=== shrimp_writeback ===
Figure 1. Cell area per tile (shrimp_writeback).
14 x 14 tiles, from black (low) to pale yellow (high), 0 to 100% covered.
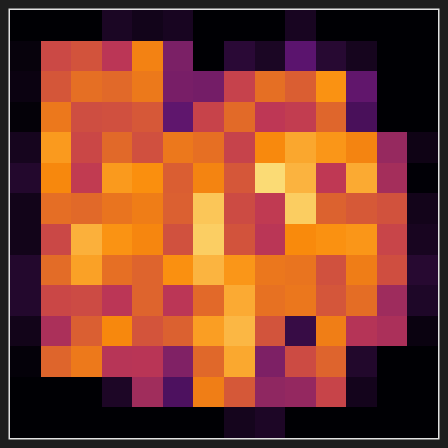
Figure 2. Placement by cell class (shrimp_writeback).
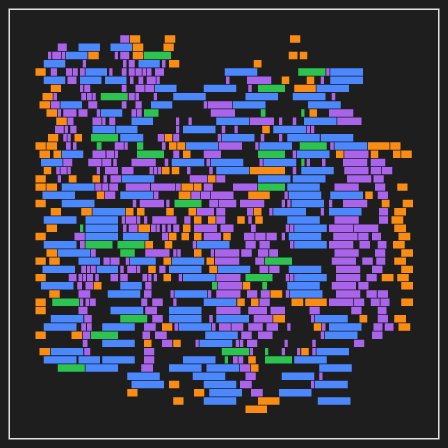
$ cat src/rtl/shrimp_writeback.sv
// Writeback stage: buffers ALU results in a small in-order FIFO, commits them to an
// 8x8 register file and the architected Z/N/C/V flags, and forwards pending writes to operand reads.
package shrimp_alu_defs;
    typedef enum logic [2:0] {
        OP_ADDU = 3'd0,
        OP_ADDS = 3'd1,
        OP_NEG  = 3'd2,
        OP_XOR  = 3'd3,
        OP_AND  = 3'd4,
        OP_OR   = 3'd5,
        OP_CMP  = 3'd6,
        OP_NOP  = 3'd7
    } alu_opcode_e;
endpackage

module shrimp_writeback
    import shrimp_alu_defs::*;
#(
    parameter int FIFO_DEPTH = 2,
    parameter int CNT_W      = 16
) (
    input  logic             clk,
    input  logic             rst,
    input  logic             in_valid,
    output logic             in_ready,
    input  alu_opcode_e      in_op,
    input  logic [7:0]       in_result,
    input  logic             in_carry,
    input  logic             in_overflow,
    input  logic [2:0]       in_rd,
    input  logic             in_we,
    input  logic             wb_stall,
    input  logic [2:0]       rs_a_addr,
    input  logic [2:0]       rs_b_addr,
    output logic [7:0]       rs_a_data,
    output logic [7:0]       rs_b_data,
    output logic             flag_z,
    output logic             flag_n,
    output logic             flag_c,
    output logic             flag_v,
    output logic [CNT_W-1:0] commit_count
);
    localparam int PTR_W = (FIFO_DEPTH > 2) ? 2 : 1;
    localparam int OCC_W = PTR_W + 1;

    alu_opcode_e      op_q    [FIFO_DEPTH];
    logic [7:0]       res_q   [FIFO_DEPTH];
    logic             carry_q [FIFO_DEPTH];
    logic             ovf_q   [FIFO_DEPTH];
    logic [2:0]       rd_q    [FIFO_DEPTH];
    logic             we_q    [FIFO_DEPTH];

    logic [PTR_W-1:0] rd_ptr;
    logic [PTR_W-1:0] wr_ptr;
    logic [OCC_W-1:0] occ;
    logic [7:0]       regs [8];
    logic             push;
    logic             pop;
    logic [PTR_W-1:0] fwd_idx;

    // Returns {z, n, c, v} after committing an entry of the given op onto the current flags.
    function automatic logic [3:0] next_flags(input alu_opcode_e op, input logic [7:0] r,
                                              input logic cy, input logic ov,
                                              input logic [3:0] cur);
        logic z_r;
        logic n_r;
        z_r = (r == 8'h00);
        n_r = r[7];
        next_flags = cur;
        case (op)
            OP_XOR, OP_AND, OP_OR: next_flags = {z_r, n_r, 1'b0, 1'b0};
            OP_ADDU:               next_flags = {z_r, n_r, cy, cur[0]};
            OP_ADDS:               next_flags = {z_r, n_r, cur[1], ov};
            OP_NEG:                next_flags = {z_r, n_r, cur[1:0]};
            OP_CMP:                next_flags = {r[2], r[1], cur[1:0]};
            default:               next_flags = cur;
        endcase
    endfunction

    assign in_ready = !rst && (occ < OCC_W'(FIFO_DEPTH));
    assign push     = in_valid && in_ready;
    assign pop      = (occ != '0) && !wb_stall;

    // Walk pending entries oldest to youngest so the youngest matching write wins.
    always_comb begin
        rs_a_data = regs[rs_a_addr];
        rs_b_data = regs[rs_b_addr];
        fwd_idx   = rd_ptr;
        for (int i = 0; i < FIFO_DEPTH; i++) begin
            fwd_idx = rd_ptr + PTR_W'(i);
            if ((OCC_W'(i) < occ) && we_q[fwd_idx]) begin
                if (rd_q[fwd_idx] == rs_a_addr) rs_a_data = res_q[fwd_idx];
                if (rd_q[fwd_idx] == rs_b_addr) rs_b_data = res_q[fwd_idx];
            end
        end
        if (rs_a_addr == 3'd0) rs_a_data = 8'h00;
        if (rs_b_addr == 3'd0) rs_b_data = 8'h00;
    end

    always_ff @(posedge clk) begin
        if (push) begin
            op_q[wr_ptr]    <= in_op;
            res_q[wr_ptr]   <= in_result;
            carry_q[wr_ptr] <= in_carry;
            ovf_q[wr_ptr]   <= in_overflow;
            rd_q[wr_ptr]    <= in_rd;
            we_q[wr_ptr]    <= in_we;
        end
    end

    always_ff @(posedge clk) begin
        if (rst) begin
            rd_ptr       <= '0;
            wr_ptr       <= '0;
            occ          <= '0;
            flag_z       <= 1'b0;
            flag_n       <= 1'b0;
            flag_c       <= 1'b0;
            flag_v       <= 1'b0;
            commit_count <= '0;
            for (int r = 0; r < 8; r++) regs[r] <= 8'h00;
        end else begin
            if (push) wr_ptr <= wr_ptr + 1'b1;
            if (pop) begin
                if (we_q[rd_ptr] && (rd_q[rd_ptr] != 3'd0)) regs[rd_q[rd_ptr]] <= res_q[rd_ptr];
                {flag_z, flag_n, flag_c, flag_v} <= next_flags(op_q[rd_ptr], res_q[rd_ptr],
                                                               carry_q[rd_ptr], ovf_q[rd_ptr],
                                                               {flag_z, flag_n, flag_c, flag_v});
                commit_count <= commit_count + 1'b1;
                rd_ptr       <= rd_ptr + 1'b1;
            end
            case ({push, pop})
                2'b10:   occ <= occ + 1'b1;
                2'b01:   occ <= occ - 1'b1;
                default: occ <= occ;
            endcase
        end
    end
endmodule

$ cat config.mk
export PLATFORM = sky130hd
export DESIGN_NAME = shrimp_writeback
export DESIGN_NICKNAME = d
export VERILOG_FILES = /design/src/rtl/shrimp_writeback.sv
export SDC_FILE = /design/constraint.sdc
export NUM_CORES = 1
export LEC_CHECK = 0
export CAP_MARGIN = 20
export CORE_MARGIN = 8
export CORE_UTILIZATION = 40
export CTS_CLUSTER_DIAMETER = 40
export DETAILED_ROUTE_END_ITERATION = 16
export PLACE_DENSITY = 0.6
export SLEW_MARGIN = 15
export SYNTH_ARGS = -nofsm -noshare
export SYNTH_HDL_FRONTEND = slang
export SYNTH_SLANG_ARGS = --single-unit
$ cat constraint.sdc
create_clock -name clk -period 2.7 [get_ports clk]
set_input_delay 0.405 -clock clk [delete_from_list [all_inputs] [get_ports clk]]
set_output_delay 0.405 -clock clk [all_outputs]
set_load 0.03 [all_outputs]
==> results.txt <==
run results: status complete, but fails checks, violated checks negative setup slack, CTS tree done, Critical R2R Capture regs[1][0], crit path time final 2.83 ns, P_leak 3.12 nW, IO Count 64, gr usage total 18.0%, initial drt markers 299, DP Area 7560 um2, n_diodes 0, Post-Route WL 17.2 mm, fin crit share 105%, Remaining Overflow, GRT 0, # setup viols final 16, worst setup margin -0.125 ns, Simple Share, Synth 11.8%, AO/OA Area Share 5.06%, Fin Clk Skew 0.00527 ns, Slew HR 66.4%, yosys cell count 482, num tapcells 216, post-synth top area cell edfxtp_1, crit path to rs_b_data[7], VDD IR max 0.449 mV, biggest regs regs: 64 flops, commit_count: 16 flops, res_q: 16 flops, R2R cell count 9, setup TNS -1.28 ns
About Figure 1:
fullest tile: 92%
mean over tiles: 41%
tiles over 75% full: 12%
fp_density: 40.3%
Core Area: 15700 um2

About Figure 2:
| color | class | cells |
|---|---|---|
| orange | remaining buffers and delay cells | 131 |
| purple | remaining logic cells | 341 |
| blue | registers | 123 |
| green | clock drivers and dummy loads | 32 |
Seq area share: 40.7%
row cnt: 46
fin area: 8490 um2

metal layers:
metal | share of wire [%] | vias to the layer above | global-route usage (%)
li1 | - | 2073 | -
met1 | 42 | 2174 | 21.6
met2 | 50 | 168 | 30.2
met3 | 5.6 | 30 | 4.50
met4 | 2.7 | 0 | 7.69
met5 | 0 | - | 0
power breakdown:
group / leakage (nW) / switching, W / internal, W
Sequential: 1.17 / 0.000120 / 0.00219
Combinational: 1.66 / 0.000874 / 0.000769
Clock: 0.287 / 0.000778 / 0.00138

=== calc_seq_flat ===
Figure 3. Sequential cells grouped by signal name (calc_seq_flat).
Other sequential cells in the stronger gray, the rest of the logic in the fainter gray.
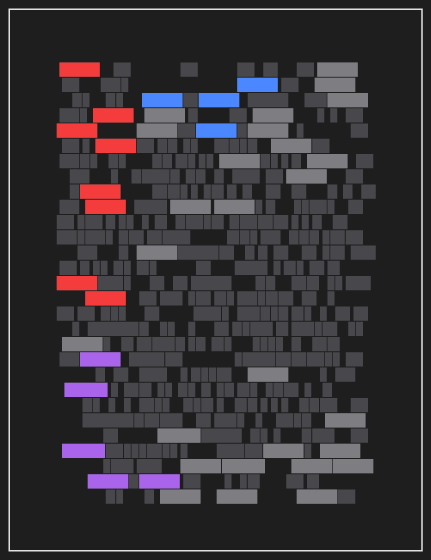
Figure 4. Cell area per tile (calc_seq_flat).
7 x 10 tiles, from black (low) to pale yellow (high), 0 to 100% covered.
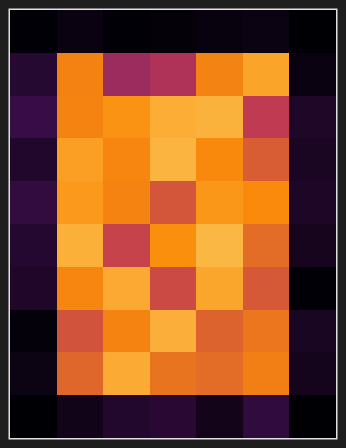
$ cat src/rtl/calc_pkg.sv
// Shared definitions for the MiniCalculator sequencer: key codes, the
// one-hot ALU operation encoding, sequencer states and result helpers.
package calc_pkg;

    // Keypad codes above the digit range
    localparam logic [3:0] KEY_DIGIT_MAX = 4'd9;
    localparam logic [3:0] KEY_ADD       = 4'd10;
    localparam logic [3:0] KEY_SUB       = 4'd11;
    localparam logic [3:0] KEY_MUL       = 4'd12;
    localparam logic [3:0] KEY_DIV       = 4'd13;
    localparam logic [3:0] KEY_EQ        = 4'd14;
    localparam logic [3:0] KEY_CLR       = 4'd15;

    // One-hot operation codes understood by the ALU
    localparam logic [3:0] OP_ADD  = 4'b1000;
    localparam logic [3:0] OP_SUB  = 4'b0100;
    localparam logic [3:0] OP_MUL  = 4'b0010;
    localparam logic [3:0] OP_DIV  = 4'b0001;
    localparam logic [3:0] OP_STOP = 4'b0000;

    // Largest operand the 4-bit signed Booth multiplier can take
    localparam logic [3:0] MUL_OPERAND_MAX = 4'd7;

    typedef enum logic [2:0] {
        ENTER_A = 3'd0,
        ENTER_B = 3'd1,
        EXEC    = 3'd2,
        WAIT    = 3'd3,
        DONE    = 3'd4,
        ERR     = 3'd5
    } state_t;

    function automatic logic is_digit(input logic [3:0] code);
        return (code <= KEY_DIGIT_MAX);
    endfunction

    function automatic logic is_operator(input logic [3:0] code);
        return (code >= KEY_ADD) && (code <= KEY_DIV);
    endfunction

    // Translate an operator key into the one-hot ALU operation
    function automatic logic [3:0] key_to_op(input logic [3:0] code);
        logic [3:0] op;
        case (code)
            KEY_ADD: op = OP_ADD;
            KEY_SUB: op = OP_SUB;
            KEY_MUL: op = OP_MUL;
            KEY_DIV: op = OP_DIV;
            default: op = OP_STOP;
        endcase
        return op;
    endfunction

    // The adder only produces a meaningful 5-bit field; sub is signed in
    // that field, add is unsigned, mul already fills all 8 bits.
    function automatic logic [7:0] normalise_result(input logic [3:0] op,
                                                    input logic [7:0] alu_o);
        logic [7:0] res;
        case (op)
            OP_ADD:  res = {3'b000, alu_o[4:0]};
            OP_SUB:  res = {{3{alu_o[4]}}, alu_o[4:0]};
            OP_MUL:  res = alu_o;
            default: res = 8'h00;
        endcase
        return res;
    endfunction

endpackage

$ cat src/rtl/calc_seq_if.sv
// Keypad handshake, ALU drive/return and display-side signals of calc_seq.
interface calc_seq_if;
    logic       key_valid;
    logic [3:0] key_code;
    logic       key_ready;
    logic [3:0] alu_op;
    logic [3:0] alu_data1;
    logic [3:0] alu_data2;
    logic [7:0] alu_o;
    logic       alu_busy;
    logic [7:0] result;
    logic       result_valid;
    logic       err;
    logic       ctrl_busy;

    // Environment side: keypad decoder, ALU and display
    modport master (
        output key_valid, key_code, alu_o, alu_busy,
        input  key_ready, alu_op, alu_data1, alu_data2,
        input  result, result_valid, err, ctrl_busy
    );

    // Sequencer side
    modport slave (
        input  key_valid, key_code, alu_o, alu_busy,
        output key_ready, alu_op, alu_data1, alu_data2,
        output result, result_valid, err, ctrl_busy
    );
endinterface

$ cat src/rtl/calc_seq.sv
// Key-driven sequencer: gathers A, operator and B from the keypad, drives
// the ALU for the whole operation, waits out busy and captures the result.
module calc_seq
    import calc_pkg::*;
#(
    parameter int TIMEOUT = 31
) (
    input logic      clk,
    input logic      rst,
    calc_seq_if.slave bus
);

    localparam int CNT_W = (TIMEOUT < 1) ? 1 : $clog2(TIMEOUT + 1);
    localparam logic [CNT_W-1:0] CNT_LAST = CNT_W'(TIMEOUT);

    state_t           state_r;
    state_t           state_next_s;
    logic [3:0]       a_r;
    logic [3:0]       a_next_s;
    logic [3:0]       b_r;
    logic [3:0]       b_next_s;
    logic [3:0]       op_r;
    logic [3:0]       op_next_s;
    logic [CNT_W-1:0] wait_cnt_r;
    logic [CNT_W-1:0] wait_cnt_next_s;
    logic             capture_s;
    logic             key_accept_s;
    logic             op_active_s;

    logic [3:0]       alu_op_r;
    logic [3:0]       alu_data1_r;
    logic [3:0]       alu_data2_r;
    logic [7:0]       result_r;
    logic             result_valid_r;
    logic             err_r;
    logic             ctrl_busy_r;
    logic             key_ready_r;

    assign key_accept_s = bus.key_valid & key_ready_r;
    assign op_active_s  = (state_next_s == EXEC) || (state_next_s == WAIT);

    // Next-state and operand/operator bookkeeping for every key and ALU event
    always_comb begin
        state_next_s    = state_r;
        a_next_s        = a_r;
        b_next_s        = b_r;
        op_next_s       = op_r;
        wait_cnt_next_s = wait_cnt_r;
        capture_s       = 1'b0;
        case (state_r)
            ENTER_A: begin
                if (!key_accept_s) begin
                    state_next_s = ENTER_A;
                end else if (is_digit(bus.key_code)) begin
                    a_next_s = bus.key_code;
                end else if (is_operator(bus.key_code)) begin
                    op_next_s    = key_to_op(bus.key_code);
                    state_next_s = ENTER_B;
                end else if (bus.key_code == KEY_CLR) begin
                    a_next_s  = 4'd0;
                    b_next_s  = 4'd0;
                    op_next_s = OP_STOP;
                end else begin
                    state_next_s = ENTER_A;
                end
            end
            ENTER_B: begin
                if (!key_accept_s) begin
                    state_next_s = ENTER_B;
                end else if (is_digit(bus.key_code)) begin
                    b_next_s = bus.key_code;
                end else if (is_operator(bus.key_code)) begin
                    op_next_s = key_to_op(bus.key_code);
                end else if (bus.key_code == KEY_EQ) begin
                    if (op_r == OP_DIV) begin
                        state_next_s = ERR;
                    end else if ((op_r == OP_MUL) &&
                                 ((a_r > MUL_OPERAND_MAX) || (b_r > MUL_OPERAND_MAX))) begin
                        state_next_s = ERR;
                    end else begin
                        state_next_s = EXEC;
                    end
                end else begin
                    a_next_s     = 4'd0;
                    b_next_s     = 4'd0;
                    op_next_s    = OP_STOP;
                    state_next_s = ENTER_A;
                end
            end
            EXEC: begin
                wait_cnt_next_s = '0;
                state_next_s    = WAIT;
            end
            WAIT: begin
                if (!bus.alu_busy) begin
                    capture_s    = 1'b1;
                    state_next_s = DONE;
                end else if (wait_cnt_r == CNT_LAST) begin
                    state_next_s = ERR;
                end else begin
                    wait_cnt_next_s = wait_cnt_r + {{(CNT_W-1){1'b0}}, 1'b1};
                end
            end
            DONE: begin
                if (!key_accept_s) begin
                    state_next_s = DONE;
                end else if (is_digit(bus.key_code)) begin
                    a_next_s     = bus.key_code;
                    b_next_s     = 4'd0;
                    op_next_s    = OP_STOP;
                    state_next_s = ENTER_A;
                end else if (bus.key_code == KEY_CLR) begin
                    a_next_s     = 4'd0;
                    b_next_s     = 4'd0;
                    op_next_s    = OP_STOP;
                    state_next_s = ENTER_A;
                end else begin
                    state_next_s = DONE;
                end
            end
            ERR: begin
                if (key_accept_s && (bus.key_code == KEY_CLR)) begin
                    a_next_s     = 4'd0;
                    b_next_s     = 4'd0;
                    op_next_s    = OP_STOP;
                    state_next_s = ENTER_A;
                end else begin
                    state_next_s = ERR;
                end
            end
            default: begin
                a_next_s     = 4'd0;
                b_next_s     = 4'd0;
                op_next_s    = OP_STOP;
                state_next_s = ENTER_A;
            end
        endcase
    end

    // State, operand and WAIT-counter registers
    always_ff @(posedge clk) begin
        if (rst) begin
            state_r    <= ENTER_A;
            a_r        <= 4'd0;
            b_r        <= 4'd0;
            op_r       <= OP_STOP;
            wait_cnt_r <= '0;
        end else begin
            state_r    <= state_next_s;
            a_r        <= a_next_s;
            b_r        <= b_next_s;
            op_r       <= op_next_s;
            wait_cnt_r <= wait_cnt_next_s;
        end
    end

    // Registered outputs; the ALU sees an op only while EXEC/WAIT is next,
    // so op drops in the same cycle the result is presented.
    always_ff @(posedge clk) begin
        if (rst) begin
            alu_op_r       <= OP_STOP;
            alu_data1_r    <= 4'd0;
            alu_data2_r    <= 4'd0;
            result_r       <= 8'h00;
            result_valid_r <= 1'b0;
            err_r          <= 1'b0;
            ctrl_busy_r    <= 1'b0;
            key_ready_r    <= 1'b0;
        end else begin
            alu_op_r       <= op_active_s ? op_next_s : OP_STOP;
            alu_data1_r    <= op_active_s ? a_next_s  : 4'd0;
            alu_data2_r    <= op_active_s ? b_next_s  : 4'd0;
            result_r       <= capture_s ? normalise_result(op_r, bus.alu_o) : result_r;
            result_valid_r <= capture_s;
            err_r          <= (state_next_s == ERR);
            ctrl_busy_r    <= op_active_s;
            key_ready_r    <= !op_active_s;
        end
    end

    assign bus.alu_op       = alu_op_r;
    assign bus.alu_data1    = alu_data1_r;
    assign bus.alu_data2    = alu_data2_r;
    assign bus.result       = result_r;
    assign bus.result_valid = result_valid_r;
    assign bus.err          = err_r;
    assign bus.ctrl_busy    = ctrl_busy_r;
    assign bus.key_ready    = key_ready_r;

endmodule

$ cat src/flat_wrapper.sv
// flat-port wrapper written by rule: the top's interface ports become plain ports
module calc_seq_flat import calc_pkg::*;
#(
    parameter int TIMEOUT = 31
)
  (clk, rst, bus_key_valid, bus_key_code, bus_alu_o, bus_alu_busy, bus_key_ready, bus_alu_op, bus_alu_data1, bus_alu_data2, bus_result, bus_result_valid, bus_err, bus_ctrl_busy);
  calc_seq_if bus_i ();
  input logic clk;
  input logic rst;
  input wire logic [$bits(bus_i.key_valid)-1:0] bus_key_valid;
  input wire logic [$bits(bus_i.key_code)-1:0] bus_key_code;
  input wire logic [$bits(bus_i.alu_o)-1:0] bus_alu_o;
  input wire logic [$bits(bus_i.alu_busy)-1:0] bus_alu_busy;
  output wire logic [$bits(bus_i.key_ready)-1:0] bus_key_ready;
  output wire logic [$bits(bus_i.alu_op)-1:0] bus_alu_op;
  output wire logic [$bits(bus_i.alu_data1)-1:0] bus_alu_data1;
  output wire logic [$bits(bus_i.alu_data2)-1:0] bus_alu_data2;
  output wire logic [$bits(bus_i.result)-1:0] bus_result;
  output wire logic [$bits(bus_i.result_valid)-1:0] bus_result_valid;
  output wire logic [$bits(bus_i.err)-1:0] bus_err;
  output wire logic [$bits(bus_i.ctrl_busy)-1:0] bus_ctrl_busy;
  assign bus_i.key_valid = bus_key_valid;
  assign bus_i.key_code = bus_key_code;
  assign bus_i.alu_o = bus_alu_o;
  assign bus_i.alu_busy = bus_alu_busy;
  assign bus_key_ready = bus_i.key_ready;
  assign bus_alu_op = bus_i.alu_op;
  assign bus_alu_data1 = bus_i.alu_data1;
  assign bus_alu_data2 = bus_i.alu_data2;
  assign bus_result = bus_i.result;
  assign bus_result_valid = bus_i.result_valid;
  assign bus_err = bus_i.err;
  assign bus_ctrl_busy = bus_i.ctrl_busy;
  calc_seq #(.TIMEOUT(TIMEOUT)) u_core (.clk(clk), .rst(rst), .bus(bus_i));
endmodule
$ cat config.mk
export PLATFORM = sky130hd
export DESIGN_NAME = calc_seq_flat
export DESIGN_NICKNAME = d
export VERILOG_FILES = /design/src/rtl/calc_pkg.sv /design/src/rtl/calc_seq_if.sv /design/src/rtl/calc_seq.sv /design/src/flat_wrapper.sv
export SDC_FILE = /design/constraint.sdc
export NUM_CORES = 1
export LEC_CHECK = 0
export ABC_AREA = 1
export CAP_MARGIN = 20
export CORE_ASPECT_RATIO = 1.4
export CORE_MARGIN = 8
export CORE_UTILIZATION = 46
export DETAILED_ROUTE_END_ITERATION = 10
export PLACE_DENSITY_LB_ADDON = 0.12
export SYNTH_ARGS = -nofsm -noshare
export SYNTH_HDL_FRONTEND = slang
export SYNTH_SLANG_ARGS = --single-unit
export TNS_END_PERCENT = 1
$ cat constraint.sdc
create_clock -name clk -period 1.6 [get_ports clk]
set_clock_uncertainty 0.05 [all_clocks]
set_input_delay 0.32 -clock clk [delete_from_list [all_inputs] [get_ports clk]]
set_output_delay 0.32 -clock clk [all_outputs]
set_load 0.03 [all_outputs]
==> results.txt <==
run results: status complete, no violations, Mux area share 0%, crit path to u_core.bus.alu_data2[1], Resize count post-CTS 36, multi-input gates 204, htree depth 2, Avg WL per Cell 13.6 um, largest class logic gates, reg-to-reg critical path startpoint u_core.wait_cnt_r[1], Simple Share, Synth 32.9%, row cnt 29, yosys cell count 283, Remaining Overflow, GRT 0, power consumption 0.00216 W, GR Util met2 31.1%, FFs & Latches 44, crit-path max FO 7, # setup viols final 0, Syn Nets 301, initial antenna violation count 0, Cells after DPL 421, fin crit share 98.3%, Critical R2R Capture u_core.bus.alu_data2[1], DP HPWL 4.48 mm, RSZ-0062 raised after global routing yes, Worst Setup SP u_core.wait_cnt_r[1], fill count 421, Die W 73.4 um, main flop type dfxtp_1, CP Capture Type register, Post-Route WL 5.92 mm, P_leak 1.41 nW, most frequent cells in the layout 63 x nand2_1, 42 x buf_4, 40 x dfxtp_1, 31 x a21oi_1, 26 x dlygate4sd2_1, HP Class reg2reg, count of clock buffers in the final design 6, global route hottest layer met2, Crit Path Class reg2reg, met2 routed WL 2.98 mm, Dominant combinational family simple AND/OR/NAND/NOR gates, fin area 3100 um2, PwrDens 696 nW/um2, Hold Startpoint u_core.bus.result[4], Final Hold Vio Count 0, initial drt markers 90, largest net degree at the start of global routing 23, yosys adder share 1.18%, Via Count 2180, Max Used Layer met4, GPL Wtd Cong 0.944, fraction of area in multi-input gates 38.0%, pre-CTS setup slack -0.427 ns, most numerous logic cell after layout nand2_1, top cells by count 66 x nand2_1, 44 x dfxtp_1, 34 x a21oi_1, via density per instance 5.02, Yosys warnings 0, Flops after synth 44, Fmax 636 MHz, Synth top area share 41.6%, clk cell area share 2.99%, cell area after synthesis 2120 um2
About Figure 3:
| color | name in the netlist | flops |
|---|---|---|
| red | u_core.bus.result | 8 |
| purple | u_core.wait_cnt_r | 5 |
| blue | u_core.bus.alu_op | 4 |
not colored: 27
post-layout util: 68.8%
Seq area share: 28.6%
Seq group: 0.00113 W
FF/Latch Area: 886 um2

About Figure 4:
densest ninth of the die: center
mean over tiles: 43%
tiles over 75% full: 21%
nearly empty tiles: 11%
fullest tile: 84%
fp_density: 47.1%
Core Area: 4500 um2

-- report_power, final --
part	internal [W]	switching, W	total, W
clock network	0.000345	0.000367	0.000712
registers	0.00111	0.0000176	0.00113
logic	0.000139	0.000175	0.000314
total	0.00160	0.000560	0.00216
-- worst max-delay path, stage by stage, from the launching register on --
cell and delay [ns]:
dfxtp_2 0.36, ha_4 0.15, nand2_4 0.05, nor2_4 0.13, ha_4 0.14, inv_4 0.04, nand3_4 0.07, nand2_2 0.06
inv_2 0.08, nand2_4 0.07, nand2_8 0.10, buf_12 0.13, a21oi_2 0.03

=== regfile_write_arbiter_flat ===
===== src/rtl/regfile_pkg.sv =====
// -----------------------------------------------------------------------------
// regfile_pkg
// Shared definitions for the RegisterFile write-port arbiter:
//   - default geometry of the 64-bit, 32-entry RegisterFile
//   - index of the hardwired-zero register
//   - arbiter state encoding and grant encodings
// No ports (package).
// -----------------------------------------------------------------------------
package regfile_pkg;

    localparam int DATA_WIDTH = 64;
    localparam int ADDR_WIDTH = 5;
    localparam int ZERO_REG   = 31;

    typedef enum logic {
        INIT = 1'b0,
        RUN  = 1'b1
    } state_t;

    // One-hot so the grant value doubles as the LastGrant encoding.
    typedef enum logic [1:0] {
        GRANT_NONE = 2'b00,
        GRANT_A    = 2'b01,
        GRANT_B    = 2'b10
    } grant_t;

endpackage


===== src/rtl/regfile_write_arbiter_if.sv =====
// -----------------------------------------------------------------------------
// regfile_write_arbiter_if
// Valid/ready writeback request bundle for the two requesters
// (A = execute, B = memory/load).
//   master : requester side, drives valid/RW/BusW and receives ready
//   slave  : arbiter side, receives valid/RW/BusW and drives ready
// -----------------------------------------------------------------------------
interface regfile_write_arbiter_if #(
    parameter int DATA_WIDTH = regfile_pkg::DATA_WIDTH,
    parameter int ADDR_WIDTH = regfile_pkg::ADDR_WIDTH
);

    logic                  ReqAValid;
    logic [ADDR_WIDTH-1:0] ReqARW;
    logic [DATA_WIDTH-1:0] ReqABusW;
    logic                  ReqAReady;

    logic                  ReqBValid;
    logic [ADDR_WIDTH-1:0] ReqBRW;
    logic [DATA_WIDTH-1:0] ReqBBusW;
    logic                  ReqBReady;

    modport master (
        output ReqAValid, ReqARW, ReqABusW,
        output ReqBValid, ReqBRW, ReqBBusW,
        input  ReqAReady, ReqBReady
    );

    modport slave (
        input  ReqAValid, ReqARW, ReqABusW,
        input  ReqBValid, ReqBRW, ReqBBusW,
        output ReqAReady, ReqBReady
    );

endinterface


===== src/rtl/rr_arbiter2.sv =====
// -----------------------------------------------------------------------------
// rr_arbiter2
// Two-way round-robin arbiter. The grant is combinational from the valids and
// the pointer; the pointer moves to the losing side after every grant and
// holds when nothing is granted.
// Ports:
//   Clk, Reset     : clock, synchronous active-high reset (pointer -> A)
//   Enable         : arbitration allowed; when low no grant is issued
//   AValid, BValid : request lines
//   Grant          : GRANT_NONE / GRANT_A / GRANT_B, never both sides
// -----------------------------------------------------------------------------
module rr_arbiter2
    import regfile_pkg::*;
(
    input  logic   Clk,
    input  logic   Reset,
    input  logic   Enable,
    input  logic   AValid,
    input  logic   BValid,
    output grant_t Grant
);

    grant_t pointer;

    always_comb begin
        // NOTE: default assigned first so every path drives Grant; no latch.
        Grant = GRANT_NONE;
        if (Enable) begin
            if (AValid && BValid) begin
                Grant = pointer;
            end else if (AValid) begin
                Grant = GRANT_A;
            end else if (BValid) begin
                Grant = GRANT_B;
            end
        end
    end

    always_ff @(posedge Clk) begin
        // NOTE: registered state uses non-blocking assignments only.
        if (Reset) begin
            pointer <= GRANT_A;
        end else if (Grant == GRANT_A) begin
            pointer <= GRANT_B;
        end else if (Grant == GRANT_B) begin
            pointer <= GRANT_A;
        end
    end

endmodule


===== src/rtl/regfile_write_arbiter.sv =====
// -----------------------------------------------------------------------------
// regfile_write_arbiter
// Owns the RegisterFile write port. After reset it sweeps INIT_VALUE into
// X0..X(ZERO_REG-1), then shares the port between requesters A and B with
// round-robin valid/ready arbitration. Writes to ZERO_REG are accepted but
// dropped (RegWr stays low).
// Ports:
//   Clk, Reset : clock, synchronous active-high reset
//   req        : requester bundle (slave side), readys combinational
//   RW, BusW   : registered write index/data; hold when nothing is granted
//   RegWr      : registered write enable
//   InitDone   : high from the edge that issues the last init write
//   LastGrant  : registered winner of the most recent grant (01 A, 10 B)
//   WriteCount : registered, saturating count of committed writes
// -----------------------------------------------------------------------------
module regfile_write_arbiter #(
    parameter int                    DATA_WIDTH = regfile_pkg::DATA_WIDTH,
    parameter int                    ADDR_WIDTH = regfile_pkg::ADDR_WIDTH,
    parameter int                    ZERO_REG   = regfile_pkg::ZERO_REG,
    parameter logic [DATA_WIDTH-1:0] INIT_VALUE = '0,
    parameter int                    CNT_WIDTH  = 16
) (
    input  logic                  Clk,
    input  logic                  Reset,
    regfile_write_arbiter_if.slave req,
    output logic [ADDR_WIDTH-1:0] RW,
    output logic [DATA_WIDTH-1:0] BusW,
    output logic                  RegWr,
    output logic                  InitDone,
    output logic [1:0]            LastGrant,
    output logic [CNT_WIDTH-1:0]  WriteCount
);

    localparam logic [ADDR_WIDTH-1:0] ZeroIdx  = ADDR_WIDTH'(ZERO_REG);
    localparam logic [ADDR_WIDTH-1:0] LastInit = ADDR_WIDTH'(ZERO_REG - 1);
    localparam logic [CNT_WIDTH-1:0]  CntMax   = '1;

    regfile_pkg::state_t   state;
    logic [ADDR_WIDTH-1:0] initCnt;
    regfile_pkg::grant_t   grant;
    logic [ADDR_WIDTH-1:0] grantRW;
    logic [DATA_WIDTH-1:0] grantBusW;
    logic                  grantCommits;

    rr_arbiter2 u_arbiter (
        .Clk    (Clk),
        .Reset  (Reset),
        .Enable (state == regfile_pkg::RUN),
        .AValid (req.ReqAValid),
        .BValid (req.ReqBValid),
        .Grant  (grant)
    );

    assign req.ReqAReady = (grant == regfile_pkg::GRANT_A);
    assign req.ReqBReady = (grant == regfile_pkg::GRANT_B);

    assign grantRW      = (grant == regfile_pkg::GRANT_B) ? req.ReqBRW   : req.ReqARW;
    assign grantBusW    = (grant == regfile_pkg::GRANT_B) ? req.ReqBBusW : req.ReqABusW;
    assign grantCommits = (grant != regfile_pkg::GRANT_NONE) && (grantRW != ZeroIdx);

    always_ff @(posedge Clk) begin
        if (Reset) begin
            state      <= regfile_pkg::INIT;
            initCnt    <= '0;
            RW         <= '0;
            BusW       <= '0;
            RegWr      <= 1'b0;
            InitDone   <= 1'b0;
            LastGrant  <= regfile_pkg::GRANT_NONE;
            WriteCount <= '0;
        end else begin
            case (state)
                regfile_pkg::INIT: begin
                    RW      <= initCnt;
                    BusW    <= INIT_VALUE;
                    RegWr   <= 1'b1;
                    initCnt <= initCnt + 1'b1;
                    if (WriteCount != CntMax) begin
                        WriteCount <= WriteCount + 1'b1;
                    end
                    // The edge issuing the last init write also enters RUN.
                    if (initCnt == LastInit) begin
                        state    <= regfile_pkg::RUN;
                        InitDone <= 1'b1;
                    end
                end
                regfile_pkg::RUN: begin
                    if (grant != regfile_pkg::GRANT_NONE) begin
                        RW        <= grantRW;
                        BusW      <= grantBusW;
                        RegWr     <= grantCommits;
                        LastGrant <= grant;
                        if (grantCommits && (WriteCount != CntMax)) begin
                            WriteCount <= WriteCount + 1'b1;
                        end
                    end else begin
                        RegWr <= 1'b0;
                    end
                end
                default: begin
                    state <= regfile_pkg::INIT;
                end
            endcase
        end
    end

endmodule


===== src/flat_wrapper.sv =====
// flat-port wrapper written by rule: the top's interface ports become plain ports
module regfile_write_arbiter_flat 
#(
    parameter int                    DATA_WIDTH = regfile_pkg::DATA_WIDTH,
    parameter int                    ADDR_WIDTH = regfile_pkg::ADDR_WIDTH,
    parameter int                    ZERO_REG   = regfile_pkg::ZERO_REG,
    parameter logic [DATA_WIDTH-1:0] INIT_VALUE = '0,
    parameter int                    CNT_WIDTH  = 16
)
  (Clk, Reset, RW, BusW, RegWr, InitDone, LastGrant, WriteCount, req_ReqAValid, req_ReqARW, req_ReqABusW, req_ReqBValid, req_ReqBRW, req_ReqBBusW, req_ReqAReady, req_ReqBReady);
  regfile_write_arbiter_if #(.DATA_WIDTH(DATA_WIDTH), .ADDR_WIDTH(ADDR_WIDTH)) req_i ();
  input  logic Clk;
  input  logic Reset;
  output logic [ADDR_WIDTH-1:0] RW;
  output logic [DATA_WIDTH-1:0] BusW;
  output logic RegWr;
  output logic InitDone;
  output logic [1:0] LastGrant;
  output logic [CNT_WIDTH-1:0] WriteCount;
  input wire logic [$bits(req_i.ReqAValid)-1:0] req_ReqAValid;
  input wire logic [$bits(req_i.ReqARW)-1:0] req_ReqARW;
  input wire logic [$bits(req_i.ReqABusW)-1:0] req_ReqABusW;
  input wire logic [$bits(req_i.ReqBValid)-1:0] req_ReqBValid;
  input wire logic [$bits(req_i.ReqBRW)-1:0] req_ReqBRW;
  input wire logic [$bits(req_i.ReqBBusW)-1:0] req_ReqBBusW;
  output wire logic [$bits(req_i.ReqAReady)-1:0] req_ReqAReady;
  output wire logic [$bits(req_i.ReqBReady)-1:0] req_ReqBReady;
  assign req_i.ReqAValid = req_ReqAValid;
  assign req_i.ReqARW = req_ReqARW;
  assign req_i.ReqABusW = req_ReqABusW;
  assign req_i.ReqBValid = req_ReqBValid;
  assign req_i.ReqBRW = req_ReqBRW;
  assign req_i.ReqBBusW = req_ReqBBusW;
  assign req_ReqAReady = req_i.ReqAReady;
  assign req_ReqBReady = req_i.ReqBReady;
  regfile_write_arbiter #(.DATA_WIDTH(DATA_WIDTH), .ADDR_WIDTH(ADDR_WIDTH), .ZERO_REG(ZERO_REG), .INIT_VALUE(INIT_VALUE), .CNT_WIDTH(CNT_WIDTH)) u_core (.Clk(Clk), .Reset(Reset), .req(req_i), .RW(RW), .BusW(BusW), .RegWr(RegWr), .InitDone(InitDone), .LastGrant(LastGrant), .WriteCount(WriteCount));
endmodule

===== config.mk =====
export PLATFORM = sky130hd
export DESIGN_NAME = regfile_write_arbiter_flat
export DESIGN_NICKNAME = d
export VERILOG_FILES = /design/src/rtl/regfile_pkg.sv /design/src/rtl/regfile_write_arbiter_if.sv /design/src/rtl/rr_arbiter2.sv /design/src/rtl/regfile_write_arbiter.sv /design/src/flat_wrapper.sv
export SDC_FILE = /design/constraint.sdc
export NUM_CORES = 1
export LEC_CHECK = 0
export CAP_MARGIN = 30
export CORE_ASPECT_RATIO = 2
export CORE_MARGIN = 10
export CORE_UTILIZATION = 40
export DETAILED_ROUTE_END_ITERATION = 10
export PLACE_DENSITY = 0.81
export SLEW_MARGIN = 20
export SYNTH_ARGS = -nofsm -noshare
export SYNTH_HDL_FRONTEND = slang
export SYNTH_HIERARCHICAL = 1
export SYNTH_SLANG_ARGS = --single-unit

===== constraint.sdc =====
create_clock -name Clk -period 4 [get_ports Clk]
set_input_delay 1.2 -clock Clk [delete_from_list [all_inputs] [get_ports Clk]]
set_output_delay 1.2 -clock Clk [all_outputs]
set_load 0.03 [all_outputs]

Figure 5. Placement by cell class (regfile_write_arbiter_flat).
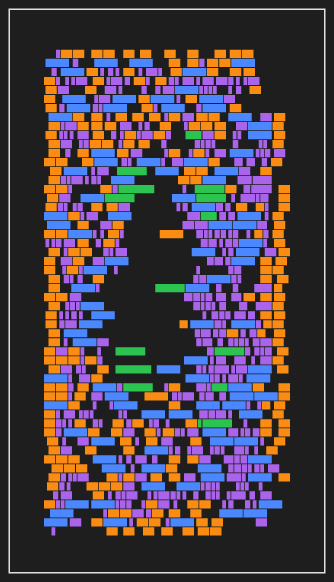
| color | class | cells |
|---|---|---|
| purple | remaining logic cells | 415 |
| orange | remaining buffers and delay cells | 239 |
| blue | registers | 97 |
| green | clock drivers and dummy loads | 15 |
row cnt: 54
post-layout util: 66.3%

==> results.txt <==
run results: antenna-violating nets left 0, setup slack, reg-to-reg 1.41 ns, # setup viols final 0, fill count 936, status complete, no violations, num tapcells 140, number of setup buffers added after CTS 0, top power group sequential cells, biggest regs u_core/BusW: 64 flops, u_core/WriteCount: 16 flops, htree depth 3, crit path DRT 2.80 ns, Signal buf overhead 33.0%, critical path's slowest cell clkdlybuf4s50_1, Syn Inst Count 549, CTS tree done, Resize count post-CTS 0, top cells by count 156 x nor2_1, 97 x dfxtp_1, 81 x a21oi_1, cell area after synthesis 4480 um2, switching part of the total 19.4%, largest stage delay on the critical path 0.48 ns, IO Count 233
Figure 6. Cell area per tile (regfile_write_arbiter_flat).
9 x 17 tiles, from black (low) to pale yellow (high), 0 to 100% covered.
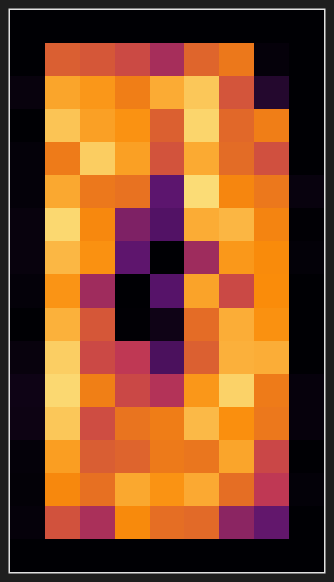
nearly empty tiles: 29%
tiles over 75% full: 25%
fullest tile: 92%
fp_density: 40.9%
Core Area: 10900 um2

[final timing paths]
path / startpoint / to / cells after the start
min: u_core/LastGrant[1] / u_core/LastGrant[1] / 2
max reg2reg: u_core/state / u_core/WriteCount[9] / 8
min reg2reg: u_core/LastGrant[1] / u_core/LastGrant[1] / 2
max: req_ReqAValid / req_ReqAReady / 5
[layer usage]
metal	global-route usage [%]	share of wire, %	wire length [um]	vias to the layer above
met5	0	0	0	-
met4	10.1	4.4	723	0
met3	7.00	9.1	1500	38
met2	36.2	54	8960	221
met1	18.5	32	5350	2177
li1	-	-	-	2293

=== collision_detect_flat ===
[config.mk]
export PLATFORM = sky130hd
export DESIGN_NAME = collision_detect_flat
export DESIGN_NICKNAME = d
export VERILOG_FILES = /design/src/rtl/collision_detect_if.sv /design/src/rtl/collision_detect.sv /design/src/flat_wrapper.sv
export SDC_FILE = /design/constraint.sdc
export NUM_CORES = 1
export LEC_CHECK = 0
export ABC_AREA = 1
export CAP_MARGIN = 40
export CORE_ASPECT_RATIO = 0.5
export CORE_MARGIN = 8
export CORE_UTILIZATION = 30
export CTS_CLUSTER_DIAMETER = 60
export DETAILED_ROUTE_END_ITERATION = 8
export HOLD_SLACK_MARGIN = 0.05
export PLACE_DENSITY = 0.57
export SKIP_LAST_GASP = 1
export SYNTH_ARGS = -nofsm -noshare
export SYNTH_HDL_FRONTEND = slang
export SYNTH_SLANG_ARGS = --single-unit
[constraint.sdc]
create_clock -name clk -period 2.57 [get_ports clk]
set_clock_uncertainty 0.1 [all_clocks]
set_input_delay 0.514 -clock clk [delete_from_list [all_inputs] [get_ports clk]]
set_output_delay 0.514 -clock clk [all_outputs]
set_load 0.01 [all_outputs]
[src/rtl/collision_detect_if.sv]
// -----------------------------------------------------------------------------
// collision_detect_if
// Bullet-table access bundle between the collision tester and the bullet table.
//   bullet_addr   : table read address (driven by the tester)
//   bullet_valid  : read data, entry is live (one cycle after the address)
//   bullet_x/y    : read data, entry centre coordinates
//   clr_en        : one-cycle request to invalidate entry clr_addr
//   clr_addr      : index of the entry to invalidate
// Modports:
//   master : the collision tester (drives address and clear requests)
//   slave  : the bullet table (returns read data, accepts clear requests)
// -----------------------------------------------------------------------------
interface collision_detect_if #(
    parameter int ADDR_W  = 6,
    parameter int COORD_W = 10
);
    logic [ADDR_W-1:0]  bullet_addr;
    logic               bullet_valid;
    logic [COORD_W-1:0] bullet_x;
    logic [COORD_W-1:0] bullet_y;
    logic               clr_en;
    logic [ADDR_W-1:0]  clr_addr;

    modport master (
        output bullet_addr,
        output clr_en,
        output clr_addr,
        input  bullet_valid,
        input  bullet_x,
        input  bullet_y
    );

    modport slave (
        input  bullet_addr,
        input  clr_en,
        input  clr_addr,
        output bullet_valid,
        output bullet_x,
        output bullet_y
    );
endinterface

[src/rtl/collision_detect.sv]
// -----------------------------------------------------------------------------
// collision_detect
// Once per frame, sweeps the bullet table and tests each live bullet against
// the player hitbox. In hit mode the lowest hitting index is reported in a
// single REPORT cycle (collision pulse plus a clear request for that entry).
// In bomb mode every live entry gets a clear request as its data returns and
// no collision is ever reported.
// Ports:
//   clk          : system clock
//   hard_reset_n : asynchronous active-low reset
//   frame_tick   : one-cycle sweep request
//   game_en      : game running; dropping it aborts a sweep
//   game_state   : FSM state code (Play = 5'b00010, Bomb = 5'b00110)
//   player_x/y   : player hitbox centre, held stable during a sweep
//   tbl          : bullet table read port and clear request (master side)
//   collision    : one-cycle hit pulse
//   hit_index    : index of the last reported hit, held between reports
//   busy         : sweep in progress
//   overrun      : sticky, a frame_tick arrived while busy
// -----------------------------------------------------------------------------
module collision_detect #(
    parameter int NUM_BULLETS = 64,
    parameter int ADDR_W      = 6,
    parameter int COORD_W     = 10,
    parameter int HIT_R       = 3,
    parameter int BULLET_R    = 2
) (
    input  logic               clk,
    input  logic               hard_reset_n,
    input  logic               frame_tick,
    input  logic               game_en,
    input  logic [4:0]         game_state,
    input  logic [COORD_W-1:0] player_x,
    input  logic [COORD_W-1:0] player_y,
    collision_detect_if.master tbl,
    output logic               collision,
    output logic [ADDR_W-1:0]  hit_index,
    output logic               busy,
    output logic               overrun
);

    typedef enum logic [1:0] {
        S_IDLE,
        S_SCAN,
        S_FLUSH,
        S_REPORT
    } state_t;

    localparam logic [4:0]                GS_PLAY   = 5'b00010;
    localparam logic [4:0]                GS_BOMB   = 5'b00110;
    localparam logic [ADDR_W-1:0]         LAST_ADDR = ADDR_W'(NUM_BULLETS - 1);
    localparam int                        REACH_I   = HIT_R + BULLET_R;
    localparam logic signed [COORD_W:0]   REACH     = (COORD_W + 1)'(REACH_I);

    state_t              state_q, state_d;
    logic [ADDR_W-1:0]   bullet_addr_q;
    logic [ADDR_W-1:0]   eval_addr_q;   // index whose data is on the bus this cycle
    logic                eval_q;        // read data on the bus belongs to this sweep
    logic                bomb_q;        // sweep mode latched at accept
    logic                found_q;
    logic [ADDR_W-1:0]   win_q;
    logic                collision_q;
    logic                rpt_clr_q;
    logic [ADDR_W-1:0]   rpt_addr_q;
    logic [ADDR_W-1:0]   hit_index_q;
    logic                busy_q;
    logic                overrun_q;

    logic                accept;
    logic signed [COORD_W:0] dx, dy;
    logic                in_box;
    logic                hit_now;
    logic                bomb_clr;
    logic                found_any;
    logic [ADDR_W-1:0]   win_addr;

    assign accept = frame_tick && game_en &&
                    ((game_state == GS_PLAY) || (game_state == GS_BOMB));

    // One extra bit keeps the differences exact across the whole coordinate range.
    assign dx = $signed({1'b0, tbl.bullet_x}) - $signed({1'b0, player_x});
    assign dy = $signed({1'b0, tbl.bullet_y}) - $signed({1'b0, player_y});

    assign in_box = tbl.bullet_valid &&
                    (dx <= REACH) && (dx >= -REACH) &&
                    (dy <= REACH) && (dy >= -REACH);

    assign hit_now   = eval_q && !bomb_q && in_box;
    assign bomb_clr  = eval_q && bomb_q && tbl.bullet_valid;
    assign found_any = found_q || hit_now;
    assign win_addr  = found_q ? win_q : eval_addr_q;

    // Next-state logic.
    // NOTE: every always_comb output gets a default first so no latch is inferred.
    always_comb begin
        state_d = state_q;
        case (state_q)
            S_IDLE:   if (accept) state_d = S_SCAN;
            S_SCAN:   if (bullet_addr_q == LAST_ADDR) state_d = S_FLUSH;
            S_FLUSH:  state_d = S_REPORT;
            S_REPORT: state_d = S_IDLE;
            default:  state_d = S_IDLE;
        endcase
        if ((state_q != S_IDLE) && !game_en) state_d = S_IDLE;
    end

    // NOTE: sequential state uses non-blocking assignments so every register
    // samples the pre-edge values of the others.
    always_ff @(posedge clk or negedge hard_reset_n) begin
        if (!hard_reset_n) begin
            state_q       <= S_IDLE;
            bullet_addr_q <= '0;
            eval_addr_q   <= '0;
            eval_q        <= 1'b0;
            bomb_q        <= 1'b0;
            found_q       <= 1'b0;
            win_q         <= '0;
            collision_q   <= 1'b0;
            rpt_clr_q     <= 1'b0;
            rpt_addr_q    <= '0;
            hit_index_q   <= '0;
            busy_q        <= 1'b0;
            overrun_q     <= 1'b0;
        end else begin
            state_q     <= state_d;
            busy_q      <= (state_d != S_IDLE);
            eval_addr_q <= bullet_addr_q;
            // Data for the address issued in SCAN returns next cycle, unless aborting.
            eval_q      <= (state_q == S_SCAN) && (state_d != S_IDLE);

            if (state_d == S_IDLE)
                bullet_addr_q <= '0;
            else if ((state_q == S_SCAN) && (state_d == S_SCAN))
                bullet_addr_q <= bullet_addr_q + 1'b1;

            if ((state_q == S_IDLE) && (state_d == S_SCAN)) begin
                bomb_q  <= (game_state == GS_BOMB);
                found_q <= 1'b0;
            end else if (hit_now && !found_q) begin
                found_q <= 1'b1;
                win_q   <= eval_addr_q;
            end

            // The last entry is evaluated in FLUSH, so fold in a same-cycle hit.
            collision_q <= 1'b0;
            rpt_clr_q   <= 1'b0;
            rpt_addr_q  <= '0;
            if ((state_q == S_FLUSH) && (state_d == S_REPORT) && !bomb_q && found_any) begin
                collision_q <= 1'b1;
                rpt_clr_q   <= 1'b1;
                rpt_addr_q  <= win_addr;
                hit_index_q <= win_addr;
            end

            if (frame_tick && busy_q) overrun_q <= 1'b1;
        end
    end

    // Bomb clears must land in the same cycle the entry's data returns, so they
    // bypass the report registers; eval_q gates them off in IDLE and on reset.
    assign tbl.bullet_addr = bullet_addr_q;
    assign tbl.clr_en      = rpt_clr_q || bomb_clr;
    assign tbl.clr_addr    = bomb_clr ? eval_addr_q : rpt_addr_q;

    assign collision = collision_q;
    assign hit_index = hit_index_q;
    assign busy      = busy_q;
    assign overrun   = overrun_q;

endmodule

[src/flat_wrapper.sv]
// flat-port wrapper written by rule: the top's interface ports become plain ports
module collision_detect_flat 
#(
    parameter int NUM_BULLETS = 64,
    parameter int ADDR_W      = 6,
    parameter int COORD_W     = 10,
    parameter int HIT_R       = 3,
    parameter int BULLET_R    = 2
)
  (clk, hard_reset_n, frame_tick, game_en, game_state, player_x, player_y, collision, hit_index, busy, overrun, tbl_bullet_addr, tbl_clr_en, tbl_clr_addr, tbl_bullet_valid, tbl_bullet_x, tbl_bullet_y);
  collision_detect_if #(.ADDR_W(ADDR_W), .COORD_W(COORD_W)) tbl_i ();
  input  logic clk;
  input  logic hard_reset_n;
  input  logic frame_tick;
  input  logic game_en;
  input  logic [4:0] game_state;
  input  logic [COORD_W-1:0] player_x;
  input  logic [COORD_W-1:0] player_y;
  output logic collision;
  output logic [ADDR_W-1:0] hit_index;
  output logic busy;
  output logic overrun;
  output wire logic [$bits(tbl_i.bullet_addr)-1:0] tbl_bullet_addr;
  output wire logic [$bits(tbl_i.clr_en)-1:0] tbl_clr_en;
  output wire logic [$bits(tbl_i.clr_addr)-1:0] tbl_clr_addr;
  input wire logic [$bits(tbl_i.bullet_valid)-1:0] tbl_bullet_valid;
  input wire logic [$bits(tbl_i.bullet_x)-1:0] tbl_bullet_x;
  input wire logic [$bits(tbl_i.bullet_y)-1:0] tbl_bullet_y;
  assign tbl_bullet_addr = tbl_i.bullet_addr;
  assign tbl_clr_en = tbl_i.clr_en;
  assign tbl_clr_addr = tbl_i.clr_addr;
  assign tbl_i.bullet_valid = tbl_bullet_valid;
  assign tbl_i.bullet_x = tbl_bullet_x;
  assign tbl_i.bullet_y = tbl_bullet_y;
  collision_detect #(.NUM_BULLETS(NUM_BULLETS), .ADDR_W(ADDR_W), .COORD_W(COORD_W), .HIT_R(HIT_R), .BULLET_R(BULLET_R)) u_core (.clk(clk), .hard_reset_n(hard_reset_n), .frame_tick(frame_tick), .game_en(game_en), .game_state(game_state), .player_x(player_x), .player_y(player_y), .tbl(tbl_i), .collision(collision), .hit_index(hit_index), .busy(busy), .overrun(overrun));
endmodule
Figure 7. Placement by cell class (collision_detect_flat).
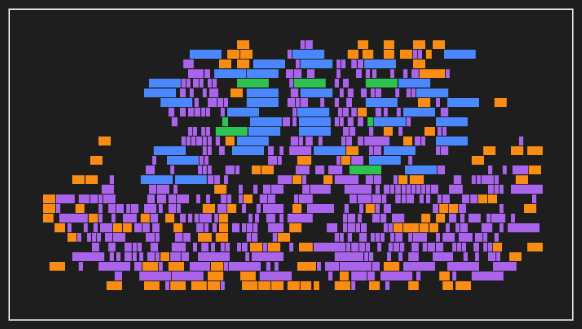
| color | class | cells |
|---|---|---|
| orange | remaining buffers and delay cells | 111 |
| blue | registers | 38 |
| purple | remaining logic cells | 411 |
| green | clock drivers and dummy loads | 7 |
Seq area share: 19.3%
post-layout util: 49.1%
fin area: 4930 um2

Figure 8. Wires at chosen ports, followed through buffers (collision_detect_flat).
Scale bar: 50 um.
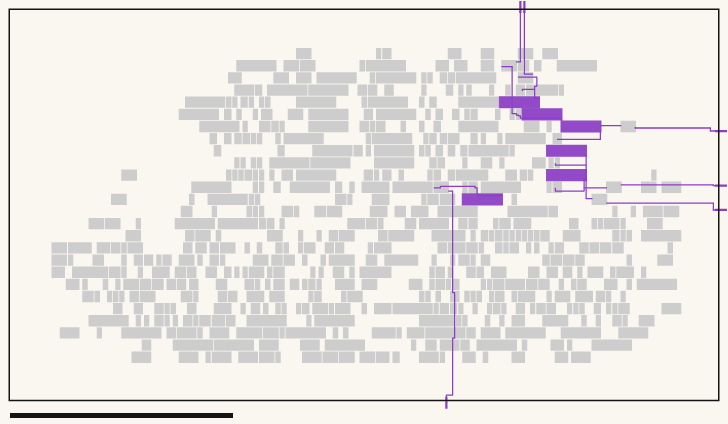
| color | port | bits | direction | end cells | buffers | wire |
|---|---|---|---|---|---|---|
| purple | hit_index | 6 | output | 6 | 6 | 250 um |
port buffer count: 71
IO Count: 72

==> results.txt <==
run results: nonclk buf count 111, vias in the first global route 2948, FFs & Latches 38, Die W 159 um, Simple Share, Synth 38.9%, worst setup margin -0.0307 ns, CP delay by family, top simple AND/OR/NAND/NOR gates, syn_area_per_cell 6.76 um2, yosys xor share 0.533%, Syn Nets 524, GPL Wtd Cong 0.780, crit path DAT 2.67 ns, pre-CTS setup slack -0.793 ns, initial antenna violation count 0, count leader, synth nand2_1, # setup viols final 6, largest stage delay on the critical path 0.44 ns, most frequent cells in the layout 100 x nand2_1, 69 x inv_1, 47 x nand2_2, 38 x dfrtp_1, clk buf depth 2, Hold Slack 0.345 ns, antenna-violating nets left 0, max cap viols 0, first-pass GRT wire length 13.3 mm, status complete, but fails checks, main flop type dfrtp_1, CP Depth 17, Comb power frac 36.8%, violated checks negative setup slack, Hold Startpoint u_core.tbl.bullet_addr[4]
[power by group through the flow]
stage / sequential [W] / combinational, W / clock (W)
after detailed placement: 0.000632 / 0.000542 / 0
after CTS: 0.000621 / 0.000625 / 0.000585
after floorplan: 0.000625 / 0.000333 / 0
after global placement: 0.000631 / 0.000534 / 0
final: 0.000621 / 0.000697 / 0.000574
after global routing: 0.000622 / 0.000775 / 0.000618
[layer usage]
metal / share of wire (%) / up-vias / track usage [%]
li1: - / 1638 / -
met1: 50 / 1381 / 15.9
met5: 0 / - / 0
met2: 46 / 33 / 19.0
met4: 0.54 / 0 / 1.78
met3: 3.7 / 6 / 2.28

=== dl_scoreboard_32r ===
Figure 9. Cell sizes after repair (dl_scoreboard_32r).
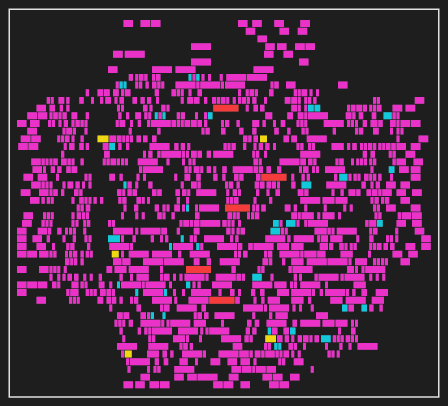
Figure 10. Routing congestion (dl_scoreboard_32r).
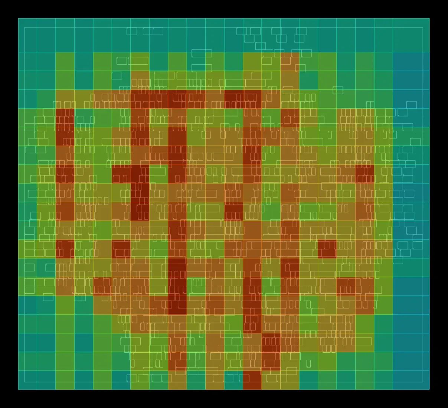
Figure 11. Sequential cells grouped by signal name (dl_scoreboard_32r).
Other sequential cells in the stronger gray, the rest of the logic in the fainter gray.
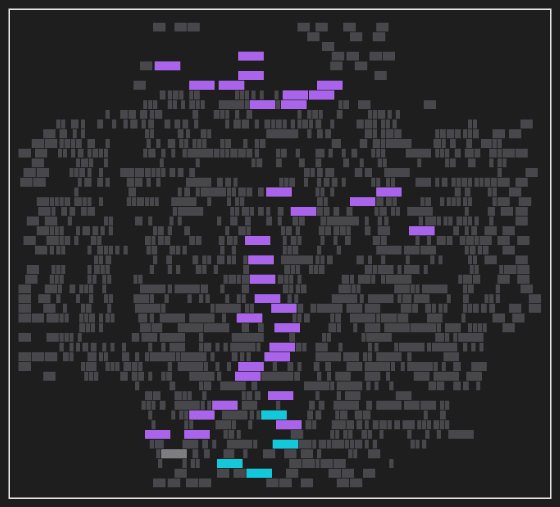
**config.mk**
```make
export PLATFORM = sky130hd
export DESIGN_NAME = dl_scoreboard_32r
export DESIGN_NICKNAME = d
export VERILOG_FILES = /design/src/rtl/dl_scoreboard_32r.sv
export SDC_FILE = /design/constraint.sdc
export NUM_CORES = 1
export LEC_CHECK = 0
export ABC_AREA = 1
export ABC_CLOCK_PERIOD_IN_PS = 32900
export CORE_ASPECT_RATIO = 0.9
export CORE_MARGIN = 2
export CORE_UTILIZATION = 30
export CTS_BUF_LIST = sky130_fd_sc_hd__clkbuf_8 sky130_fd_sc_hd__clkbuf_16
export CTS_CLUSTER_DIAMETER = 50
export DETAILED_ROUTE_END_ITERATION = 7
export PLACE_DENSITY = 0.56
export SYNTH_ARGS = -nofsm -noshare
export SYNTH_HDL_FRONTEND = slang
export SYNTH_SLANG_ARGS = --single-unit
```
**constraint.sdc**
```tcl
create_clock -name clk -period 32.9 [get_ports clk]
set_input_delay 8.225 -clock clk [delete_from_list [all_inputs] [get_ports clk]]
set_output_delay 8.225 -clock clk [all_outputs]
set_load 0.02 [all_outputs]
```
**src/rtl/dl_scoreboard_32r.sv**
```systemverilog
// Register scoreboard for a 32-entry register file: tracks outstanding writes,
// flags RAW/WAW hazards at issue, bypasses same-cycle writebacks, bounds the
// number of writes in flight, and records protocol errors in a sticky flag.
module dl_scoreboard_32r #(
  parameter int MAX_INFLIGHT = 8,
  parameter int CNT_W        = $clog2(MAX_INFLIGHT + 1)
) (
  input  logic             clk,
  input  logic             rst,
  input  logic             iss_val,
  output logic             iss_rdy,
  input  logic             iss_wen,
  input  logic [31:0]      iss_rd_oh,
  input  logic [4:0]       iss_rs1,
  input  logic [4:0]       iss_rs2,
  input  logic             wb_val,
  input  logic [31:0]      wb_rd_oh,
  input  logic             flush,
  output logic [31:0]      busy,
  output logic [CNT_W-1:0] inflight_cnt,
  output logic             hazard,
  output logic             err
);

  // Number of set bits in a 32-bit vector.
  function automatic logic [5:0] popcount32(input logic [31:0] v);
    logic [5:0] n;
    n = '0;
    for (int i = 0; i < 32; i++) n = n + 6'(v[i]);
    return n;
  endfunction

  // True when exactly one bit of v is set.
  function automatic logic is_onehot(input logic [31:0] v);
    return (v != '0) && ((v & (v - 32'd1)) == '0);
  endfunction

  logic [31:0]      busy_q;
  logic [CNT_W-1:0] cnt_q;
  logic             err_q;

  logic [31:0] clr;
  logic [31:0] beff;
  logic [31:0] set;
  logic [31:0] busy_next;
  logic [5:0]  clr_pop;
  logic [5:0]  cnt_avail;
  logic        room;
  logic        fire;
  logic        err_event;

  // Writeback clear, effective busy, hazard, ready and the next busy vector.
  always_comb begin
    // NOTE: every always_comb output gets a default first so no path leaves a
    // variable unassigned, which would otherwise infer a latch.
    clr       = '0;
    set       = '0;
    err_event = 1'b0;

    if (wb_val && !flush) clr = wb_rd_oh & busy_q;
    beff = busy_q & ~clr;

    // Register 0 is never busy (bit 0 is held at 0), so index 0 cannot hazard.
    hazard = beff[iss_rs1] | beff[iss_rs2] | (iss_wen & (|(beff & iss_rd_oh)));

    // Capacity is judged after this cycle's writeback frees its entry.
    clr_pop   = popcount32(clr);
    cnt_avail = 6'(cnt_q) - clr_pop;
    room      = (cnt_avail < 6'(MAX_INFLIGHT)) || !iss_wen || iss_rd_oh[0];
    iss_rdy   = !rst && !flush && !hazard && room;
    fire      = iss_val && iss_rdy;

    // Clear applies before set, so an issue to the register being written
    // back in the same cycle keeps ownership of it.
    if (fire && iss_wen) set = iss_rd_oh & ~32'h1;
    busy_next = (busy_q & ~clr) | set;

    // Writebacks to idle registers or register 0, and multi-hot vectors.
    if (wb_val && !flush && (!is_onehot(wb_rd_oh) || ((wb_rd_oh & busy_q) == '0)))
      err_event = 1'b1;
    if (fire && iss_wen && !is_onehot(iss_rd_oh))
      err_event = 1'b1;
  end

  // State register: reset dominates flush, which dominates normal update.
  always_ff @(posedge clk) begin
    // NOTE: sequential state uses non-blocking assignments so every register
    // samples pre-edge values regardless of statement order.
    if (rst) begin
      busy_q <= '0;
      cnt_q  <= '0;
      err_q  <= 1'b0;
    end else if (flush) begin
      busy_q <= '0;
      cnt_q  <= '0;
    end else begin
      busy_q <= busy_next;
      // Counting the next vector directly keeps the count equal to the number
      // of busy bits even when illegal multi-hot vectors slip through.
      cnt_q  <= CNT_W'(popcount32(busy_next));
      if (err_event) err_q <= 1'b1;
    end
  end

  assign busy         = busy_q;
  assign inflight_cnt = cnt_q;
  assign err          = err_q;

endmodule
```
==> results.txt <==
run results: Synth top area share 17.4%, Hold Crit Depth 2, Power Internal 0.0000951 W, crit path DRT 24.67 ns, number of enable flip-flop cells 0, Post-synth ARST share 0%, Hold Startpoint err, main flop type dfxtp_1, port buffer count 118, Slew @ Worst Pin 1.01 ns, crit path to iss_rdy, Layout area overhead 25.8%, RSZ-0062 raised after global routing no, Fmax 41.5 MHz, initial drt markers 732, Flops after synth 37, Die ar. 20700 um2, crit path time final 24.08 ns, status complete, no violations, row cnt 48, YS chip area 5870 um2, Yosys warnings 0, n_diodes 0, PwrDens 20.4 nW/um2, CTS root buf clkbuf_16, die height 137 um, switching part of the total 36.8%
About Figure 9:
| color | size | cells | share |
|---|---|---|---|
| cyan | x2 | 38 | 3.6% |
| yellow | x3 and x4 | 5 | 0.47% |
| red | x6 and larger | 5 | 0.47% |
| magenta | x1 and smaller | 1010 | 95% |
nonclk buf count: 120
worst setup margin: 8.82 ns
fin area: 7390 um2

About Figure 10:
post-layout util: 38.6%
gr usage total: 22.4%
M1 GR Usage: 32.2%

About Figure 11:
| color | name in the netlist | flops | where |
|---|---|---|---|
| purple | busy | 32 | a column down the middle |
| cyan | inflight_cnt | 4 | south |
not colored: 1
FF/Latch Area: 741 um2
Seq area share: 10.0%
Seq group: 0.0000460 W

[state kept, by name, indices dropped and copies added, names as in the netlist]
name / count
err: 1
busy: 32
inflight_cnt: 4
[cells by family after synthesis]
| logic type | Yosys count |
|---|---|
| compound gates | 77 |
| xor+xnor | 5 |
| fa+ha+maj | 81 |
| buf+inv | 177 |
| flops | 37 |
| simple gates | 578 |
[final cells by class]
class                      instances  area, um2
fill                            2091      11800
multi-input combinational        741       4420
inverter                         152        571
clock buffer                       5        125
tap                              250        313
clock inverter                     3       17.5
timing repair buffer             120       1200
sequential                        37        741

=== uart_sim_transmitter ===
Figure 12. Cell sizes after repair (uart_sim_transmitter).
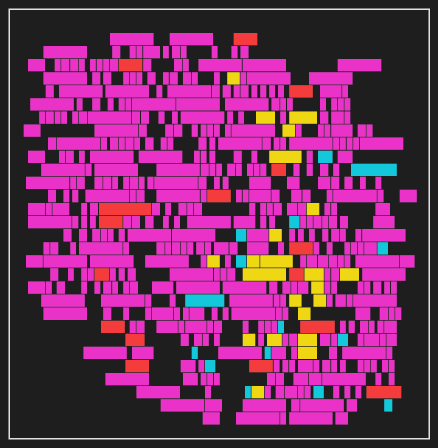
File: config.mk
export PLATFORM = sky130hd
export DESIGN_NAME = uart_sim_transmitter
export DESIGN_NICKNAME = d
export VERILOG_FILES = /design/src/rtl/uart_sim_transmitter.sv
export SDC_FILE = /design/constraint.sdc
export NUM_CORES = 1
export LEC_CHECK = 0
export ABC_AREA = 1
export CORE_AREA = 2 2 85 87
export CTS_CLUSTER_DIAMETER = 100
export DETAILED_ROUTE_END_ITERATION = 7
export DIE_AREA = 0 0 87 89
export GPL_ROUTABILITY_DRIVEN = 0
export PLACE_DENSITY = 0.8
export SYNTH_ARGS = -nofsm -noshare
export SYNTH_HDL_FRONTEND = slang
export SYNTH_SLANG_ARGS = --single-unit
File: constraint.sdc
create_clock -name clk_i -period 2.45 [get_ports clk_i]
set_input_delay 0.6125 -clock clk_i [delete_from_list [all_inputs] [get_ports clk_i]]
set_output_delay 0.6125 -clock clk_i [all_outputs]
set_load 0.01 [all_outputs]
File: src/rtl/uart_sim_transmitter.sv
// Simulation-side UART transmitter: queues bytes through a small FIFO and
// serializes them as 8N1 / 8N2 frames, LSB first, at CLOCK_FREQ/BAUD_RATE cycles per bit.
module uart_sim_transmitter #(
    parameter int BAUD_RATE  = 19200,
    parameter int CLOCK_FREQ = 100000000,
    parameter int FIFO_DEPTH = 4,
    parameter int STOP_BITS  = 1
) (
    input  logic       clk_i,
    input  logic       rstn_i,
    input  logic [7:0] data_i,
    input  logic       valid_i,
    output logic       ready_o,
    output logic       txd_o,
    output logic       busy_o,
    output logic       done_o
);

    localparam int BAUD_VAL = CLOCK_FREQ / BAUD_RATE;
    localparam int PTR_W    = (FIFO_DEPTH > 1) ? $clog2(FIFO_DEPTH) : 1;
    localparam int CNT_W    = $clog2(((STOP_BITS > 1) ? STOP_BITS : 1) * ((BAUD_VAL > 1) ? BAUD_VAL : 2) + 1);
    localparam logic [CNT_W-1:0] BIT_RELOAD  = CNT_W'(BAUD_VAL - 1);
    localparam logic [CNT_W-1:0] STOP_RELOAD = CNT_W'(STOP_BITS * BAUD_VAL - 1);
    localparam logic [PTR_W:0]   FULL_COUNT  = (PTR_W + 1)'(FIFO_DEPTH);

    if (BAUD_VAL < 2) begin : g_bad_baud
        $error("uart_sim_transmitter: CLOCK_FREQ/BAUD_RATE must be at least 2");
    end
    if (STOP_BITS != 1 && STOP_BITS != 2) begin : g_bad_stop
        $error("uart_sim_transmitter: STOP_BITS must be 1 or 2");
    end
    if (FIFO_DEPTH < 2 || (FIFO_DEPTH & (FIFO_DEPTH - 1)) != 0) begin : g_bad_depth
        $error("uart_sim_transmitter: FIFO_DEPTH must be a power of two >= 2");
    end

    typedef enum logic [1:0] {
        IDLE,
        START,
        DATA,
        STOP
    } state_t;

    state_t            state_q, state_d;
    logic [CNT_W-1:0]  baud_cnt_q, baud_cnt_d;
    logic [2:0]        bit_cnt_q, bit_cnt_d;
    logic [7:0]        shift_q, shift_d;
    logic              txd_q, txd_d;

    logic [7:0]        mem_q [FIFO_DEPTH];
    logic [7:0]        mem_d [FIFO_DEPTH];
    logic [PTR_W-1:0]  wr_ptr_q, wr_ptr_d;
    logic [PTR_W-1:0]  rd_ptr_q, rd_ptr_d;
    logic [PTR_W:0]    count_q, count_d;

    logic              fifo_full;
    logic              fifo_empty;
    logic              push;
    logic              pop;
    logic              frame_done;

    assign fifo_full  = (count_q == FULL_COUNT);
    assign fifo_empty = (count_q == '0);
    assign push       = valid_i && !fifo_full;

    assign ready_o = !fifo_full;
    assign txd_o   = txd_q;
    assign busy_o  = (state_q != IDLE) || !fifo_empty;
    assign done_o  = frame_done;

    // Bit sequencer: every bit period counts down from BAUD_VAL-1; the stop
    // period is one longer count so 8N2 needs no extra state.
    always_comb begin
        state_d    = state_q;
        baud_cnt_d = baud_cnt_q;
        bit_cnt_d  = bit_cnt_q;
        shift_d    = shift_q;
        txd_d      = txd_q;
        pop        = 1'b0;
        frame_done = 1'b0;

        case (state_q)
            IDLE: begin
                txd_d = 1'b1;
                if (!fifo_empty) begin
                    pop        = 1'b1;
                    shift_d    = mem_q[rd_ptr_q];
                    txd_d      = 1'b0;
                    baud_cnt_d = BIT_RELOAD;
                    state_d    = START;
                end
            end
            START: begin
                if (baud_cnt_q == '0) begin
                    txd_d      = shift_q[0];
                    bit_cnt_d  = 3'd7;
                    baud_cnt_d = BIT_RELOAD;
                    state_d    = DATA;
                end else begin
                    baud_cnt_d = baud_cnt_q - 1'b1;
                end
            end
            DATA: begin
                if (baud_cnt_q == '0) begin
                    if (bit_cnt_q != 3'd0) begin
                        shift_d    = {1'b0, shift_q[7:1]};
                        txd_d      = shift_q[1];
                        bit_cnt_d  = bit_cnt_q - 3'd1;
                        baud_cnt_d = BIT_RELOAD;
                    end else begin
                        txd_d      = 1'b1;
                        baud_cnt_d = STOP_RELOAD;
                        state_d    = STOP;
                    end
                end else begin
                    baud_cnt_d = baud_cnt_q - 1'b1;
                end
            end
            STOP: begin
                if (baud_cnt_q == '0) begin
                    frame_done = 1'b1;
                    // Chain straight into the next start bit so queued bytes go out gap-free.
                    if (!fifo_empty) begin
                        pop        = 1'b1;
                        shift_d    = mem_q[rd_ptr_q];
                        txd_d      = 1'b0;
                        baud_cnt_d = BIT_RELOAD;
                        state_d    = START;
                    end else begin
                        state_d    = IDLE;
                    end
                end else begin
                    baud_cnt_d = baud_cnt_q - 1'b1;
                end
            end
            default: begin
                txd_d   = 1'b1;
                state_d = IDLE;
            end
        endcase
    end

    always_comb begin
        mem_d    = mem_q;
        wr_ptr_d = wr_ptr_q;
        rd_ptr_d = rd_ptr_q;
        count_d  = count_q;
        if (push) begin
            mem_d[wr_ptr_q] = data_i;
            wr_ptr_d        = wr_ptr_q + 1'b1;
        end
        if (pop) begin
            rd_ptr_d = rd_ptr_q + 1'b1;
        end
        case ({push, pop})
            2'b10:   count_d = count_q + 1'b1;
            2'b01:   count_d = count_q - 1'b1;
            default: count_d = count_q;
        endcase
    end

    always_ff @(posedge clk_i or negedge rstn_i) begin
        if (!rstn_i) begin
            state_q    <= IDLE;
            baud_cnt_q <= '0;
            bit_cnt_q  <= '0;
            shift_q    <= '0;
            txd_q      <= 1'b1;
            mem_q      <= '{default: '0};
            wr_ptr_q   <= '0;
            rd_ptr_q   <= '0;
            count_q    <= '0;
        end else begin
            state_q    <= state_d;
            baud_cnt_q <= baud_cnt_d;
            bit_cnt_q  <= bit_cnt_d;
            shift_q    <= shift_d;
            txd_q      <= txd_d;
            mem_q      <= mem_d;
            wr_ptr_q   <= wr_ptr_d;
            rd_ptr_q   <= rd_ptr_d;
            count_q    <= count_d;
        end
    end

endmodule

==> results.txt <==
run results: status complete, no violations, Slew @ Worst Pin 0.567 ns, CTS Buf Count 9, M1 GR Usage 27.6%, IO Count 15, crit-path max FO 5, Biggest register mem_q, first-pass GRT wire length 12.9 mm, via density per instance 5.29, GR Util met2 35.1%, CP delay by family, top simple AND/OR/NAND/NOR gates, Worst Setup SP baud_cnt_q[9], Clock Latency Late Sink 0.37 ns, port buffer count 14, Flops after synth 66, Netlist cell types 31, HP Class in2async, Largest register FFs 32, fill count 588, Post-Route WL 7.62 mm, worst setup margin 0.172 ns, most frequent cells in the layout 167 x nand2_1, 65 x dfrtp_1, 47 x o21ai_0, 42 x nand3_1, 39 x inv_1, count leader, synth nand2_1, count of clock buffers in the final design 9, logic area 1780 um2, main flop type dfrtp_1, Pins Over Slew Limit 0, fraction of area in multi-input gates 42.9%, most numerous logic cell after layout nand2_1, post-synthesis sequential area ratio 45.7%, VDD IR max 0.456 mV, met3 wire length 334 um, Synth top area share 45.0%, clk buf depth 2, PwrDens 786 nW/um2, n_diodes 0, FF/Latch Area 1650 um2, CTS clk-pin slew, worst paths 0.09 ns, CP Buf/Inv Count 1, length of the first detailed-routing pass in iterations 5, Yosys warnings 0, yosys adder share 5.06%, Post-synth ARST share 100%, final net count 515, FFs & Latches 66, DP HPWL 5.24 mm, largest class logic gates
Notes on Figure 12 above:
| color | size | cells | share |
|---|---|---|---|
| cyan | x2 | 15 | 3.0% |
| magenta | x1 and smaller | 442 | 89% |
| yellow | x3 and x4 | 22 | 4.4% |
| red | x6 and larger | 16 | 3.2% |
Layout area overhead: 14.7%
fin area: 4140 um2
nonclk buf count: 26

[metrics by stage]
| stage | total power [W] | utilization, % | std cells | area [um2] |
|---|---|---|---|---|
| after floorplan | 0.00205 | - | 465 | 3620 |
| after global placement | 0.00225 | 58.0 | 559 | 3890 |
| after detailed placement | 0.00229 | 58.0 | 559 | 3890 |
| after CTS | 0.00328 | 61.2 | 575 | 4110 |
| after global routing | 0.00349 | 61.7 | 575 | 4140 |
| final | 0.00326 | 61.7 | 575 | 4140 |
[power breakdown]
part	switching (W)	internal, W
Clock	0.000488	0.000489
Sequential	0.000155	0.00137
Combinational	0.000454	0.000297

=== mem_trace_capture ===
==> src/rtl/mem_trace_capture.sv <==
// rtl/mem_trace_capture.sv - PDP8 bus memory-access trace capture with record FIFO
// Optional: define TRACE_TIMESTAMP_EN to stamp each record with a 32-bit cycle count.
module mem_trace_capture #(
  parameter int DEPTH = 16,
  parameter int CNT_W = 16
) (
  input  logic                    clock,
  input  logic                    resetN,
  input  logic                    run,
  input  logic                    mem_finished,
  input  logic                    read_enable,
  input  logic                    write_enable,
  input  logic                    fetch_phase,
  input  logic [11:0]             address,
  input  logic [11:0]             read_data,
  input  logic [11:0]             write_data,
  input  logic [11:0]             mem_data,
  input  logic                    rec_ready,
  output logic                    rec_valid,
  output logic [1:0]              rec_type,
  output logic [11:0]             rec_address,
  output logic [11:0]             rec_bus_data,
  output logic [11:0]             rec_mem_data,
  output logic [$clog2(DEPTH):0]  fifo_level,
  output logic                    overflow,
  output logic [CNT_W-1:0]        drop_count,
`ifdef TRACE_TIMESTAMP_EN
  output logic [31:0]             rec_timestamp,
`endif
  output logic                    trace_done
);
  localparam int AW = $clog2(DEPTH);
  localparam logic [AW:0] FULL_LVL = (AW+1)'(DEPTH);

  typedef enum logic [1:0] {IDLE, RUNNING, DRAINING, DONE} state_t;
  state_t state, state_nxt;

  logic        mf_q, live_ev, pop, push_ok;
  logic        pend_valid, pend_load;
  logic [11:0] pend_addr, pend_bus, pend_md;
  logic        sk_valid, sk_load, sk_re, sk_we, sk_fp;
  logic [11:0] sk_addr, sk_rd, sk_wd, sk_md;
  logic        has_src, src_re, src_we, src_fp;
  logic [11:0] src_addr, src_rd, src_wd, src_md;
  logic        push_req;
  logic [1:0]  push_type;
  logic [11:0] push_addr, push_bus, push_md;
  logic [AW-1:0] wr_ptr, rd_ptr;
  logic [1:0]  type_mem [DEPTH];
  logic [11:0] addr_mem [DEPTH];
  logic [11:0] bus_mem  [DEPTH];
  logic [11:0] md_mem   [DEPTH];
`ifdef TRACE_TIMESTAMP_EN
  logic [31:0] ts_q, pend_ts, sk_ts, src_ts, push_ts;
  logic [31:0] ts_mem [DEPTH];
`endif

  assign live_ev   = mem_finished & ~mf_q & ((state == RUNNING) | (state == DRAINING));
  assign rec_valid = (fifo_level != '0);
  assign pop       = rec_valid & rec_ready;
  assign push_ok   = push_req & ((fifo_level != FULL_LVL) | pop);
  assign trace_done = (state == DONE);

  // A pending dual-access write owns this cycle's push; a coincident event waits in the skid.
  always_comb begin
    src_re = read_enable;  src_we = write_enable; src_fp = fetch_phase;
    src_addr = address;    src_rd = read_data;    src_wd = write_data; src_md = mem_data;
    has_src = live_ev & ~pend_valid;
    sk_load = live_ev & (pend_valid | sk_valid);
`ifdef TRACE_TIMESTAMP_EN
    src_ts = ts_q;
`endif
    if (sk_valid && !pend_valid) begin
      has_src = 1'b1;
      src_re = sk_re;     src_we = sk_we; src_fp = sk_fp;
      src_addr = sk_addr; src_rd = sk_rd; src_wd = sk_wd; src_md = sk_md;
`ifdef TRACE_TIMESTAMP_EN
      src_ts = sk_ts;
`endif
    end
    push_req = 1'b0; push_type = 2'd0; pend_load = 1'b0;
    push_addr = src_addr; push_bus = src_rd; push_md = src_md;
`ifdef TRACE_TIMESTAMP_EN
    push_ts = pend_valid ? pend_ts : src_ts;
`endif
    if (pend_valid) begin
      push_req = 1'b1; push_type = 2'd2;
      push_addr = pend_addr; push_bus = pend_bus; push_md = pend_md;
    end else if (has_src && src_re) begin
      push_req = 1'b1; push_type = {1'b0, src_fp}; pend_load = src_we;
    end else if (has_src && src_we) begin
      push_req = 1'b1; push_type = 2'd2; push_bus = src_wd;
    end
  end

  always_ff @(posedge clock or negedge resetN) begin
    if (!resetN) begin
      mf_q <= 1'b0;
      pend_valid <= 1'b0; pend_addr <= '0; pend_bus <= '0; pend_md <= '0;
      sk_valid <= 1'b0; sk_re <= 1'b0; sk_we <= 1'b0; sk_fp <= 1'b0;
      sk_addr <= '0; sk_rd <= '0; sk_wd <= '0; sk_md <= '0;
      wr_ptr <= '0; rd_ptr <= '0; fifo_level <= '0;
      overflow <= 1'b0; drop_count <= '0;
`ifdef TRACE_TIMESTAMP_EN
      ts_q <= '0; pend_ts <= '0; sk_ts <= '0;
`endif
    end else begin
      mf_q <= mem_finished;
      pend_valid <= pend_load;
      if (pend_load) begin
        pend_addr <= src_addr; pend_bus <= src_wd; pend_md <= src_md;
`ifdef TRACE_TIMESTAMP_EN
        pend_ts <= src_ts;
`endif
      end
      if (sk_load) begin
        sk_valid <= 1'b1; sk_re <= read_enable; sk_we <= write_enable; sk_fp <= fetch_phase;
        sk_addr <= address; sk_rd <= read_data; sk_wd <= write_data; sk_md <= mem_data;
`ifdef TRACE_TIMESTAMP_EN
        sk_ts <= ts_q;
`endif
      end else if (!pend_valid) begin
        sk_valid <= 1'b0;
      end
      if (push_ok) wr_ptr <= wr_ptr + 1'b1;
      if (pop)     rd_ptr <= rd_ptr + 1'b1;
      fifo_level <= fifo_level + {{AW{1'b0}}, push_ok} - {{AW{1'b0}}, pop};
      if (push_req && !push_ok) begin
        overflow <= 1'b1;
        if (drop_count != '1) drop_count <= drop_count + 1'b1;
      end
`ifdef TRACE_TIMESTAMP_EN
      ts_q <= ts_q + 1'b1;
`endif
    end
  end

  always_ff @(posedge clock) begin
    if (push_ok) begin
      type_mem[wr_ptr] <= push_type;
      addr_mem[wr_ptr] <= push_addr;
      bus_mem[wr_ptr]  <= push_bus;
      md_mem[wr_ptr]   <= push_md;
`ifdef TRACE_TIMESTAMP_EN
      ts_mem[wr_ptr]   <= push_ts;
`endif
    end
  end

  // Record fields read as zero whenever nothing is presented.
  assign rec_type     = rec_valid ? type_mem[rd_ptr] : '0;
  assign rec_address  = rec_valid ? addr_mem[rd_ptr] : '0;
  assign rec_bus_data = rec_valid ? bus_mem[rd_ptr]  : '0;
  assign rec_mem_data = rec_valid ? md_mem[rd_ptr]   : '0;
`ifdef TRACE_TIMESTAMP_EN
  assign rec_timestamp = rec_valid ? ts_mem[rd_ptr] : '0;
`endif

  always_ff @(posedge clock or negedge resetN) begin
    if (!resetN) state <= IDLE;
    else         state <= state_nxt;
  end

  always_comb begin
    state_nxt = state;
    case (state)
      IDLE:     if (run) state_nxt = RUNNING;
      RUNNING:  if (!run) state_nxt = DRAINING;
      DRAINING: if (fifo_level == '0 && !pend_valid && !sk_valid) state_nxt = DONE;
      DONE:     if (run) state_nxt = RUNNING;
      default:  state_nxt = IDLE;
    endcase
  end
endmodule

==> config.mk <==
export PLATFORM = sky130hd
export DESIGN_NAME = mem_trace_capture
export DESIGN_NICKNAME = d
export VERILOG_FILES = /design/src/rtl/mem_trace_capture.sv
export SDC_FILE = /design/constraint.sdc
export NUM_CORES = 1
export LEC_CHECK = 0
export ABC_AREA = 1
export CORE_MARGIN = 1.5
export CORE_UTILIZATION = 42
export DETAILED_ROUTE_END_ITERATION = 16
export GPL_TIMING_DRIVEN = 0
export PLACE_DENSITY_LB_ADDON = 0.15
export SYNTH_ARGS = -nofsm -noshare
export SYNTH_HDL_FRONTEND = slang
export SYNTH_SLANG_ARGS = --single-unit
==> constraint.sdc <==
create_clock -name clock -period 4.97 [get_ports clock]
set_clock_uncertainty 0.1 [all_clocks]
set_input_delay 1.2425 -clock clock [delete_from_list [all_inputs] [get_ports clock]]
set_output_delay 1.2425 -clock clock [all_outputs]
set_load 0.01 [all_outputs]
Figure 13. Placement by cell class (mem_trace_capture).
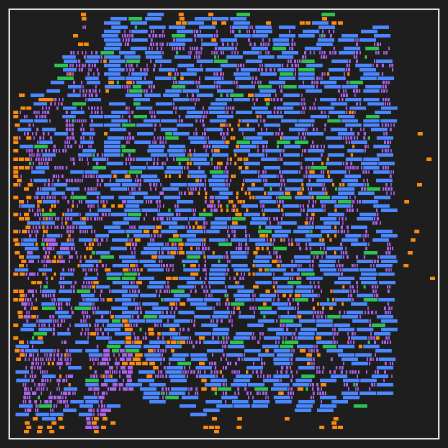
| color | class | cells |
|---|---|---|
| green | clock drivers and dummy loads | 141 |
| purple | remaining logic cells | 1959 |
| orange | remaining buffers and delay cells | 393 |
| blue | registers | 730 |
Seq area share: 58.0%
Core Area: 72700 um2

Figure 14. Sequential cells grouped by signal name (mem_trace_capture).
Other sequential cells in the stronger gray, the rest of the logic in the fainter gray.
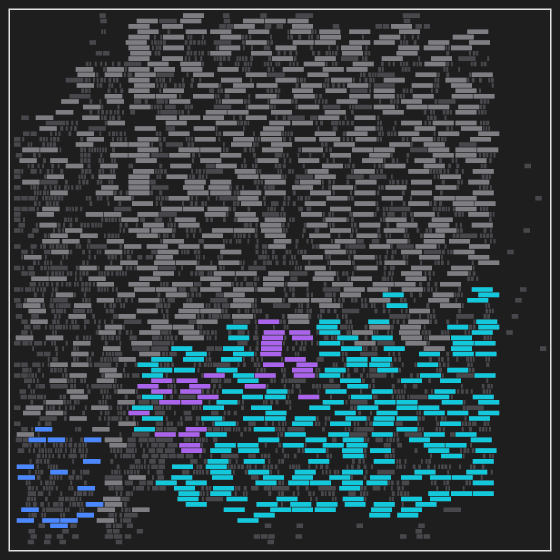
| color | name in the netlist | flops |
|---|---|---|
| cyan | addr_mem | 192 |
| blue | drop_count | 16 |
| purple | type_mem | 32 |
FF/Latch Area: 21300 um2
Seq group: 0.00771 W
post-layout util: 50.6%

Figure 15. Cell sizes after repair (mem_trace_capture).
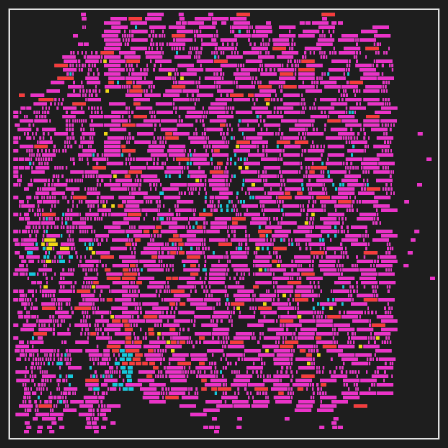
| color | size | cells | share |
|---|---|---|---|
| cyan | x2 | 144 | 4.5% |
| yellow | x3 and x4 | 43 | 1.3% |
| red | x6 and larger | 166 | 5.2% |
| magenta | x1 and smaller | 2870 | 89% |
Layout area overhead: 19.6%
worst setup margin: -0.0262 ns

[worst reg2reg max path, cell delays in order (launching register included)]
cell and delay [ns]:
dfrtp_1 0.39, inv_1 0.06, ha_1 0.30, inv_1 0.12
nand3_1 0.10, nand2_1 0.20, nand2_1 0.16, nand3_4 0.16
nand2_2 0.08, buf_2 0.20, nor3_2 0.74, buf_8 0.24
buf_6 0.16, buf_6 0.19, buf_6 0.17
[stage by stage]
stage                     worst slack, ns  power, W
after floorplan                    -0.190    0.0121
after global placement              -4.72    0.0153
after detailed placement            0.353    0.0155
after CTS                          0.0105    0.0212
after global routing             0.000808    0.0223
final                             -0.0262    0.0212
==> results.txt <==
run results: # setup viols final 1, Power Internal 0.0132 W, cell area after synthesis 30700 um2, CTS clk-pin slew, worst paths 0.06 ns, Psw 0.00798 W, R2R cell count 14, logic area 8340 um2, worst setup margin -0.0262 ns, switching part of the total 37.7%, CP Capture Type output port, worst path cell trace clkbuf_1 -> clkbuf_1 -> nand2_1 -> a21oi_1 -> clkdlybuf4s50_1, PwrDens 576 nW/um2, share of post-route cells with drive strength above 1 11.0%, final net count 3233, Flops after synth 730, Syn Inst Count 2864, post-synth top area cell edfxtp_1, DP HPWL 65.8 mm, count leader, synth nand2_1, largest net degree at the start of global routing 72, met2 routed WL 45.9 mm, met3 wire length 6.37 mm, Mux area share 0.110%, Synth top area share 59.4%, Max Used Layer met4, htree depth 3, status complete, but fails checks, violated checks negative setup slack, Hold Buf Count CTS 0, Critical R2R Capture md_mem[13][0], biggest regs addr_mem: 192 flops, bus_mem: 192 flops, md_mem: 192 flops, yosys adder share 0.676%, row cnt 99, CP delay by family, top buffers and inverters, crit path time final 5.00 ns, IO Count 118, top cells by count 1042 x nand2_1, 608 x edfxtp_1, 494 x nand3_1, gr usage total 25.0%, Via Count 22500, CP Buf/Inv Count 3, Clock power frac 26.7%, Resize count post-CTS 10, setup slack, reg-to-reg 1.29 ns, CP startpoint kind register, HP Class reg2reg, CTS root buf clkbuf_16, CTS Buf Count 77, Logic power comb 0.00780 W, fp_density 42.3%, Die W 274 um, vias in the first global route 22000, Post-Layout Cell Count 4183, count of tool warnings 33, Pins Over Slew Limit 0, largest stage delay on the critical path 0.82 ns, crit path DAT 3.65 ns

=== systolic_array_top ===
File: config.mk
export PLATFORM = sky130hd
export DESIGN_NAME = systolic_array_top
export DESIGN_NICKNAME = d
export VERILOG_FILES = /design/src/rtl/systolic_pkg.sv /design/src/rtl/systolic_pe.sv /design/src/rtl/systolic_array_top.sv
export SDC_FILE = /design/constraint.sdc
export NUM_CORES = 2
export LEC_CHECK = 0
export CAP_MARGIN = 30
export CORE_ASPECT_RATIO = 1.1
export CORE_MARGIN = 5
export CORE_UTILIZATION = 50
export DETAILED_ROUTE_END_ITERATION = 10
export PLACE_DENSITY = 0.66
export SKIP_CTS_REPAIR_TIMING = 1
export SLEW_MARGIN = 0
export SYNTH_ARGS = -nofsm -noshare
export SYNTH_HDL_FRONTEND = slang
export SYNTH_HIERARCHICAL = 1
export SYNTH_SLANG_ARGS = --single-unit
File: constraint.sdc
create_clock -name clk -period 8.2 [get_ports clk]
set_clock_uncertainty 0.2 [all_clocks]
set_input_delay 1.23 -clock clk [delete_from_list [all_inputs] [get_ports clk]]
set_output_delay 1.23 -clock clk [all_outputs]
set_load 0.03 [all_outputs]
File: src/rtl/systolic_pkg.sv
// Shared widths, lane slicing helper and accumulator type for the systolic matrix-multiply engine.
package systolic_pkg;

    localparam int ARRAYWIDTH_DEF          = 4;
    localparam int ARRAYHEIGHT_DEF         = 4;
    localparam int DATASIZE_DEF            = 8;
    localparam int OUTPUT_BUF_DATASIZE_DEF = 32;
    localparam int DSP_DELAY_DEF           = 1;

    typedef logic [OUTPUT_BUF_DATASIZE_DEF-1:0] psum_t;

    function automatic int lane_lsb(input int lane, input int width);
        return lane * width;
    endfunction

endpackage

File: src/rtl/systolic_pe.sv
// One weight-stationary MAC cell: holds a weight, forwards activation/valid right, accumulates psum downward.
// SIGNED_ARITH_EN selects two's complement operands; default is unsigned.
module systolic_pe
    import systolic_pkg::*;
#(
    parameter int DATASIZE            = DATASIZE_DEF,
    parameter int OUTPUT_BUF_DATASIZE = OUTPUT_BUF_DATASIZE_DEF,
    parameter int DSP_DELAY           = DSP_DELAY_DEF
) (
    input  logic                           clk,
    input  logic                           rst,
    input  logic                           w_shift,
    input  logic [DATASIZE-1:0]            w_in,
    output logic [DATASIZE-1:0]            w_out,
    input  logic [DATASIZE-1:0]            act_in,
    input  logic                           act_vld_in,
    output logic [DATASIZE-1:0]            act_out,
    output logic                           act_vld_out,
    input  logic [OUTPUT_BUF_DATASIZE-1:0] psum_in,
    output logic [OUTPUT_BUF_DATASIZE-1:0] psum_out
);

    localparam int PROD_W = 2 * DATASIZE;

    logic [DATASIZE-1:0]            weight;
    logic [DATASIZE-1:0]            act_p  [DSP_DELAY];
    logic                           vld_p  [DSP_DELAY];
    logic [OUTPUT_BUF_DATASIZE-1:0] psum_p [DSP_DELAY];

    function automatic logic [OUTPUT_BUF_DATASIZE-1:0] mac_term(
        input logic [DATASIZE-1:0] a,
        input logic [DATASIZE-1:0] w
    );
`ifdef SIGNED_ARITH_EN
        logic signed [PROD_W-1:0] prod;
        prod = PROD_W'($signed(a)) * PROD_W'($signed(w));
`else
        logic [PROD_W-1:0] prod;
        prod = PROD_W'(a) * PROD_W'(w);
`endif
        return OUTPUT_BUF_DATASIZE'(prod);
    endfunction

    always_ff @(posedge clk or negedge rst) begin
        if (!rst) begin
            weight <= '0;
        end else if (w_shift) begin
            weight <= w_in;
        end
    end

    // stage p0: multiply-accumulate; later stages only add latency so act and psum stay aligned
    always_ff @(posedge clk or negedge rst) begin
        if (!rst) begin
            for (int s = 0; s < DSP_DELAY; s++) begin
                act_p[s]  <= '0;
                vld_p[s]  <= 1'b0;
                psum_p[s] <= '0;
            end
        end else begin
            act_p[0]  <= act_in;
            vld_p[0]  <= act_vld_in;
            psum_p[0] <= psum_in + mac_term(act_in, weight);
            for (int s = 1; s < DSP_DELAY; s++) begin
                act_p[s]  <= act_p[s-1];
                vld_p[s]  <= vld_p[s-1];
                psum_p[s] <= psum_p[s-1];
            end
        end
    end

    assign w_out       = weight;
    assign act_out     = act_p[DSP_DELAY-1];
    assign act_vld_out = vld_p[DSP_DELAY-1];
    assign psum_out    = psum_p[DSP_DELAY-1];

endmodule

File: src/rtl/systolic_array_top.sv
// Weight-stationary N x N systolic matrix multiply (R = A x W) with input, weight and output row buffers.
// Define SIGNED_ARITH_EN for two's complement activations/weights; default build is unsigned.
module systolic_array_top
    import systolic_pkg::*;
#(
    parameter int ARRAYWIDTH          = ARRAYWIDTH_DEF,
    parameter int ARRAYHEIGHT         = ARRAYHEIGHT_DEF,
    parameter int DATASIZE            = DATASIZE_DEF,
    parameter int OUTPUT_BUF_DATASIZE = OUTPUT_BUF_DATASIZE_DEF,
    parameter int DSP_DELAY           = DSP_DELAY_DEF
) (
    input  logic                                      clk,
    input  logic                                      rst,
    input  logic                                      input_buffer_load_en,
    input  logic                                      input_buffer_out_en,
    input  logic                                      weight_buffer_load_en,
    input  logic                                      weight_buffer_out_en,
    input  logic                                      write_weight_en,
    input  logic                                      output_buffer_load_en,
    input  logic                                      output_buffer_out_en,
    input  logic [DATASIZE*ARRAYWIDTH-1:0]            in_act,
    input  logic [DATASIZE*ARRAYWIDTH-1:0]            in_weight,
    output logic [OUTPUT_BUF_DATASIZE*ARRAYWIDTH-1:0] out_res
);

    localparam int NH    = ARRAYHEIGHT;
    localparam int NW    = ARRAYWIDTH;
    localparam int OW    = OUTPUT_BUF_DATASIZE;
    localparam int ROW_W = DATASIZE * NW;
    localparam int PTR_W = (NH > 1) ? $clog2(NH) : 1;
    localparam int CNT_W = $clog2(NH + 1);
    localparam logic [PTR_W-1:0] PTR_LAST = PTR_W'(NH - 1);
    localparam logic [CNT_W-1:0] DEPTH    = CNT_W'(NH);

    function automatic logic [PTR_W-1:0] ptr_inc(input logic [PTR_W-1:0] p);
        return (p == PTR_LAST) ? '0 : p + PTR_W'(1);
    endfunction

    // Input row FIFO
    logic [ROW_W-1:0] in_mem [NH];
    logic [PTR_W-1:0] in_wp, in_rp;
    logic [CNT_W-1:0] in_cnt;
    logic             in_pop, in_push;
    logic [ROW_W-1:0] in_row;

    assign in_pop  = input_buffer_out_en && (in_cnt != '0);
    assign in_push = input_buffer_load_en && ((in_cnt != DEPTH) || in_pop);
    assign in_row  = in_pop ? in_mem[in_rp] : '0;

    always_ff @(posedge clk or negedge rst) begin
        if (!rst) begin
            in_wp  <= '0;
            in_rp  <= '0;
            in_cnt <= '0;
        end else begin
            if (in_push) in_wp <= ptr_inc(in_wp);
            if (in_pop)  in_rp <= ptr_inc(in_rp);
            if (in_push && !in_pop)      in_cnt <= in_cnt + CNT_W'(1);
            else if (in_pop && !in_push) in_cnt <= in_cnt - CNT_W'(1);
        end
    end

    always_ff @(posedge clk) begin
        if (in_push) in_mem[in_wp] <= in_act;
    end

    // Weight row FIFO
    logic [ROW_W-1:0] w_mem [NH];
    logic [PTR_W-1:0] w_wp, w_rp;
    logic [CNT_W-1:0] w_cnt;
    logic             w_pop, w_push, w_shift;
    logic [ROW_W-1:0] w_row;

    assign w_pop   = weight_buffer_out_en && (w_cnt != '0);
    assign w_push  = weight_buffer_load_en && ((w_cnt != DEPTH) || w_pop);
    assign w_row   = w_pop ? w_mem[w_rp] : '0;
    assign w_shift = write_weight_en && weight_buffer_out_en;

    always_ff @(posedge clk or negedge rst) begin
        if (!rst) begin
            w_wp  <= '0;
            w_rp  <= '0;
            w_cnt <= '0;
        end else begin
            if (w_push) w_wp <= ptr_inc(w_wp);
            if (w_pop)  w_rp <= ptr_inc(w_rp);
            if (w_push && !w_pop)      w_cnt <= w_cnt + CNT_W'(1);
            else if (w_pop && !w_push) w_cnt <= w_cnt - CNT_W'(1);
        end
    end

    always_ff @(posedge clk) begin
        if (w_push) w_mem[w_wp] <= in_weight;
    end

    logic [DATASIZE-1:0] act_h  [NH][NW+1];
    logic                vld_h  [NH][NW+1];
    logic [OW-1:0]       psum_v [NH+1][NW];
    logic [DATASIZE-1:0] w_reg  [NH][NW];

    // Lane k enters PE row k k*DSP_DELAY cycles late so it meets the psum coming down from row k-1
    for (genvar k = 0; k < NH; k++) begin : g_skew
        logic [DATASIZE-1:0] lane_act;
        assign lane_act = in_row[lane_lsb(k, DATASIZE) +: DATASIZE];
        if (k == 0) begin : g_direct
            assign act_h[k][0] = lane_act;
            assign vld_h[k][0] = in_pop;
        end else begin : g_delay
            localparam int SK = k * DSP_DELAY;
            logic [DATASIZE-1:0] sk_act_p [SK];
            logic                sk_vld_p [SK];
            always_ff @(posedge clk or negedge rst) begin
                if (!rst) begin
                    for (int s = 0; s < SK; s++) begin
                        sk_act_p[s] <= '0;
                        sk_vld_p[s] <= 1'b0;
                    end
                end else begin
                    sk_act_p[0] <= lane_act;
                    sk_vld_p[0] <= in_pop;
                    for (int s = 1; s < SK; s++) begin
                        sk_act_p[s] <= sk_act_p[s-1];
                        sk_vld_p[s] <= sk_vld_p[s-1];
                    end
                end
            end
            assign act_h[k][0] = sk_act_p[SK-1];
            assign vld_h[k][0] = sk_vld_p[SK-1];
        end
    end

    // Weights enter at the bottom row and shift upward, so the k-th row pushed ends in PE row k
    for (genvar k = 0; k < NH; k++) begin : g_row
        logic unused_tail;
        assign unused_tail = ^{act_h[k][NW], vld_h[k][NW], w_reg[0][k]};
        for (genvar j = 0; j < NW; j++) begin : g_col
            logic [DATASIZE-1:0] w_src;
            if (k == NH - 1) begin : g_wload
                assign w_src = w_row[lane_lsb(j, DATASIZE) +: DATASIZE];
            end else begin : g_wchain
                assign w_src = w_reg[k+1][j];
            end
            systolic_pe #(
                .DATASIZE            (DATASIZE),
                .OUTPUT_BUF_DATASIZE (OW),
                .DSP_DELAY           (DSP_DELAY)
            ) u_pe (
                .clk         (clk),
                .rst         (rst),
                .w_shift     (w_shift),
                .w_in        (w_src),
                .w_out       (w_reg[k][j]),
                .act_in      (act_h[k][j]),
                .act_vld_in  (vld_h[k][j]),
                .act_out     (act_h[k][j+1]),
                .act_vld_out (vld_h[k][j+1]),
                .psum_in     (psum_v[k][j]),
                .psum_out    (psum_v[k+1][j])
            );
        end
    end

    // Output buffer: per-column write pointers absorb the column skew, no explicit deskew needed
    logic [OW-1:0]    out_mem [NH][NW];
    logic [PTR_W-1:0] out_wp  [NW];
    logic [PTR_W-1:0] out_rp;
    logic [NH-1:0]    row_full;
    logic [NW-1:0]    res_vld;

    for (genvar j = 0; j < NW; j++) begin : g_cap
        assign psum_v[0][j] = '0;
        assign res_vld[j]   = output_buffer_load_en && vld_h[NH-1][j+1];
    end

    always_ff @(posedge clk) begin
        for (int j = 0; j < NW; j++) begin
            if (res_vld[j]) out_mem[out_wp[j]][j] <= psum_v[NH][j];
        end
    end

    // The last column completes a row, so it marks the row readable
    always_ff @(posedge clk or negedge rst) begin
        if (!rst) begin
            for (int j = 0; j < NW; j++) out_wp[j] <= '0;
            out_rp   <= '0;
            row_full <= '0;
        end else begin
            for (int j = 0; j < NW; j++) begin
                if (res_vld[j]) out_wp[j] <= ptr_inc(out_wp[j]);
            end
            if (output_buffer_out_en) begin
                out_rp           <= ptr_inc(out_rp);
                row_full[out_rp] <= 1'b0;
            end
            if (res_vld[NW-1]) row_full[out_wp[NW-1]] <= 1'b1;
        end
    end

    always_comb begin
        out_res = '0;
        if (output_buffer_out_en && row_full[out_rp]) begin
            for (int j = 0; j < NW; j++) out_res[lane_lsb(j, OW) +: OW] = out_mem[out_rp][j];
        end
    end

endmodule

Figure 16. Placement by cell class (systolic_array_top).
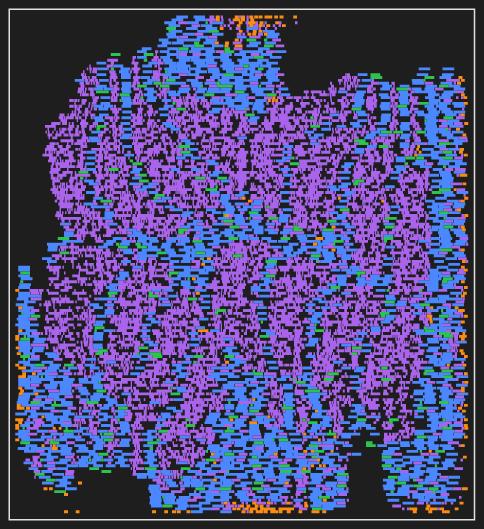
| color | class | cells |
|---|---|---|
| blue | registers | 1587 |
| orange | remaining buffers and delay cells | 245 |
| purple | remaining logic cells | 6959 |
| green | clock drivers and dummy loads | 306 |
row cnt: 173
fin area: 113000 um2
Core Area: 202000 um2
Seq area share: 38.7%
post-layout util: 55.9%

==> results.txt <==
run results: Worst Setup SP in_rp[1], # setup viols final 0, met2 routed WL 112 mm, Slew HR 33.7%, vias in the first global route 65400, Hold Crit Depth 0, Cells after DPL 11500, num tapcells 2712, htree depth 4, die height 481 um, P_leak 50.8 nW, Max Used Layer met5, first-pass GRT wire length 347 mm, Comb power frac 54.9%, CTS root buf clkbuf_16, largest net degree at the start of global routing 153, Non-clk invs 1583, Power Internal 0.0266 W, reg-to-reg critical path startpoint in_rp[1], GR Util met2 37.5%, status complete, no violations, via density per instance 5.14, fill count 16800, share of post-route cells with drive strength above 1 8.24%, Avg WL per Cell 17.9 um, Final Hold Vio Count 0, Logic power comb 0.0262 W, Hold Startpoint g_skew[3].g_delay.sk_act_p[20], CP Capture Type register, Psw 0.0211 W, Pins Over Slew Limit 0, DP HPWL 160 mm, multi-input gates 5376
Figure 17. Cell area per tile (systolic_array_top).
22 x 24 tiles, from black (low) to pale yellow (high), 0 to 100% covered.
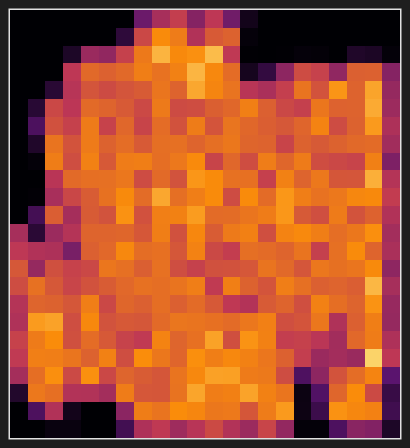
mean over tiles: 52%
tiles over 75% full: 6.8%
fullest tile: 90%
nearly empty tiles: 12%
emptiest ninth of the die: north-west
fp_density: 50.1%

[worst max-delay path, cell delays in order (launching register included)]
cell and delay [ns]:
dfrtp_1 0.92, mux4_2 0.34, nor2b_1 0.62, and2_1 0.25, fa_1 0.46, fa_1 0.52, fa_1 0.54, inv_1 0.05
fa_1 0.52, inv_1 0.04, ha_1 0.40, o211ai_1 0.15, a21oi_2 0.06, nand2b_1 0.19, a21oi_1 0.33, o21ba_1 0.21
xnor2_1 0.08

=== line_cmd_sequencer_flat ===
Figure 18. Sequential cells grouped by signal name (line_cmd_sequencer_flat).
Other sequential cells in the stronger gray, the rest of the logic in the fainter gray.
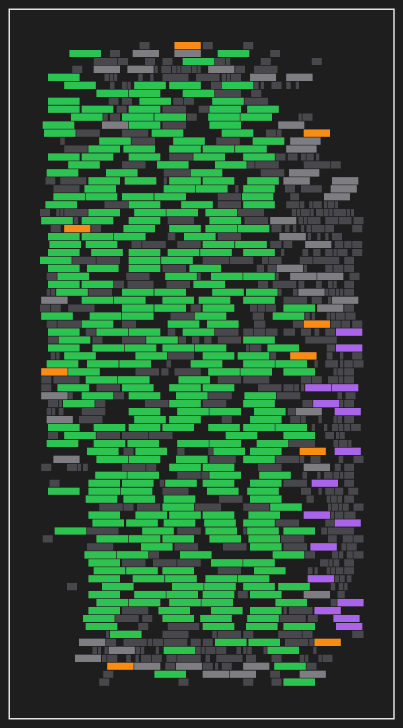
Figure 19. Cell sizes after repair (line_cmd_sequencer_flat).
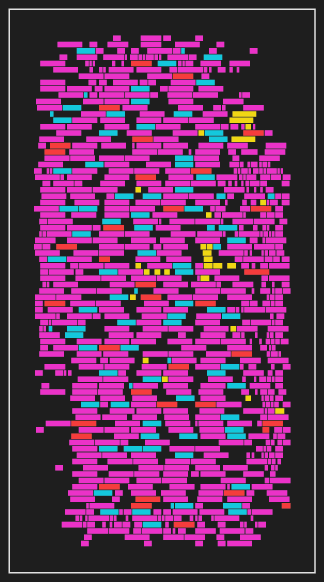
--- src/rtl/line_cmd_sequencer_if.sv ---
// Push-side and drawer-side signal bundle for line_cmd_sequencer.
// master = controller/host side, slave = the sequencer itself.
`timescale 1ns/1ps
interface line_cmd_sequencer_if #(
  parameter int DEPTH = 8
);
  localparam int CW = $clog2(DEPTH + 1);

  logic          i_push;
  logic [8:0]    i_x0;
  logic [7:0]    i_y0;
  logic [8:0]    i_x1;
  logic [7:0]    i_y1;
  logic [2:0]    i_colour;
  logic          i_flush;
  logic          i_clear_status;
  logic          i_done;
  logic          o_go;
  logic [8:0]    o_X0;
  logic [7:0]    o_Y0;
  logic [8:0]    o_X1;
  logic [7:0]    o_Y1;
  logic [2:0]    o_colour;
  logic          o_full;
  logic          o_empty;
  logic [CW-1:0] o_count;
  logic          o_busy;
  logic [15:0]   o_lines_done;
  logic          o_overflow;
  logic          o_timeout;
  logic [1:0]    dbg_state;

  modport master (
    output i_push, i_x0, i_y0, i_x1, i_y1, i_colour,
    output i_flush, i_clear_status, i_done,
    input  o_go, o_X0, o_Y0, o_X1, o_Y1, o_colour,
    input  o_full, o_empty, o_count, o_busy,
    input  o_lines_done, o_overflow, o_timeout, dbg_state
  );

  modport slave (
    input  i_push, i_x0, i_y0, i_x1, i_y1, i_colour,
    input  i_flush, i_clear_status, i_done,
    output o_go, o_X0, o_Y0, o_X1, o_Y1, o_colour,
    output o_full, o_empty, o_count, o_busy,
    output o_lines_done, o_overflow, o_timeout, dbg_state
  );
endinterface

--- src/rtl/line_cmd_sequencer.sv ---
// Queues line-draw commands and issues them one at a time to the line drawer.
// Optional draw watchdog is enabled by defining LINE_SEQ_TIMEOUT_EN.
`timescale 1ns/1ps
module line_cmd_sequencer #(
  parameter int DEPTH          = 8,
  parameter int TIMEOUT_CYCLES = 1024
) (
  input  logic               clock,
  input  logic               i_reset_n,
  line_cmd_sequencer_if.slave bus
);
  // Handshakes: i_push is a one-cycle valid with no ready; o_full is advisory
  // and a push while full is dropped and flagged in o_overflow. Towards the
  // drawer, o_go is the request and stays high until i_done is sampled (or the
  // watchdog fires); i_done is only honoured while o_go is high.

  localparam int AW = $clog2(DEPTH);
  localparam int CW = $clog2(DEPTH + 1);
  localparam int EW = 37;
  localparam logic [CW-1:0] FULL_CNT = CW'(DEPTH);

  if (DEPTH < 2 || (DEPTH & (DEPTH - 1)) != 0 || TIMEOUT_CYCLES < 1) begin : g_bad_param
    $error("line_cmd_sequencer: DEPTH must be a power of 2 >= 2, TIMEOUT_CYCLES >= 1");
  end

  typedef enum logic [1:0] {
    S_IDLE = 2'd0,
    S_DRAW = 2'd1,
    S_GAP  = 2'd2
  } state_t;

  state_t        state, state_next;
  logic [EW-1:0] mem [DEPTH];
  logic [AW-1:0] wr_ptr, rd_ptr;
  logic [CW-1:0] count;
  logic [EW-1:0] head;
  logic          push_ok, push_drop, pop, complete, tmo_hit;
  logic [8:0]    x0_q, x1_q;
  logic [7:0]    y0_q, y1_q;
  logic [2:0]    colour_q;
  logic [15:0]   lines_q;
  logic          overflow_q;

  // A flush in the same cycle swallows the push without flagging overflow.
  assign push_ok   = bus.i_push && !bus.i_flush && (count != FULL_CNT);
  assign push_drop = bus.i_push && !bus.i_flush && (count == FULL_CNT);
  assign head      = mem[rd_ptr];

`ifdef LINE_SEQ_TIMEOUT_EN
  localparam int TW = $clog2(TIMEOUT_CYCLES + 1);
  localparam logic [TW-1:0] TMO_LAST = TW'(TIMEOUT_CYCLES - 1);

  logic [TW-1:0] draw_cnt;
  logic          timeout_q;

  assign tmo_hit = (state == S_DRAW) && (draw_cnt == TMO_LAST);

  always_ff @(posedge clock or negedge i_reset_n) begin
    if (!i_reset_n) begin
      draw_cnt  <= '0;
      timeout_q <= 1'b0;
    end else begin
      if (pop)
        draw_cnt <= '0;
      else if (state == S_DRAW)
        draw_cnt <= draw_cnt + TW'(1);
      // A coincident i_done is a completion, not a timeout.
      timeout_q <= (tmo_hit && !bus.i_done) || (timeout_q && !bus.i_clear_status);
    end
  end

  assign bus.o_timeout = timeout_q;
`else
  assign tmo_hit       = 1'b0;
  assign bus.o_timeout = 1'b0;
`endif

  always_comb begin
    state_next = state;
    pop        = 1'b0;
    complete   = 1'b0;
    case (state)
      S_IDLE: begin
        if (count != '0 && !bus.i_flush) begin
          pop        = 1'b1;
          state_next = S_DRAW;
        end
      end
      S_DRAW: begin
        if (bus.i_done) begin
          complete   = 1'b1;
          state_next = S_GAP;
        end else if (tmo_hit) begin
          state_next = S_GAP;
        end
      end
      S_GAP:   state_next = S_IDLE;
      default: state_next = S_IDLE;
    endcase
  end

  always_ff @(posedge clock) begin
    if (push_ok)
      mem[wr_ptr] <= {bus.i_x0, bus.i_y0, bus.i_x1, bus.i_y1, bus.i_colour};
  end

  always_ff @(posedge clock or negedge i_reset_n) begin
    if (!i_reset_n) begin
      state      <= S_IDLE;
      wr_ptr     <= '0;
      rd_ptr     <= '0;
      count      <= '0;
      x0_q       <= '0;
      y0_q       <= '0;
      x1_q       <= '0;
      y1_q       <= '0;
      colour_q   <= '0;
      lines_q    <= '0;
      overflow_q <= 1'b0;
    end else begin
      state <= state_next;
      if (bus.i_flush) begin
        rd_ptr <= wr_ptr;
        count  <= '0;
      end else begin
        if (push_ok) wr_ptr <= wr_ptr + AW'(1);
        if (pop)     rd_ptr <= rd_ptr + AW'(1);
        count <= count + CW'(push_ok) - CW'(pop);
      end
      if (pop)
        {x0_q, y0_q, x1_q, y1_q, colour_q} <= head;
      // Set events beat a simultaneous clear.
      if (bus.i_clear_status)
        lines_q <= {15'd0, complete};
      else if (complete)
        lines_q <= lines_q + 16'd1;
      overflow_q <= push_drop || (overflow_q && !bus.i_clear_status);
    end
  end

  assign bus.o_go         = (state == S_DRAW);
  assign bus.o_busy       = (state != S_IDLE);
  assign bus.o_X0         = x0_q;
  assign bus.o_Y0         = y0_q;
  assign bus.o_X1         = x1_q;
  assign bus.o_Y1         = y1_q;
  assign bus.o_colour     = colour_q;
  assign bus.o_full       = (count == FULL_CNT);
  assign bus.o_empty      = (count == '0);
  assign bus.o_count      = count;
  assign bus.o_lines_done = lines_q;
  assign bus.o_overflow   = overflow_q;
  assign bus.dbg_state    = state;
endmodule
--- src/flat_wrapper.sv ---
// flat-port wrapper written by rule: the top's interface ports become plain ports
module line_cmd_sequencer_flat 
#(
  parameter int DEPTH          = 8,
  parameter int TIMEOUT_CYCLES = 1024
)
  (clock, i_reset_n, bus_i_push, bus_i_x0, bus_i_y0, bus_i_x1, bus_i_y1, bus_i_colour, bus_i_flush, bus_i_clear_status, bus_i_done, bus_o_go, bus_o_X0, bus_o_Y0, bus_o_X1, bus_o_Y1, bus_o_colour, bus_o_full, bus_o_empty, bus_o_count, bus_o_busy, bus_o_lines_done, bus_o_overflow, bus_o_timeout, bus_dbg_state);
  line_cmd_sequencer_if #(.DEPTH(DEPTH)) bus_i ();
  input  logic clock;
  input  logic i_reset_n;
  input wire logic [$bits(bus_i.i_push)-1:0] bus_i_push;
  input wire logic [$bits(bus_i.i_x0)-1:0] bus_i_x0;
  input wire logic [$bits(bus_i.i_y0)-1:0] bus_i_y0;
  input wire logic [$bits(bus_i.i_x1)-1:0] bus_i_x1;
  input wire logic [$bits(bus_i.i_y1)-1:0] bus_i_y1;
  input wire logic [$bits(bus_i.i_colour)-1:0] bus_i_colour;
  input wire logic [$bits(bus_i.i_flush)-1:0] bus_i_flush;
  input wire logic [$bits(bus_i.i_clear_status)-1:0] bus_i_clear_status;
  input wire logic [$bits(bus_i.i_done)-1:0] bus_i_done;
  output wire logic [$bits(bus_i.o_go)-1:0] bus_o_go;
  output wire logic [$bits(bus_i.o_X0)-1:0] bus_o_X0;
  output wire logic [$bits(bus_i.o_Y0)-1:0] bus_o_Y0;
  output wire logic [$bits(bus_i.o_X1)-1:0] bus_o_X1;
  output wire logic [$bits(bus_i.o_Y1)-1:0] bus_o_Y1;
  output wire logic [$bits(bus_i.o_colour)-1:0] bus_o_colour;
  output wire logic [$bits(bus_i.o_full)-1:0] bus_o_full;
  output wire logic [$bits(bus_i.o_empty)-1:0] bus_o_empty;
  output wire logic [$bits(bus_i.o_count)-1:0] bus_o_count;
  output wire logic [$bits(bus_i.o_busy)-1:0] bus_o_busy;
  output wire logic [$bits(bus_i.o_lines_done)-1:0] bus_o_lines_done;
  output wire logic [$bits(bus_i.o_overflow)-1:0] bus_o_overflow;
  output wire logic [$bits(bus_i.o_timeout)-1:0] bus_o_timeout;
  output wire logic [$bits(bus_i.dbg_state)-1:0] bus_dbg_state;
  assign bus_i.i_push = bus_i_push;
  assign bus_i.i_x0 = bus_i_x0;
  assign bus_i.i_y0 = bus_i_y0;
  assign bus_i.i_x1 = bus_i_x1;
  assign bus_i.i_y1 = bus_i_y1;
  assign bus_i.i_colour = bus_i_colour;
  assign bus_i.i_flush = bus_i_flush;
  assign bus_i.i_clear_status = bus_i_clear_status;
  assign bus_i.i_done = bus_i_done;
  assign bus_o_go = bus_i.o_go;
  assign bus_o_X0 = bus_i.o_X0;
  assign bus_o_Y0 = bus_i.o_Y0;
  assign bus_o_X1 = bus_i.o_X1;
  assign bus_o_Y1 = bus_i.o_Y1;
  assign bus_o_colour = bus_i.o_colour;
  assign bus_o_full = bus_i.o_full;
  assign bus_o_empty = bus_i.o_empty;
  assign bus_o_count = bus_i.o_count;
  assign bus_o_busy = bus_i.o_busy;
  assign bus_o_lines_done = bus_i.o_lines_done;
  assign bus_o_overflow = bus_i.o_overflow;
  assign bus_o_timeout = bus_i.o_timeout;
  assign bus_dbg_state = bus_i.dbg_state;
  line_cmd_sequencer #(.DEPTH(DEPTH), .TIMEOUT_CYCLES(TIMEOUT_CYCLES)) u_core (.clock(clock), .i_reset_n(i_reset_n), .bus(bus_i));
endmodule
--- config.mk ---
export PLATFORM = sky130hd
export DESIGN_NAME = line_cmd_sequencer_flat
export DESIGN_NICKNAME = d
export VERILOG_FILES = /design/src/rtl/line_cmd_sequencer_if.sv /design/src/rtl/line_cmd_sequencer.sv /design/src/flat_wrapper.sv
export SDC_FILE = /design/constraint.sdc
export NUM_CORES = 1
export LEC_CHECK = 0
export ABC_AREA = 0
export CORE_AREA = 10 10 121 232
export DETAILED_ROUTE_END_ITERATION = 8
export DIE_AREA = 0 0 131 242
export GPL_TIMING_DRIVEN = 1
export PLACE_DENSITY_LB_ADDON = 0.2
export REMOVE_ABC_BUFFERS = 1
export SLEW_MARGIN = 30
export SYNTH_ARGS = -nofsm -noshare
export SYNTH_HDL_FRONTEND = slang
export SYNTH_SLANG_ARGS = --single-unit
--- constraint.sdc ---
create_clock -name clock -period 4.95 [get_ports clock]
set_input_delay 0.99 -clock clock [delete_from_list [all_inputs] [get_ports clock]]
set_output_delay 0.99 -clock clock [all_outputs]
set_load 0.005 [all_outputs]
==> results.txt <==
run results: most numerous logic cell after layout edfxtp_1, Logic power comb 0.00211 W, status complete, no violations, die height 242 um, AO/OA Area Share 2.05%, largest stage delay on the critical path 0.63 ns, number of enable flip-flop cells 296, HP Class in2async, setup TNS 0 ns, Crit Path Class in2reg, yosys cell count 714, yosys xor share 0.945%, Fin Clk Skew 0.0107 ns, Fmax 304 MHz, Avg WL per Cell 23.0 um, Synth top area share 64.0%, crit-path max FO 19, Post-Route WL 27.3 mm, FFs & Latches 362, setup slack, reg-to-reg 2.17 ns, Die W 131 um, met3 wire length 1.36 mm, count leader, synth edfxtp_1
## Picture notes: Figure 18
| color | name in the netlist | flops |
|---|---|---|
| purple | u_core.bus.o_lines_done | 16 |
| orange | u_core.bus.o_X0 | 9 |
| green | u_core.mem | 296 |
FF/Latch Area: 10600 um2
Seq group: 0.00412 W
post-layout util: 66.7%
Seq area share: 64.7%

## Picture notes: Figure 19
| color | size | cells | share |
|---|---|---|---|
| cyan | x2 | 86 | 10% |
| red | x6 and larger | 35 | 4.1% |
| magenta | x1 and smaller | 705 | 83% |
| yellow | x3 and x4 | 26 | 3.1% |
Layout area overhead: 17.3%
worst setup margin: 1.66 ns
fin area: 16300 um2
nonclk buf count: 120

-- registers in the layout, indices dropped and copies added (netlist names) --
register,flops
u_core.bus.dbg_state,2
u_core.bus.o_X0,9
u_core.bus.o_X1,9
u_core.bus.o_Y0,8
u_core.bus.o_Y1,8
u_core.bus.o_colour,3
u_core.bus.o_count,4
u_core.bus.o_lines_done,16
u_core.bus.o_overflow,1
u_core.mem,296
u_core.rd_ptr,3
u_core.wr_ptr,3

=== satd4x4_engine ===
File: config.mk
export PLATFORM = sky130hd
export DESIGN_NAME = satd4x4_engine
export DESIGN_NICKNAME = d
export VERILOG_FILES = /design/src/rtl/satd4x4_engine.sv
export SDC_FILE = /design/constraint.sdc
export NUM_CORES = 1
export LEC_CHECK = 0
export ABC_AREA = 1
export CAP_MARGIN = 0
export CORE_MARGIN = 1.5
export CORE_UTILIZATION = 50
export CTS_CLUSTER_SIZE = 24
export DETAILED_ROUTE_END_ITERATION = 8
export GPL_TIMING_DRIVEN = 1
export PLACE_DENSITY = 0.68
export SKIP_CTS_REPAIR_TIMING = 1
export SYNTH_ARGS = -nofsm -noshare
export SYNTH_HDL_FRONTEND = slang
export SYNTH_SLANG_ARGS = --single-unit
export TNS_END_PERCENT = 30
File: constraint.sdc
create_clock -name clk -period 16.1 [get_ports clk]
set_input_delay 1.61 -clock clk [delete_from_list [all_inputs] [get_ports clk]]
set_output_delay 1.61 -clock clk [all_outputs]
set_load 0.02 [all_outputs]
File: src/rtl/satd4x4_engine.sv
// satd4x4_engine: pipelined 4x4 Hadamard SATD engine for the FME datapath.
// Row pass on each accepted residual row into a registered transpose buffer, then a
// four-cycle column pass that sums absolute coefficients. NUM_BLK block costs are
// accumulated (saturating) into one partition result behind a valid/ready handshake.
// Optional build macro: SATD4X4_HALF_EN -- when defined, satd = (acc+1)>>1.
module satd4x4_engine #(
  parameter int unsigned PIX_W   = 8,
  parameter int unsigned NUM_BLK = 4,
  parameter int unsigned OUT_W   = 20
) (
  input  logic               clk,
  input  logic               rst,
  input  logic               in_valid,
  output logic               in_ready,
  input  logic [4*PIX_W-1:0] in_ref,
  input  logic [4*PIX_W-1:0] in_cur,
  output logic               out_valid,
  input  logic               out_ready,
  output logic [OUT_W-1:0]   satd
);

  localparam int unsigned DW  = PIX_W + 1;  // pixel difference
  localparam int unsigned RW  = PIX_W + 3;  // row-pass coefficient
  localparam int unsigned CW  = PIX_W + 5;  // column-pass coefficient
  localparam int unsigned BW  = PIX_W + 9;  // per-block magnitude sum
  localparam int unsigned SW  = ((OUT_W > BW) ? OUT_W : BW) + 1;  // headroom for acc+blk_sum
  localparam int unsigned BCW = (NUM_BLK > 1) ? $clog2(NUM_BLK) : 1;

  localparam logic [OUT_W-1:0] AccMax  = '1;
  localparam logic [BCW-1:0]   BlkLast = BCW'(NUM_BLK - 1);

  typedef enum logic [1:0] {StRow, StCol, StOut} state_e;

  state_e                 state_q, state_d;
  logic [1:0]             row_cnt_q, row_cnt_d;
  logic [1:0]             col_cnt_q, col_cnt_d;
  logic [BCW-1:0]         blk_cnt_q, blk_cnt_d;
  logic signed [RW-1:0]   tbuf_q [4][4];
  logic signed [RW-1:0]   tbuf_d [4][4];
  logic [BW-1:0]          blk_sum_q, blk_sum_d;
  logic [OUT_W-1:0]       acc_q, acc_d;

  // Row pass signals
  logic signed [DW-1:0]   diff [4];
  logic signed [RW-1:0]   row_e [4];
  logic signed [RW-1:0]   row_s0, row_s1, row_t0, row_t1;
  logic signed [RW-1:0]   row_h [4];

  // Column pass signals
  logic signed [CW-1:0]   col_e [4];
  logic signed [CW-1:0]   col_s0, col_s1, col_t0, col_t1;
  logic signed [CW-1:0]   col_h [4];
  logic [CW-1:0]          col_abs [4];
  logic [BW-1:0]          col_sum;
  logic [BW-1:0]          blk_sum_nx;
  logic [SW-1:0]          acc_sum;
  logic [OUT_W-1:0]       acc_sat;

  // Row butterfly on the incoming residual row
  always_comb begin
    for (int k = 0; k < 4; k++) begin
      diff[k]  = $signed({1'b0, in_cur[k*PIX_W +: PIX_W]})
               - $signed({1'b0, in_ref[k*PIX_W +: PIX_W]});
      row_e[k] = {{2{diff[k][DW-1]}}, diff[k]};
    end
    row_s0   = row_e[0] + row_e[3];
    row_s1   = row_e[1] + row_e[2];
    row_t1   = row_e[1] - row_e[2];
    row_t0   = row_e[0] - row_e[3];
    row_h[0] = row_s0 + row_s1;
    row_h[1] = row_t1 + row_t0;
    row_h[2] = row_s0 - row_s1;
    row_h[3] = row_t0 - row_t1;
  end

  // Column butterfly on transpose column col_cnt, magnitudes and saturating accumulate
  always_comb begin
    for (int r = 0; r < 4; r++) begin
      col_e[r] = {{2{tbuf_q[r][col_cnt_q][RW-1]}}, tbuf_q[r][col_cnt_q]};
    end
    col_s0   = col_e[0] + col_e[3];
    col_s1   = col_e[1] + col_e[2];
    col_t1   = col_e[1] - col_e[2];
    col_t0   = col_e[0] - col_e[3];
    col_h[0] = col_s0 + col_s1;
    col_h[1] = col_t1 + col_t0;
    col_h[2] = col_s0 - col_s1;
    col_h[3] = col_t0 - col_t1;
    for (int k = 0; k < 4; k++) begin
      col_abs[k] = col_h[k][CW-1] ? -col_h[k] : col_h[k];
    end
    col_sum = {{(BW-CW){1'b0}}, col_abs[0]} + {{(BW-CW){1'b0}}, col_abs[1]}
            + {{(BW-CW){1'b0}}, col_abs[2]} + {{(BW-CW){1'b0}}, col_abs[3]};
    // Last column folds its own magnitudes in before the block cost reaches acc
    blk_sum_nx = blk_sum_q + col_sum;
    acc_sum    = {{(SW-OUT_W){1'b0}}, acc_q} + {{(SW-BW){1'b0}}, blk_sum_nx};
    acc_sat    = (acc_sum > {{(SW-OUT_W){1'b0}}, AccMax}) ? AccMax : acc_sum[OUT_W-1:0];
  end

  // Next-state logic for the FSM, counters, transpose buffer and accumulators
  always_comb begin
    state_d   = state_q;
    row_cnt_d = row_cnt_q;
    col_cnt_d = col_cnt_q;
    blk_cnt_d = blk_cnt_q;
    tbuf_d    = tbuf_q;
    blk_sum_d = blk_sum_q;
    acc_d     = acc_q;
    unique case (state_q)
      StRow: begin
        if (in_valid) begin
          for (int k = 0; k < 4; k++) begin
            tbuf_d[row_cnt_q][k] = row_h[k];
          end
          row_cnt_d = row_cnt_q + 2'd1;
          if (row_cnt_q == 2'd3) begin
            state_d = StCol;
          end
        end
      end
      StCol: begin
        col_cnt_d = col_cnt_q + 2'd1;
        blk_sum_d = blk_sum_nx;
        if (col_cnt_q == 2'd3) begin
          acc_d     = acc_sat;
          blk_sum_d = '0;
          if (blk_cnt_q == BlkLast) begin
            blk_cnt_d = '0;
            state_d   = StOut;
          end else begin
            blk_cnt_d = blk_cnt_q + BCW'(1);
            state_d   = StRow;
          end
        end
      end
      StOut: begin
        if (out_ready) begin
          acc_d   = '0;
          state_d = StRow;
        end
      end
      default: state_d = StRow;
    endcase
  end

  // State and datapath registers; reset aborts any partial row, block or result
  always_ff @(posedge clk or posedge rst) begin
    if (rst) begin
      state_q   <= StRow;
      row_cnt_q <= '0;
      col_cnt_q <= '0;
      blk_cnt_q <= '0;
      blk_sum_q <= '0;
      acc_q     <= '0;
      for (int r = 0; r < 4; r++) begin
        for (int c = 0; c < 4; c++) begin
          tbuf_q[r][c] <= '0;
        end
      end
    end else begin
      state_q   <= state_d;
      row_cnt_q <= row_cnt_d;
      col_cnt_q <= col_cnt_d;
      blk_cnt_q <= blk_cnt_d;
      blk_sum_q <= blk_sum_d;
      acc_q     <= acc_d;
      tbuf_q    <= tbuf_d;
    end
  end

  // Handshake outputs depend on state only
  always_comb begin
    in_ready  = (state_q == StRow);
    out_valid = (state_q == StOut);
  end

`ifdef SATD4X4_HALF_EN
  logic [OUT_W:0] acc_inc;

  // Rounded halving of the (possibly saturated) accumulated cost
  always_comb begin
    acc_inc = {1'b0, acc_q} + {{OUT_W{1'b0}}, 1'b1};
    satd    = acc_inc[OUT_W:1];
  end
`else
  // Unscaled accumulated cost
  always_comb begin
    satd = acc_q;
  end
`endif

endmodule

Figure 20. Cell sizes after repair (satd4x4_engine).
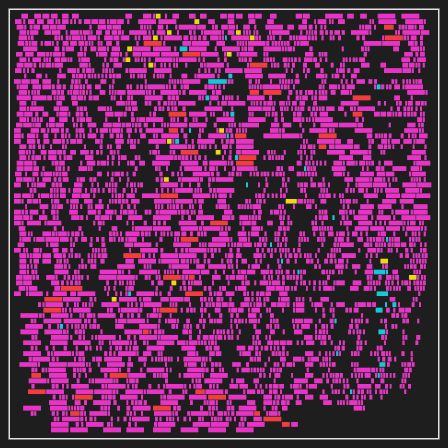
| color | size | cells | share |
|---|---|---|---|
| cyan | x2 | 32 | 0.98% |
| red | x6 and larger | 40 | 1.2% |
| magenta | x1 and smaller | 3163 | 97% |
| yellow | x3 and x4 | 19 | 0.58% |
worst setup margin: 5.09 ns
fin area: 24400 um2

Figure 21. Routing congestion (satd4x4_engine).
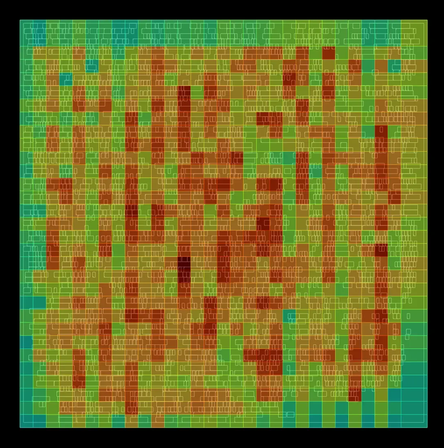
GR Util met2: 50.6%
Avg WL per Cell: 16.7 um

==> results.txt <==
run results: status complete, no violations, first-pass GRT wire length 102 mm, FF/Latch Area 5430 um2, Crit Path Class reg2reg, Via Count 20600, Post-Route WL 64.1 mm, die height 214 um, Syn Inst Count 3203, Non-clk invs 557, htree depth 1, Cells after DPL 3798, # setup viols final 0, met3 wire length 2.17 mm, cell area after synthesis 22200 um2, Layout area overhead 9.86%, CTS Buf Count 26, antenna-violating nets left 0, port buffer count 89, multi-input gates 2329, Remaining Overflow, GRT 0, vias in the first global route 19900, CTS tree done
==> sequential cells by signal (all words and copies together), names as in the netlist <==
name       cells
tbuf_q       172
satd          20
blk_sum_q     17
blk_cnt_q      2
col_cnt_q      2
row_cnt_q      2
state_q        2
==> worst min path at each step <==
stage | startpoint | end | cells after the start
final | tbuf_q[118] | tbuf_q[118] | 2
after global routing | tbuf_q[117] | tbuf_q[117] | 2
after CTS | tbuf_q[109] | tbuf_q[109] | 2
after detailed placement | tbuf_q[109] | tbuf_q[109] | 2
after global placement | tbuf_q[112] | tbuf_q[112] | 2
after floorplan | tbuf_q[44] | tbuf_q[44] | 2


==> screenshots <==
Cell sizes after repair.
image #1
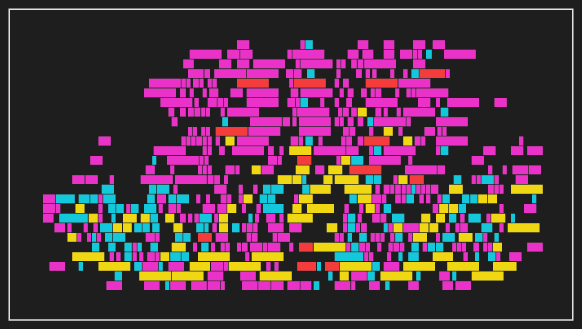
image #2
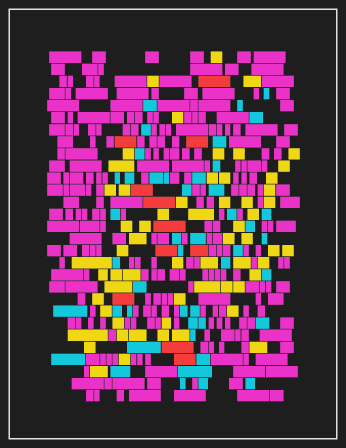
image #3
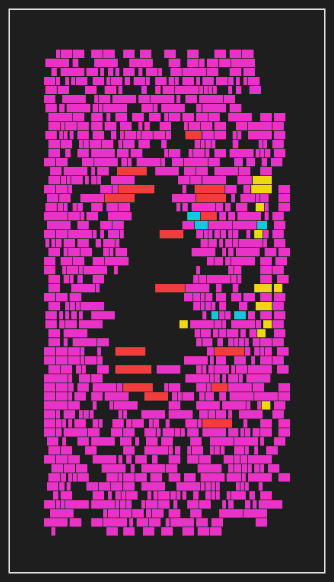
image #4
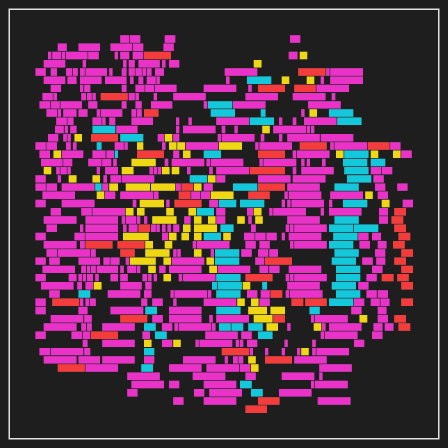
| from | picture |
|---|---|
| regfile_write_arbiter_flat | image #3 |
| collision_detect_flat | image #1 |
| shrimp_writeback | image #4 |
| calc_seq_flat | image #2 |
- fewest cells: image #2


==> gallery <==
Sequential cells grouped by signal name.
Other sequential cells in the stronger gray, the rest of the logic in the fainter gray.
picture 1
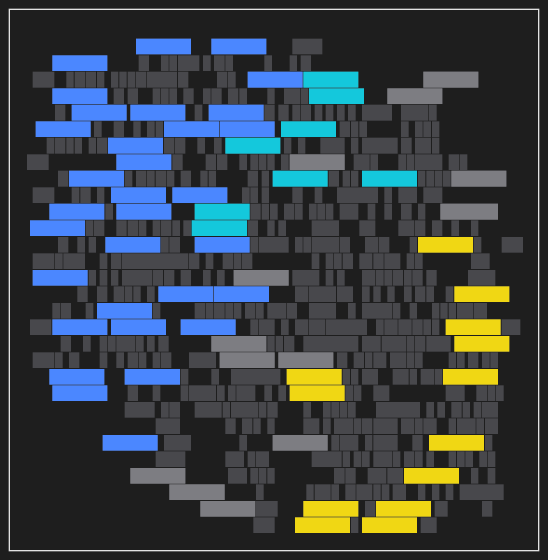
picture 2
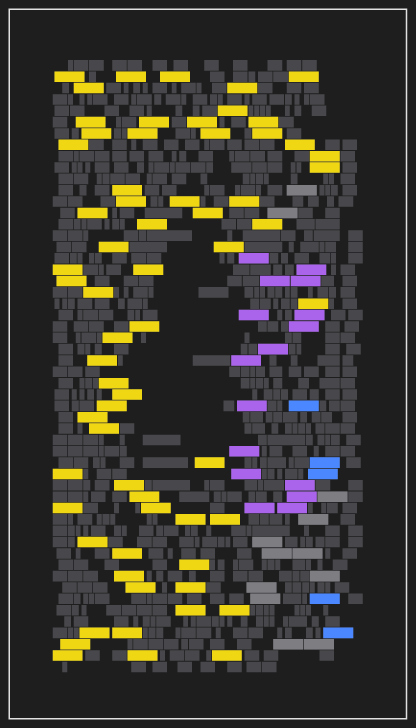
picture 3
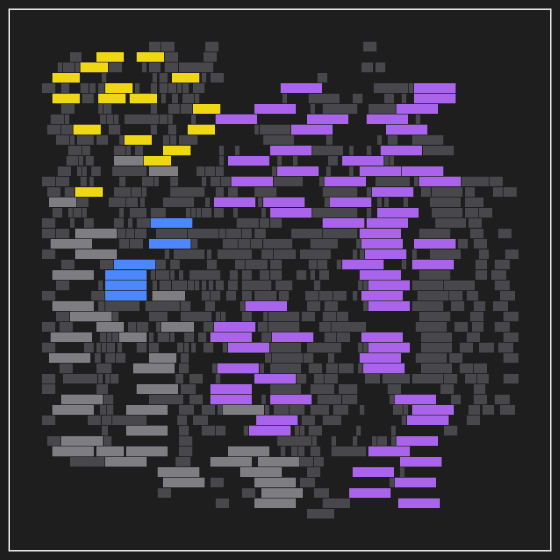
picture 4
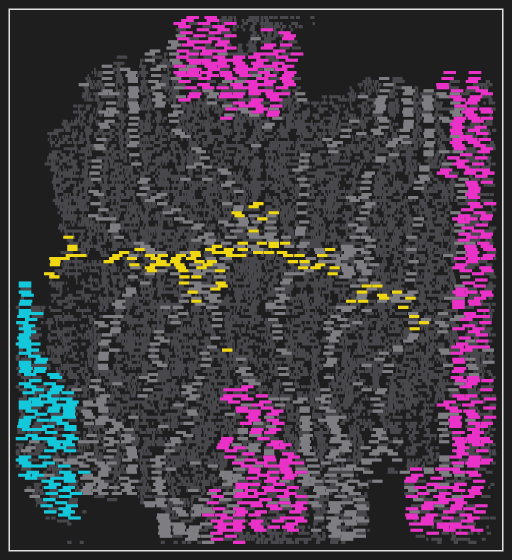
picture 5
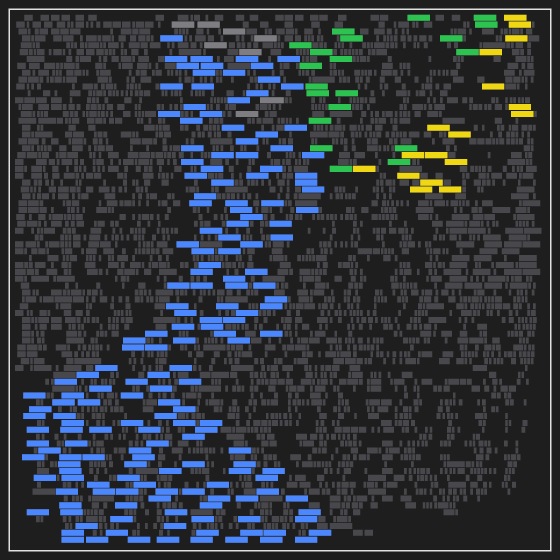
Of these, fewest cells: picture 1
Of these, most sequential cells: picture 4
- satd4x4_engine = picture 5
- shrimp_writeback = picture 3
- regfile_write_arbiter_flat = picture 2
- systolic_array_top = picture 4
- uart_sim_transmitter = picture 1

Key to picture 2:
| color | name in the netlist | flops |
|---|---|---|
| purple | u_core/WriteCount | 16 |
| yellow | u_core/BusW | 64 |
| blue | u_core/RW | 5 |

No activity file was given, so power comes from the tool's default toggle rates.
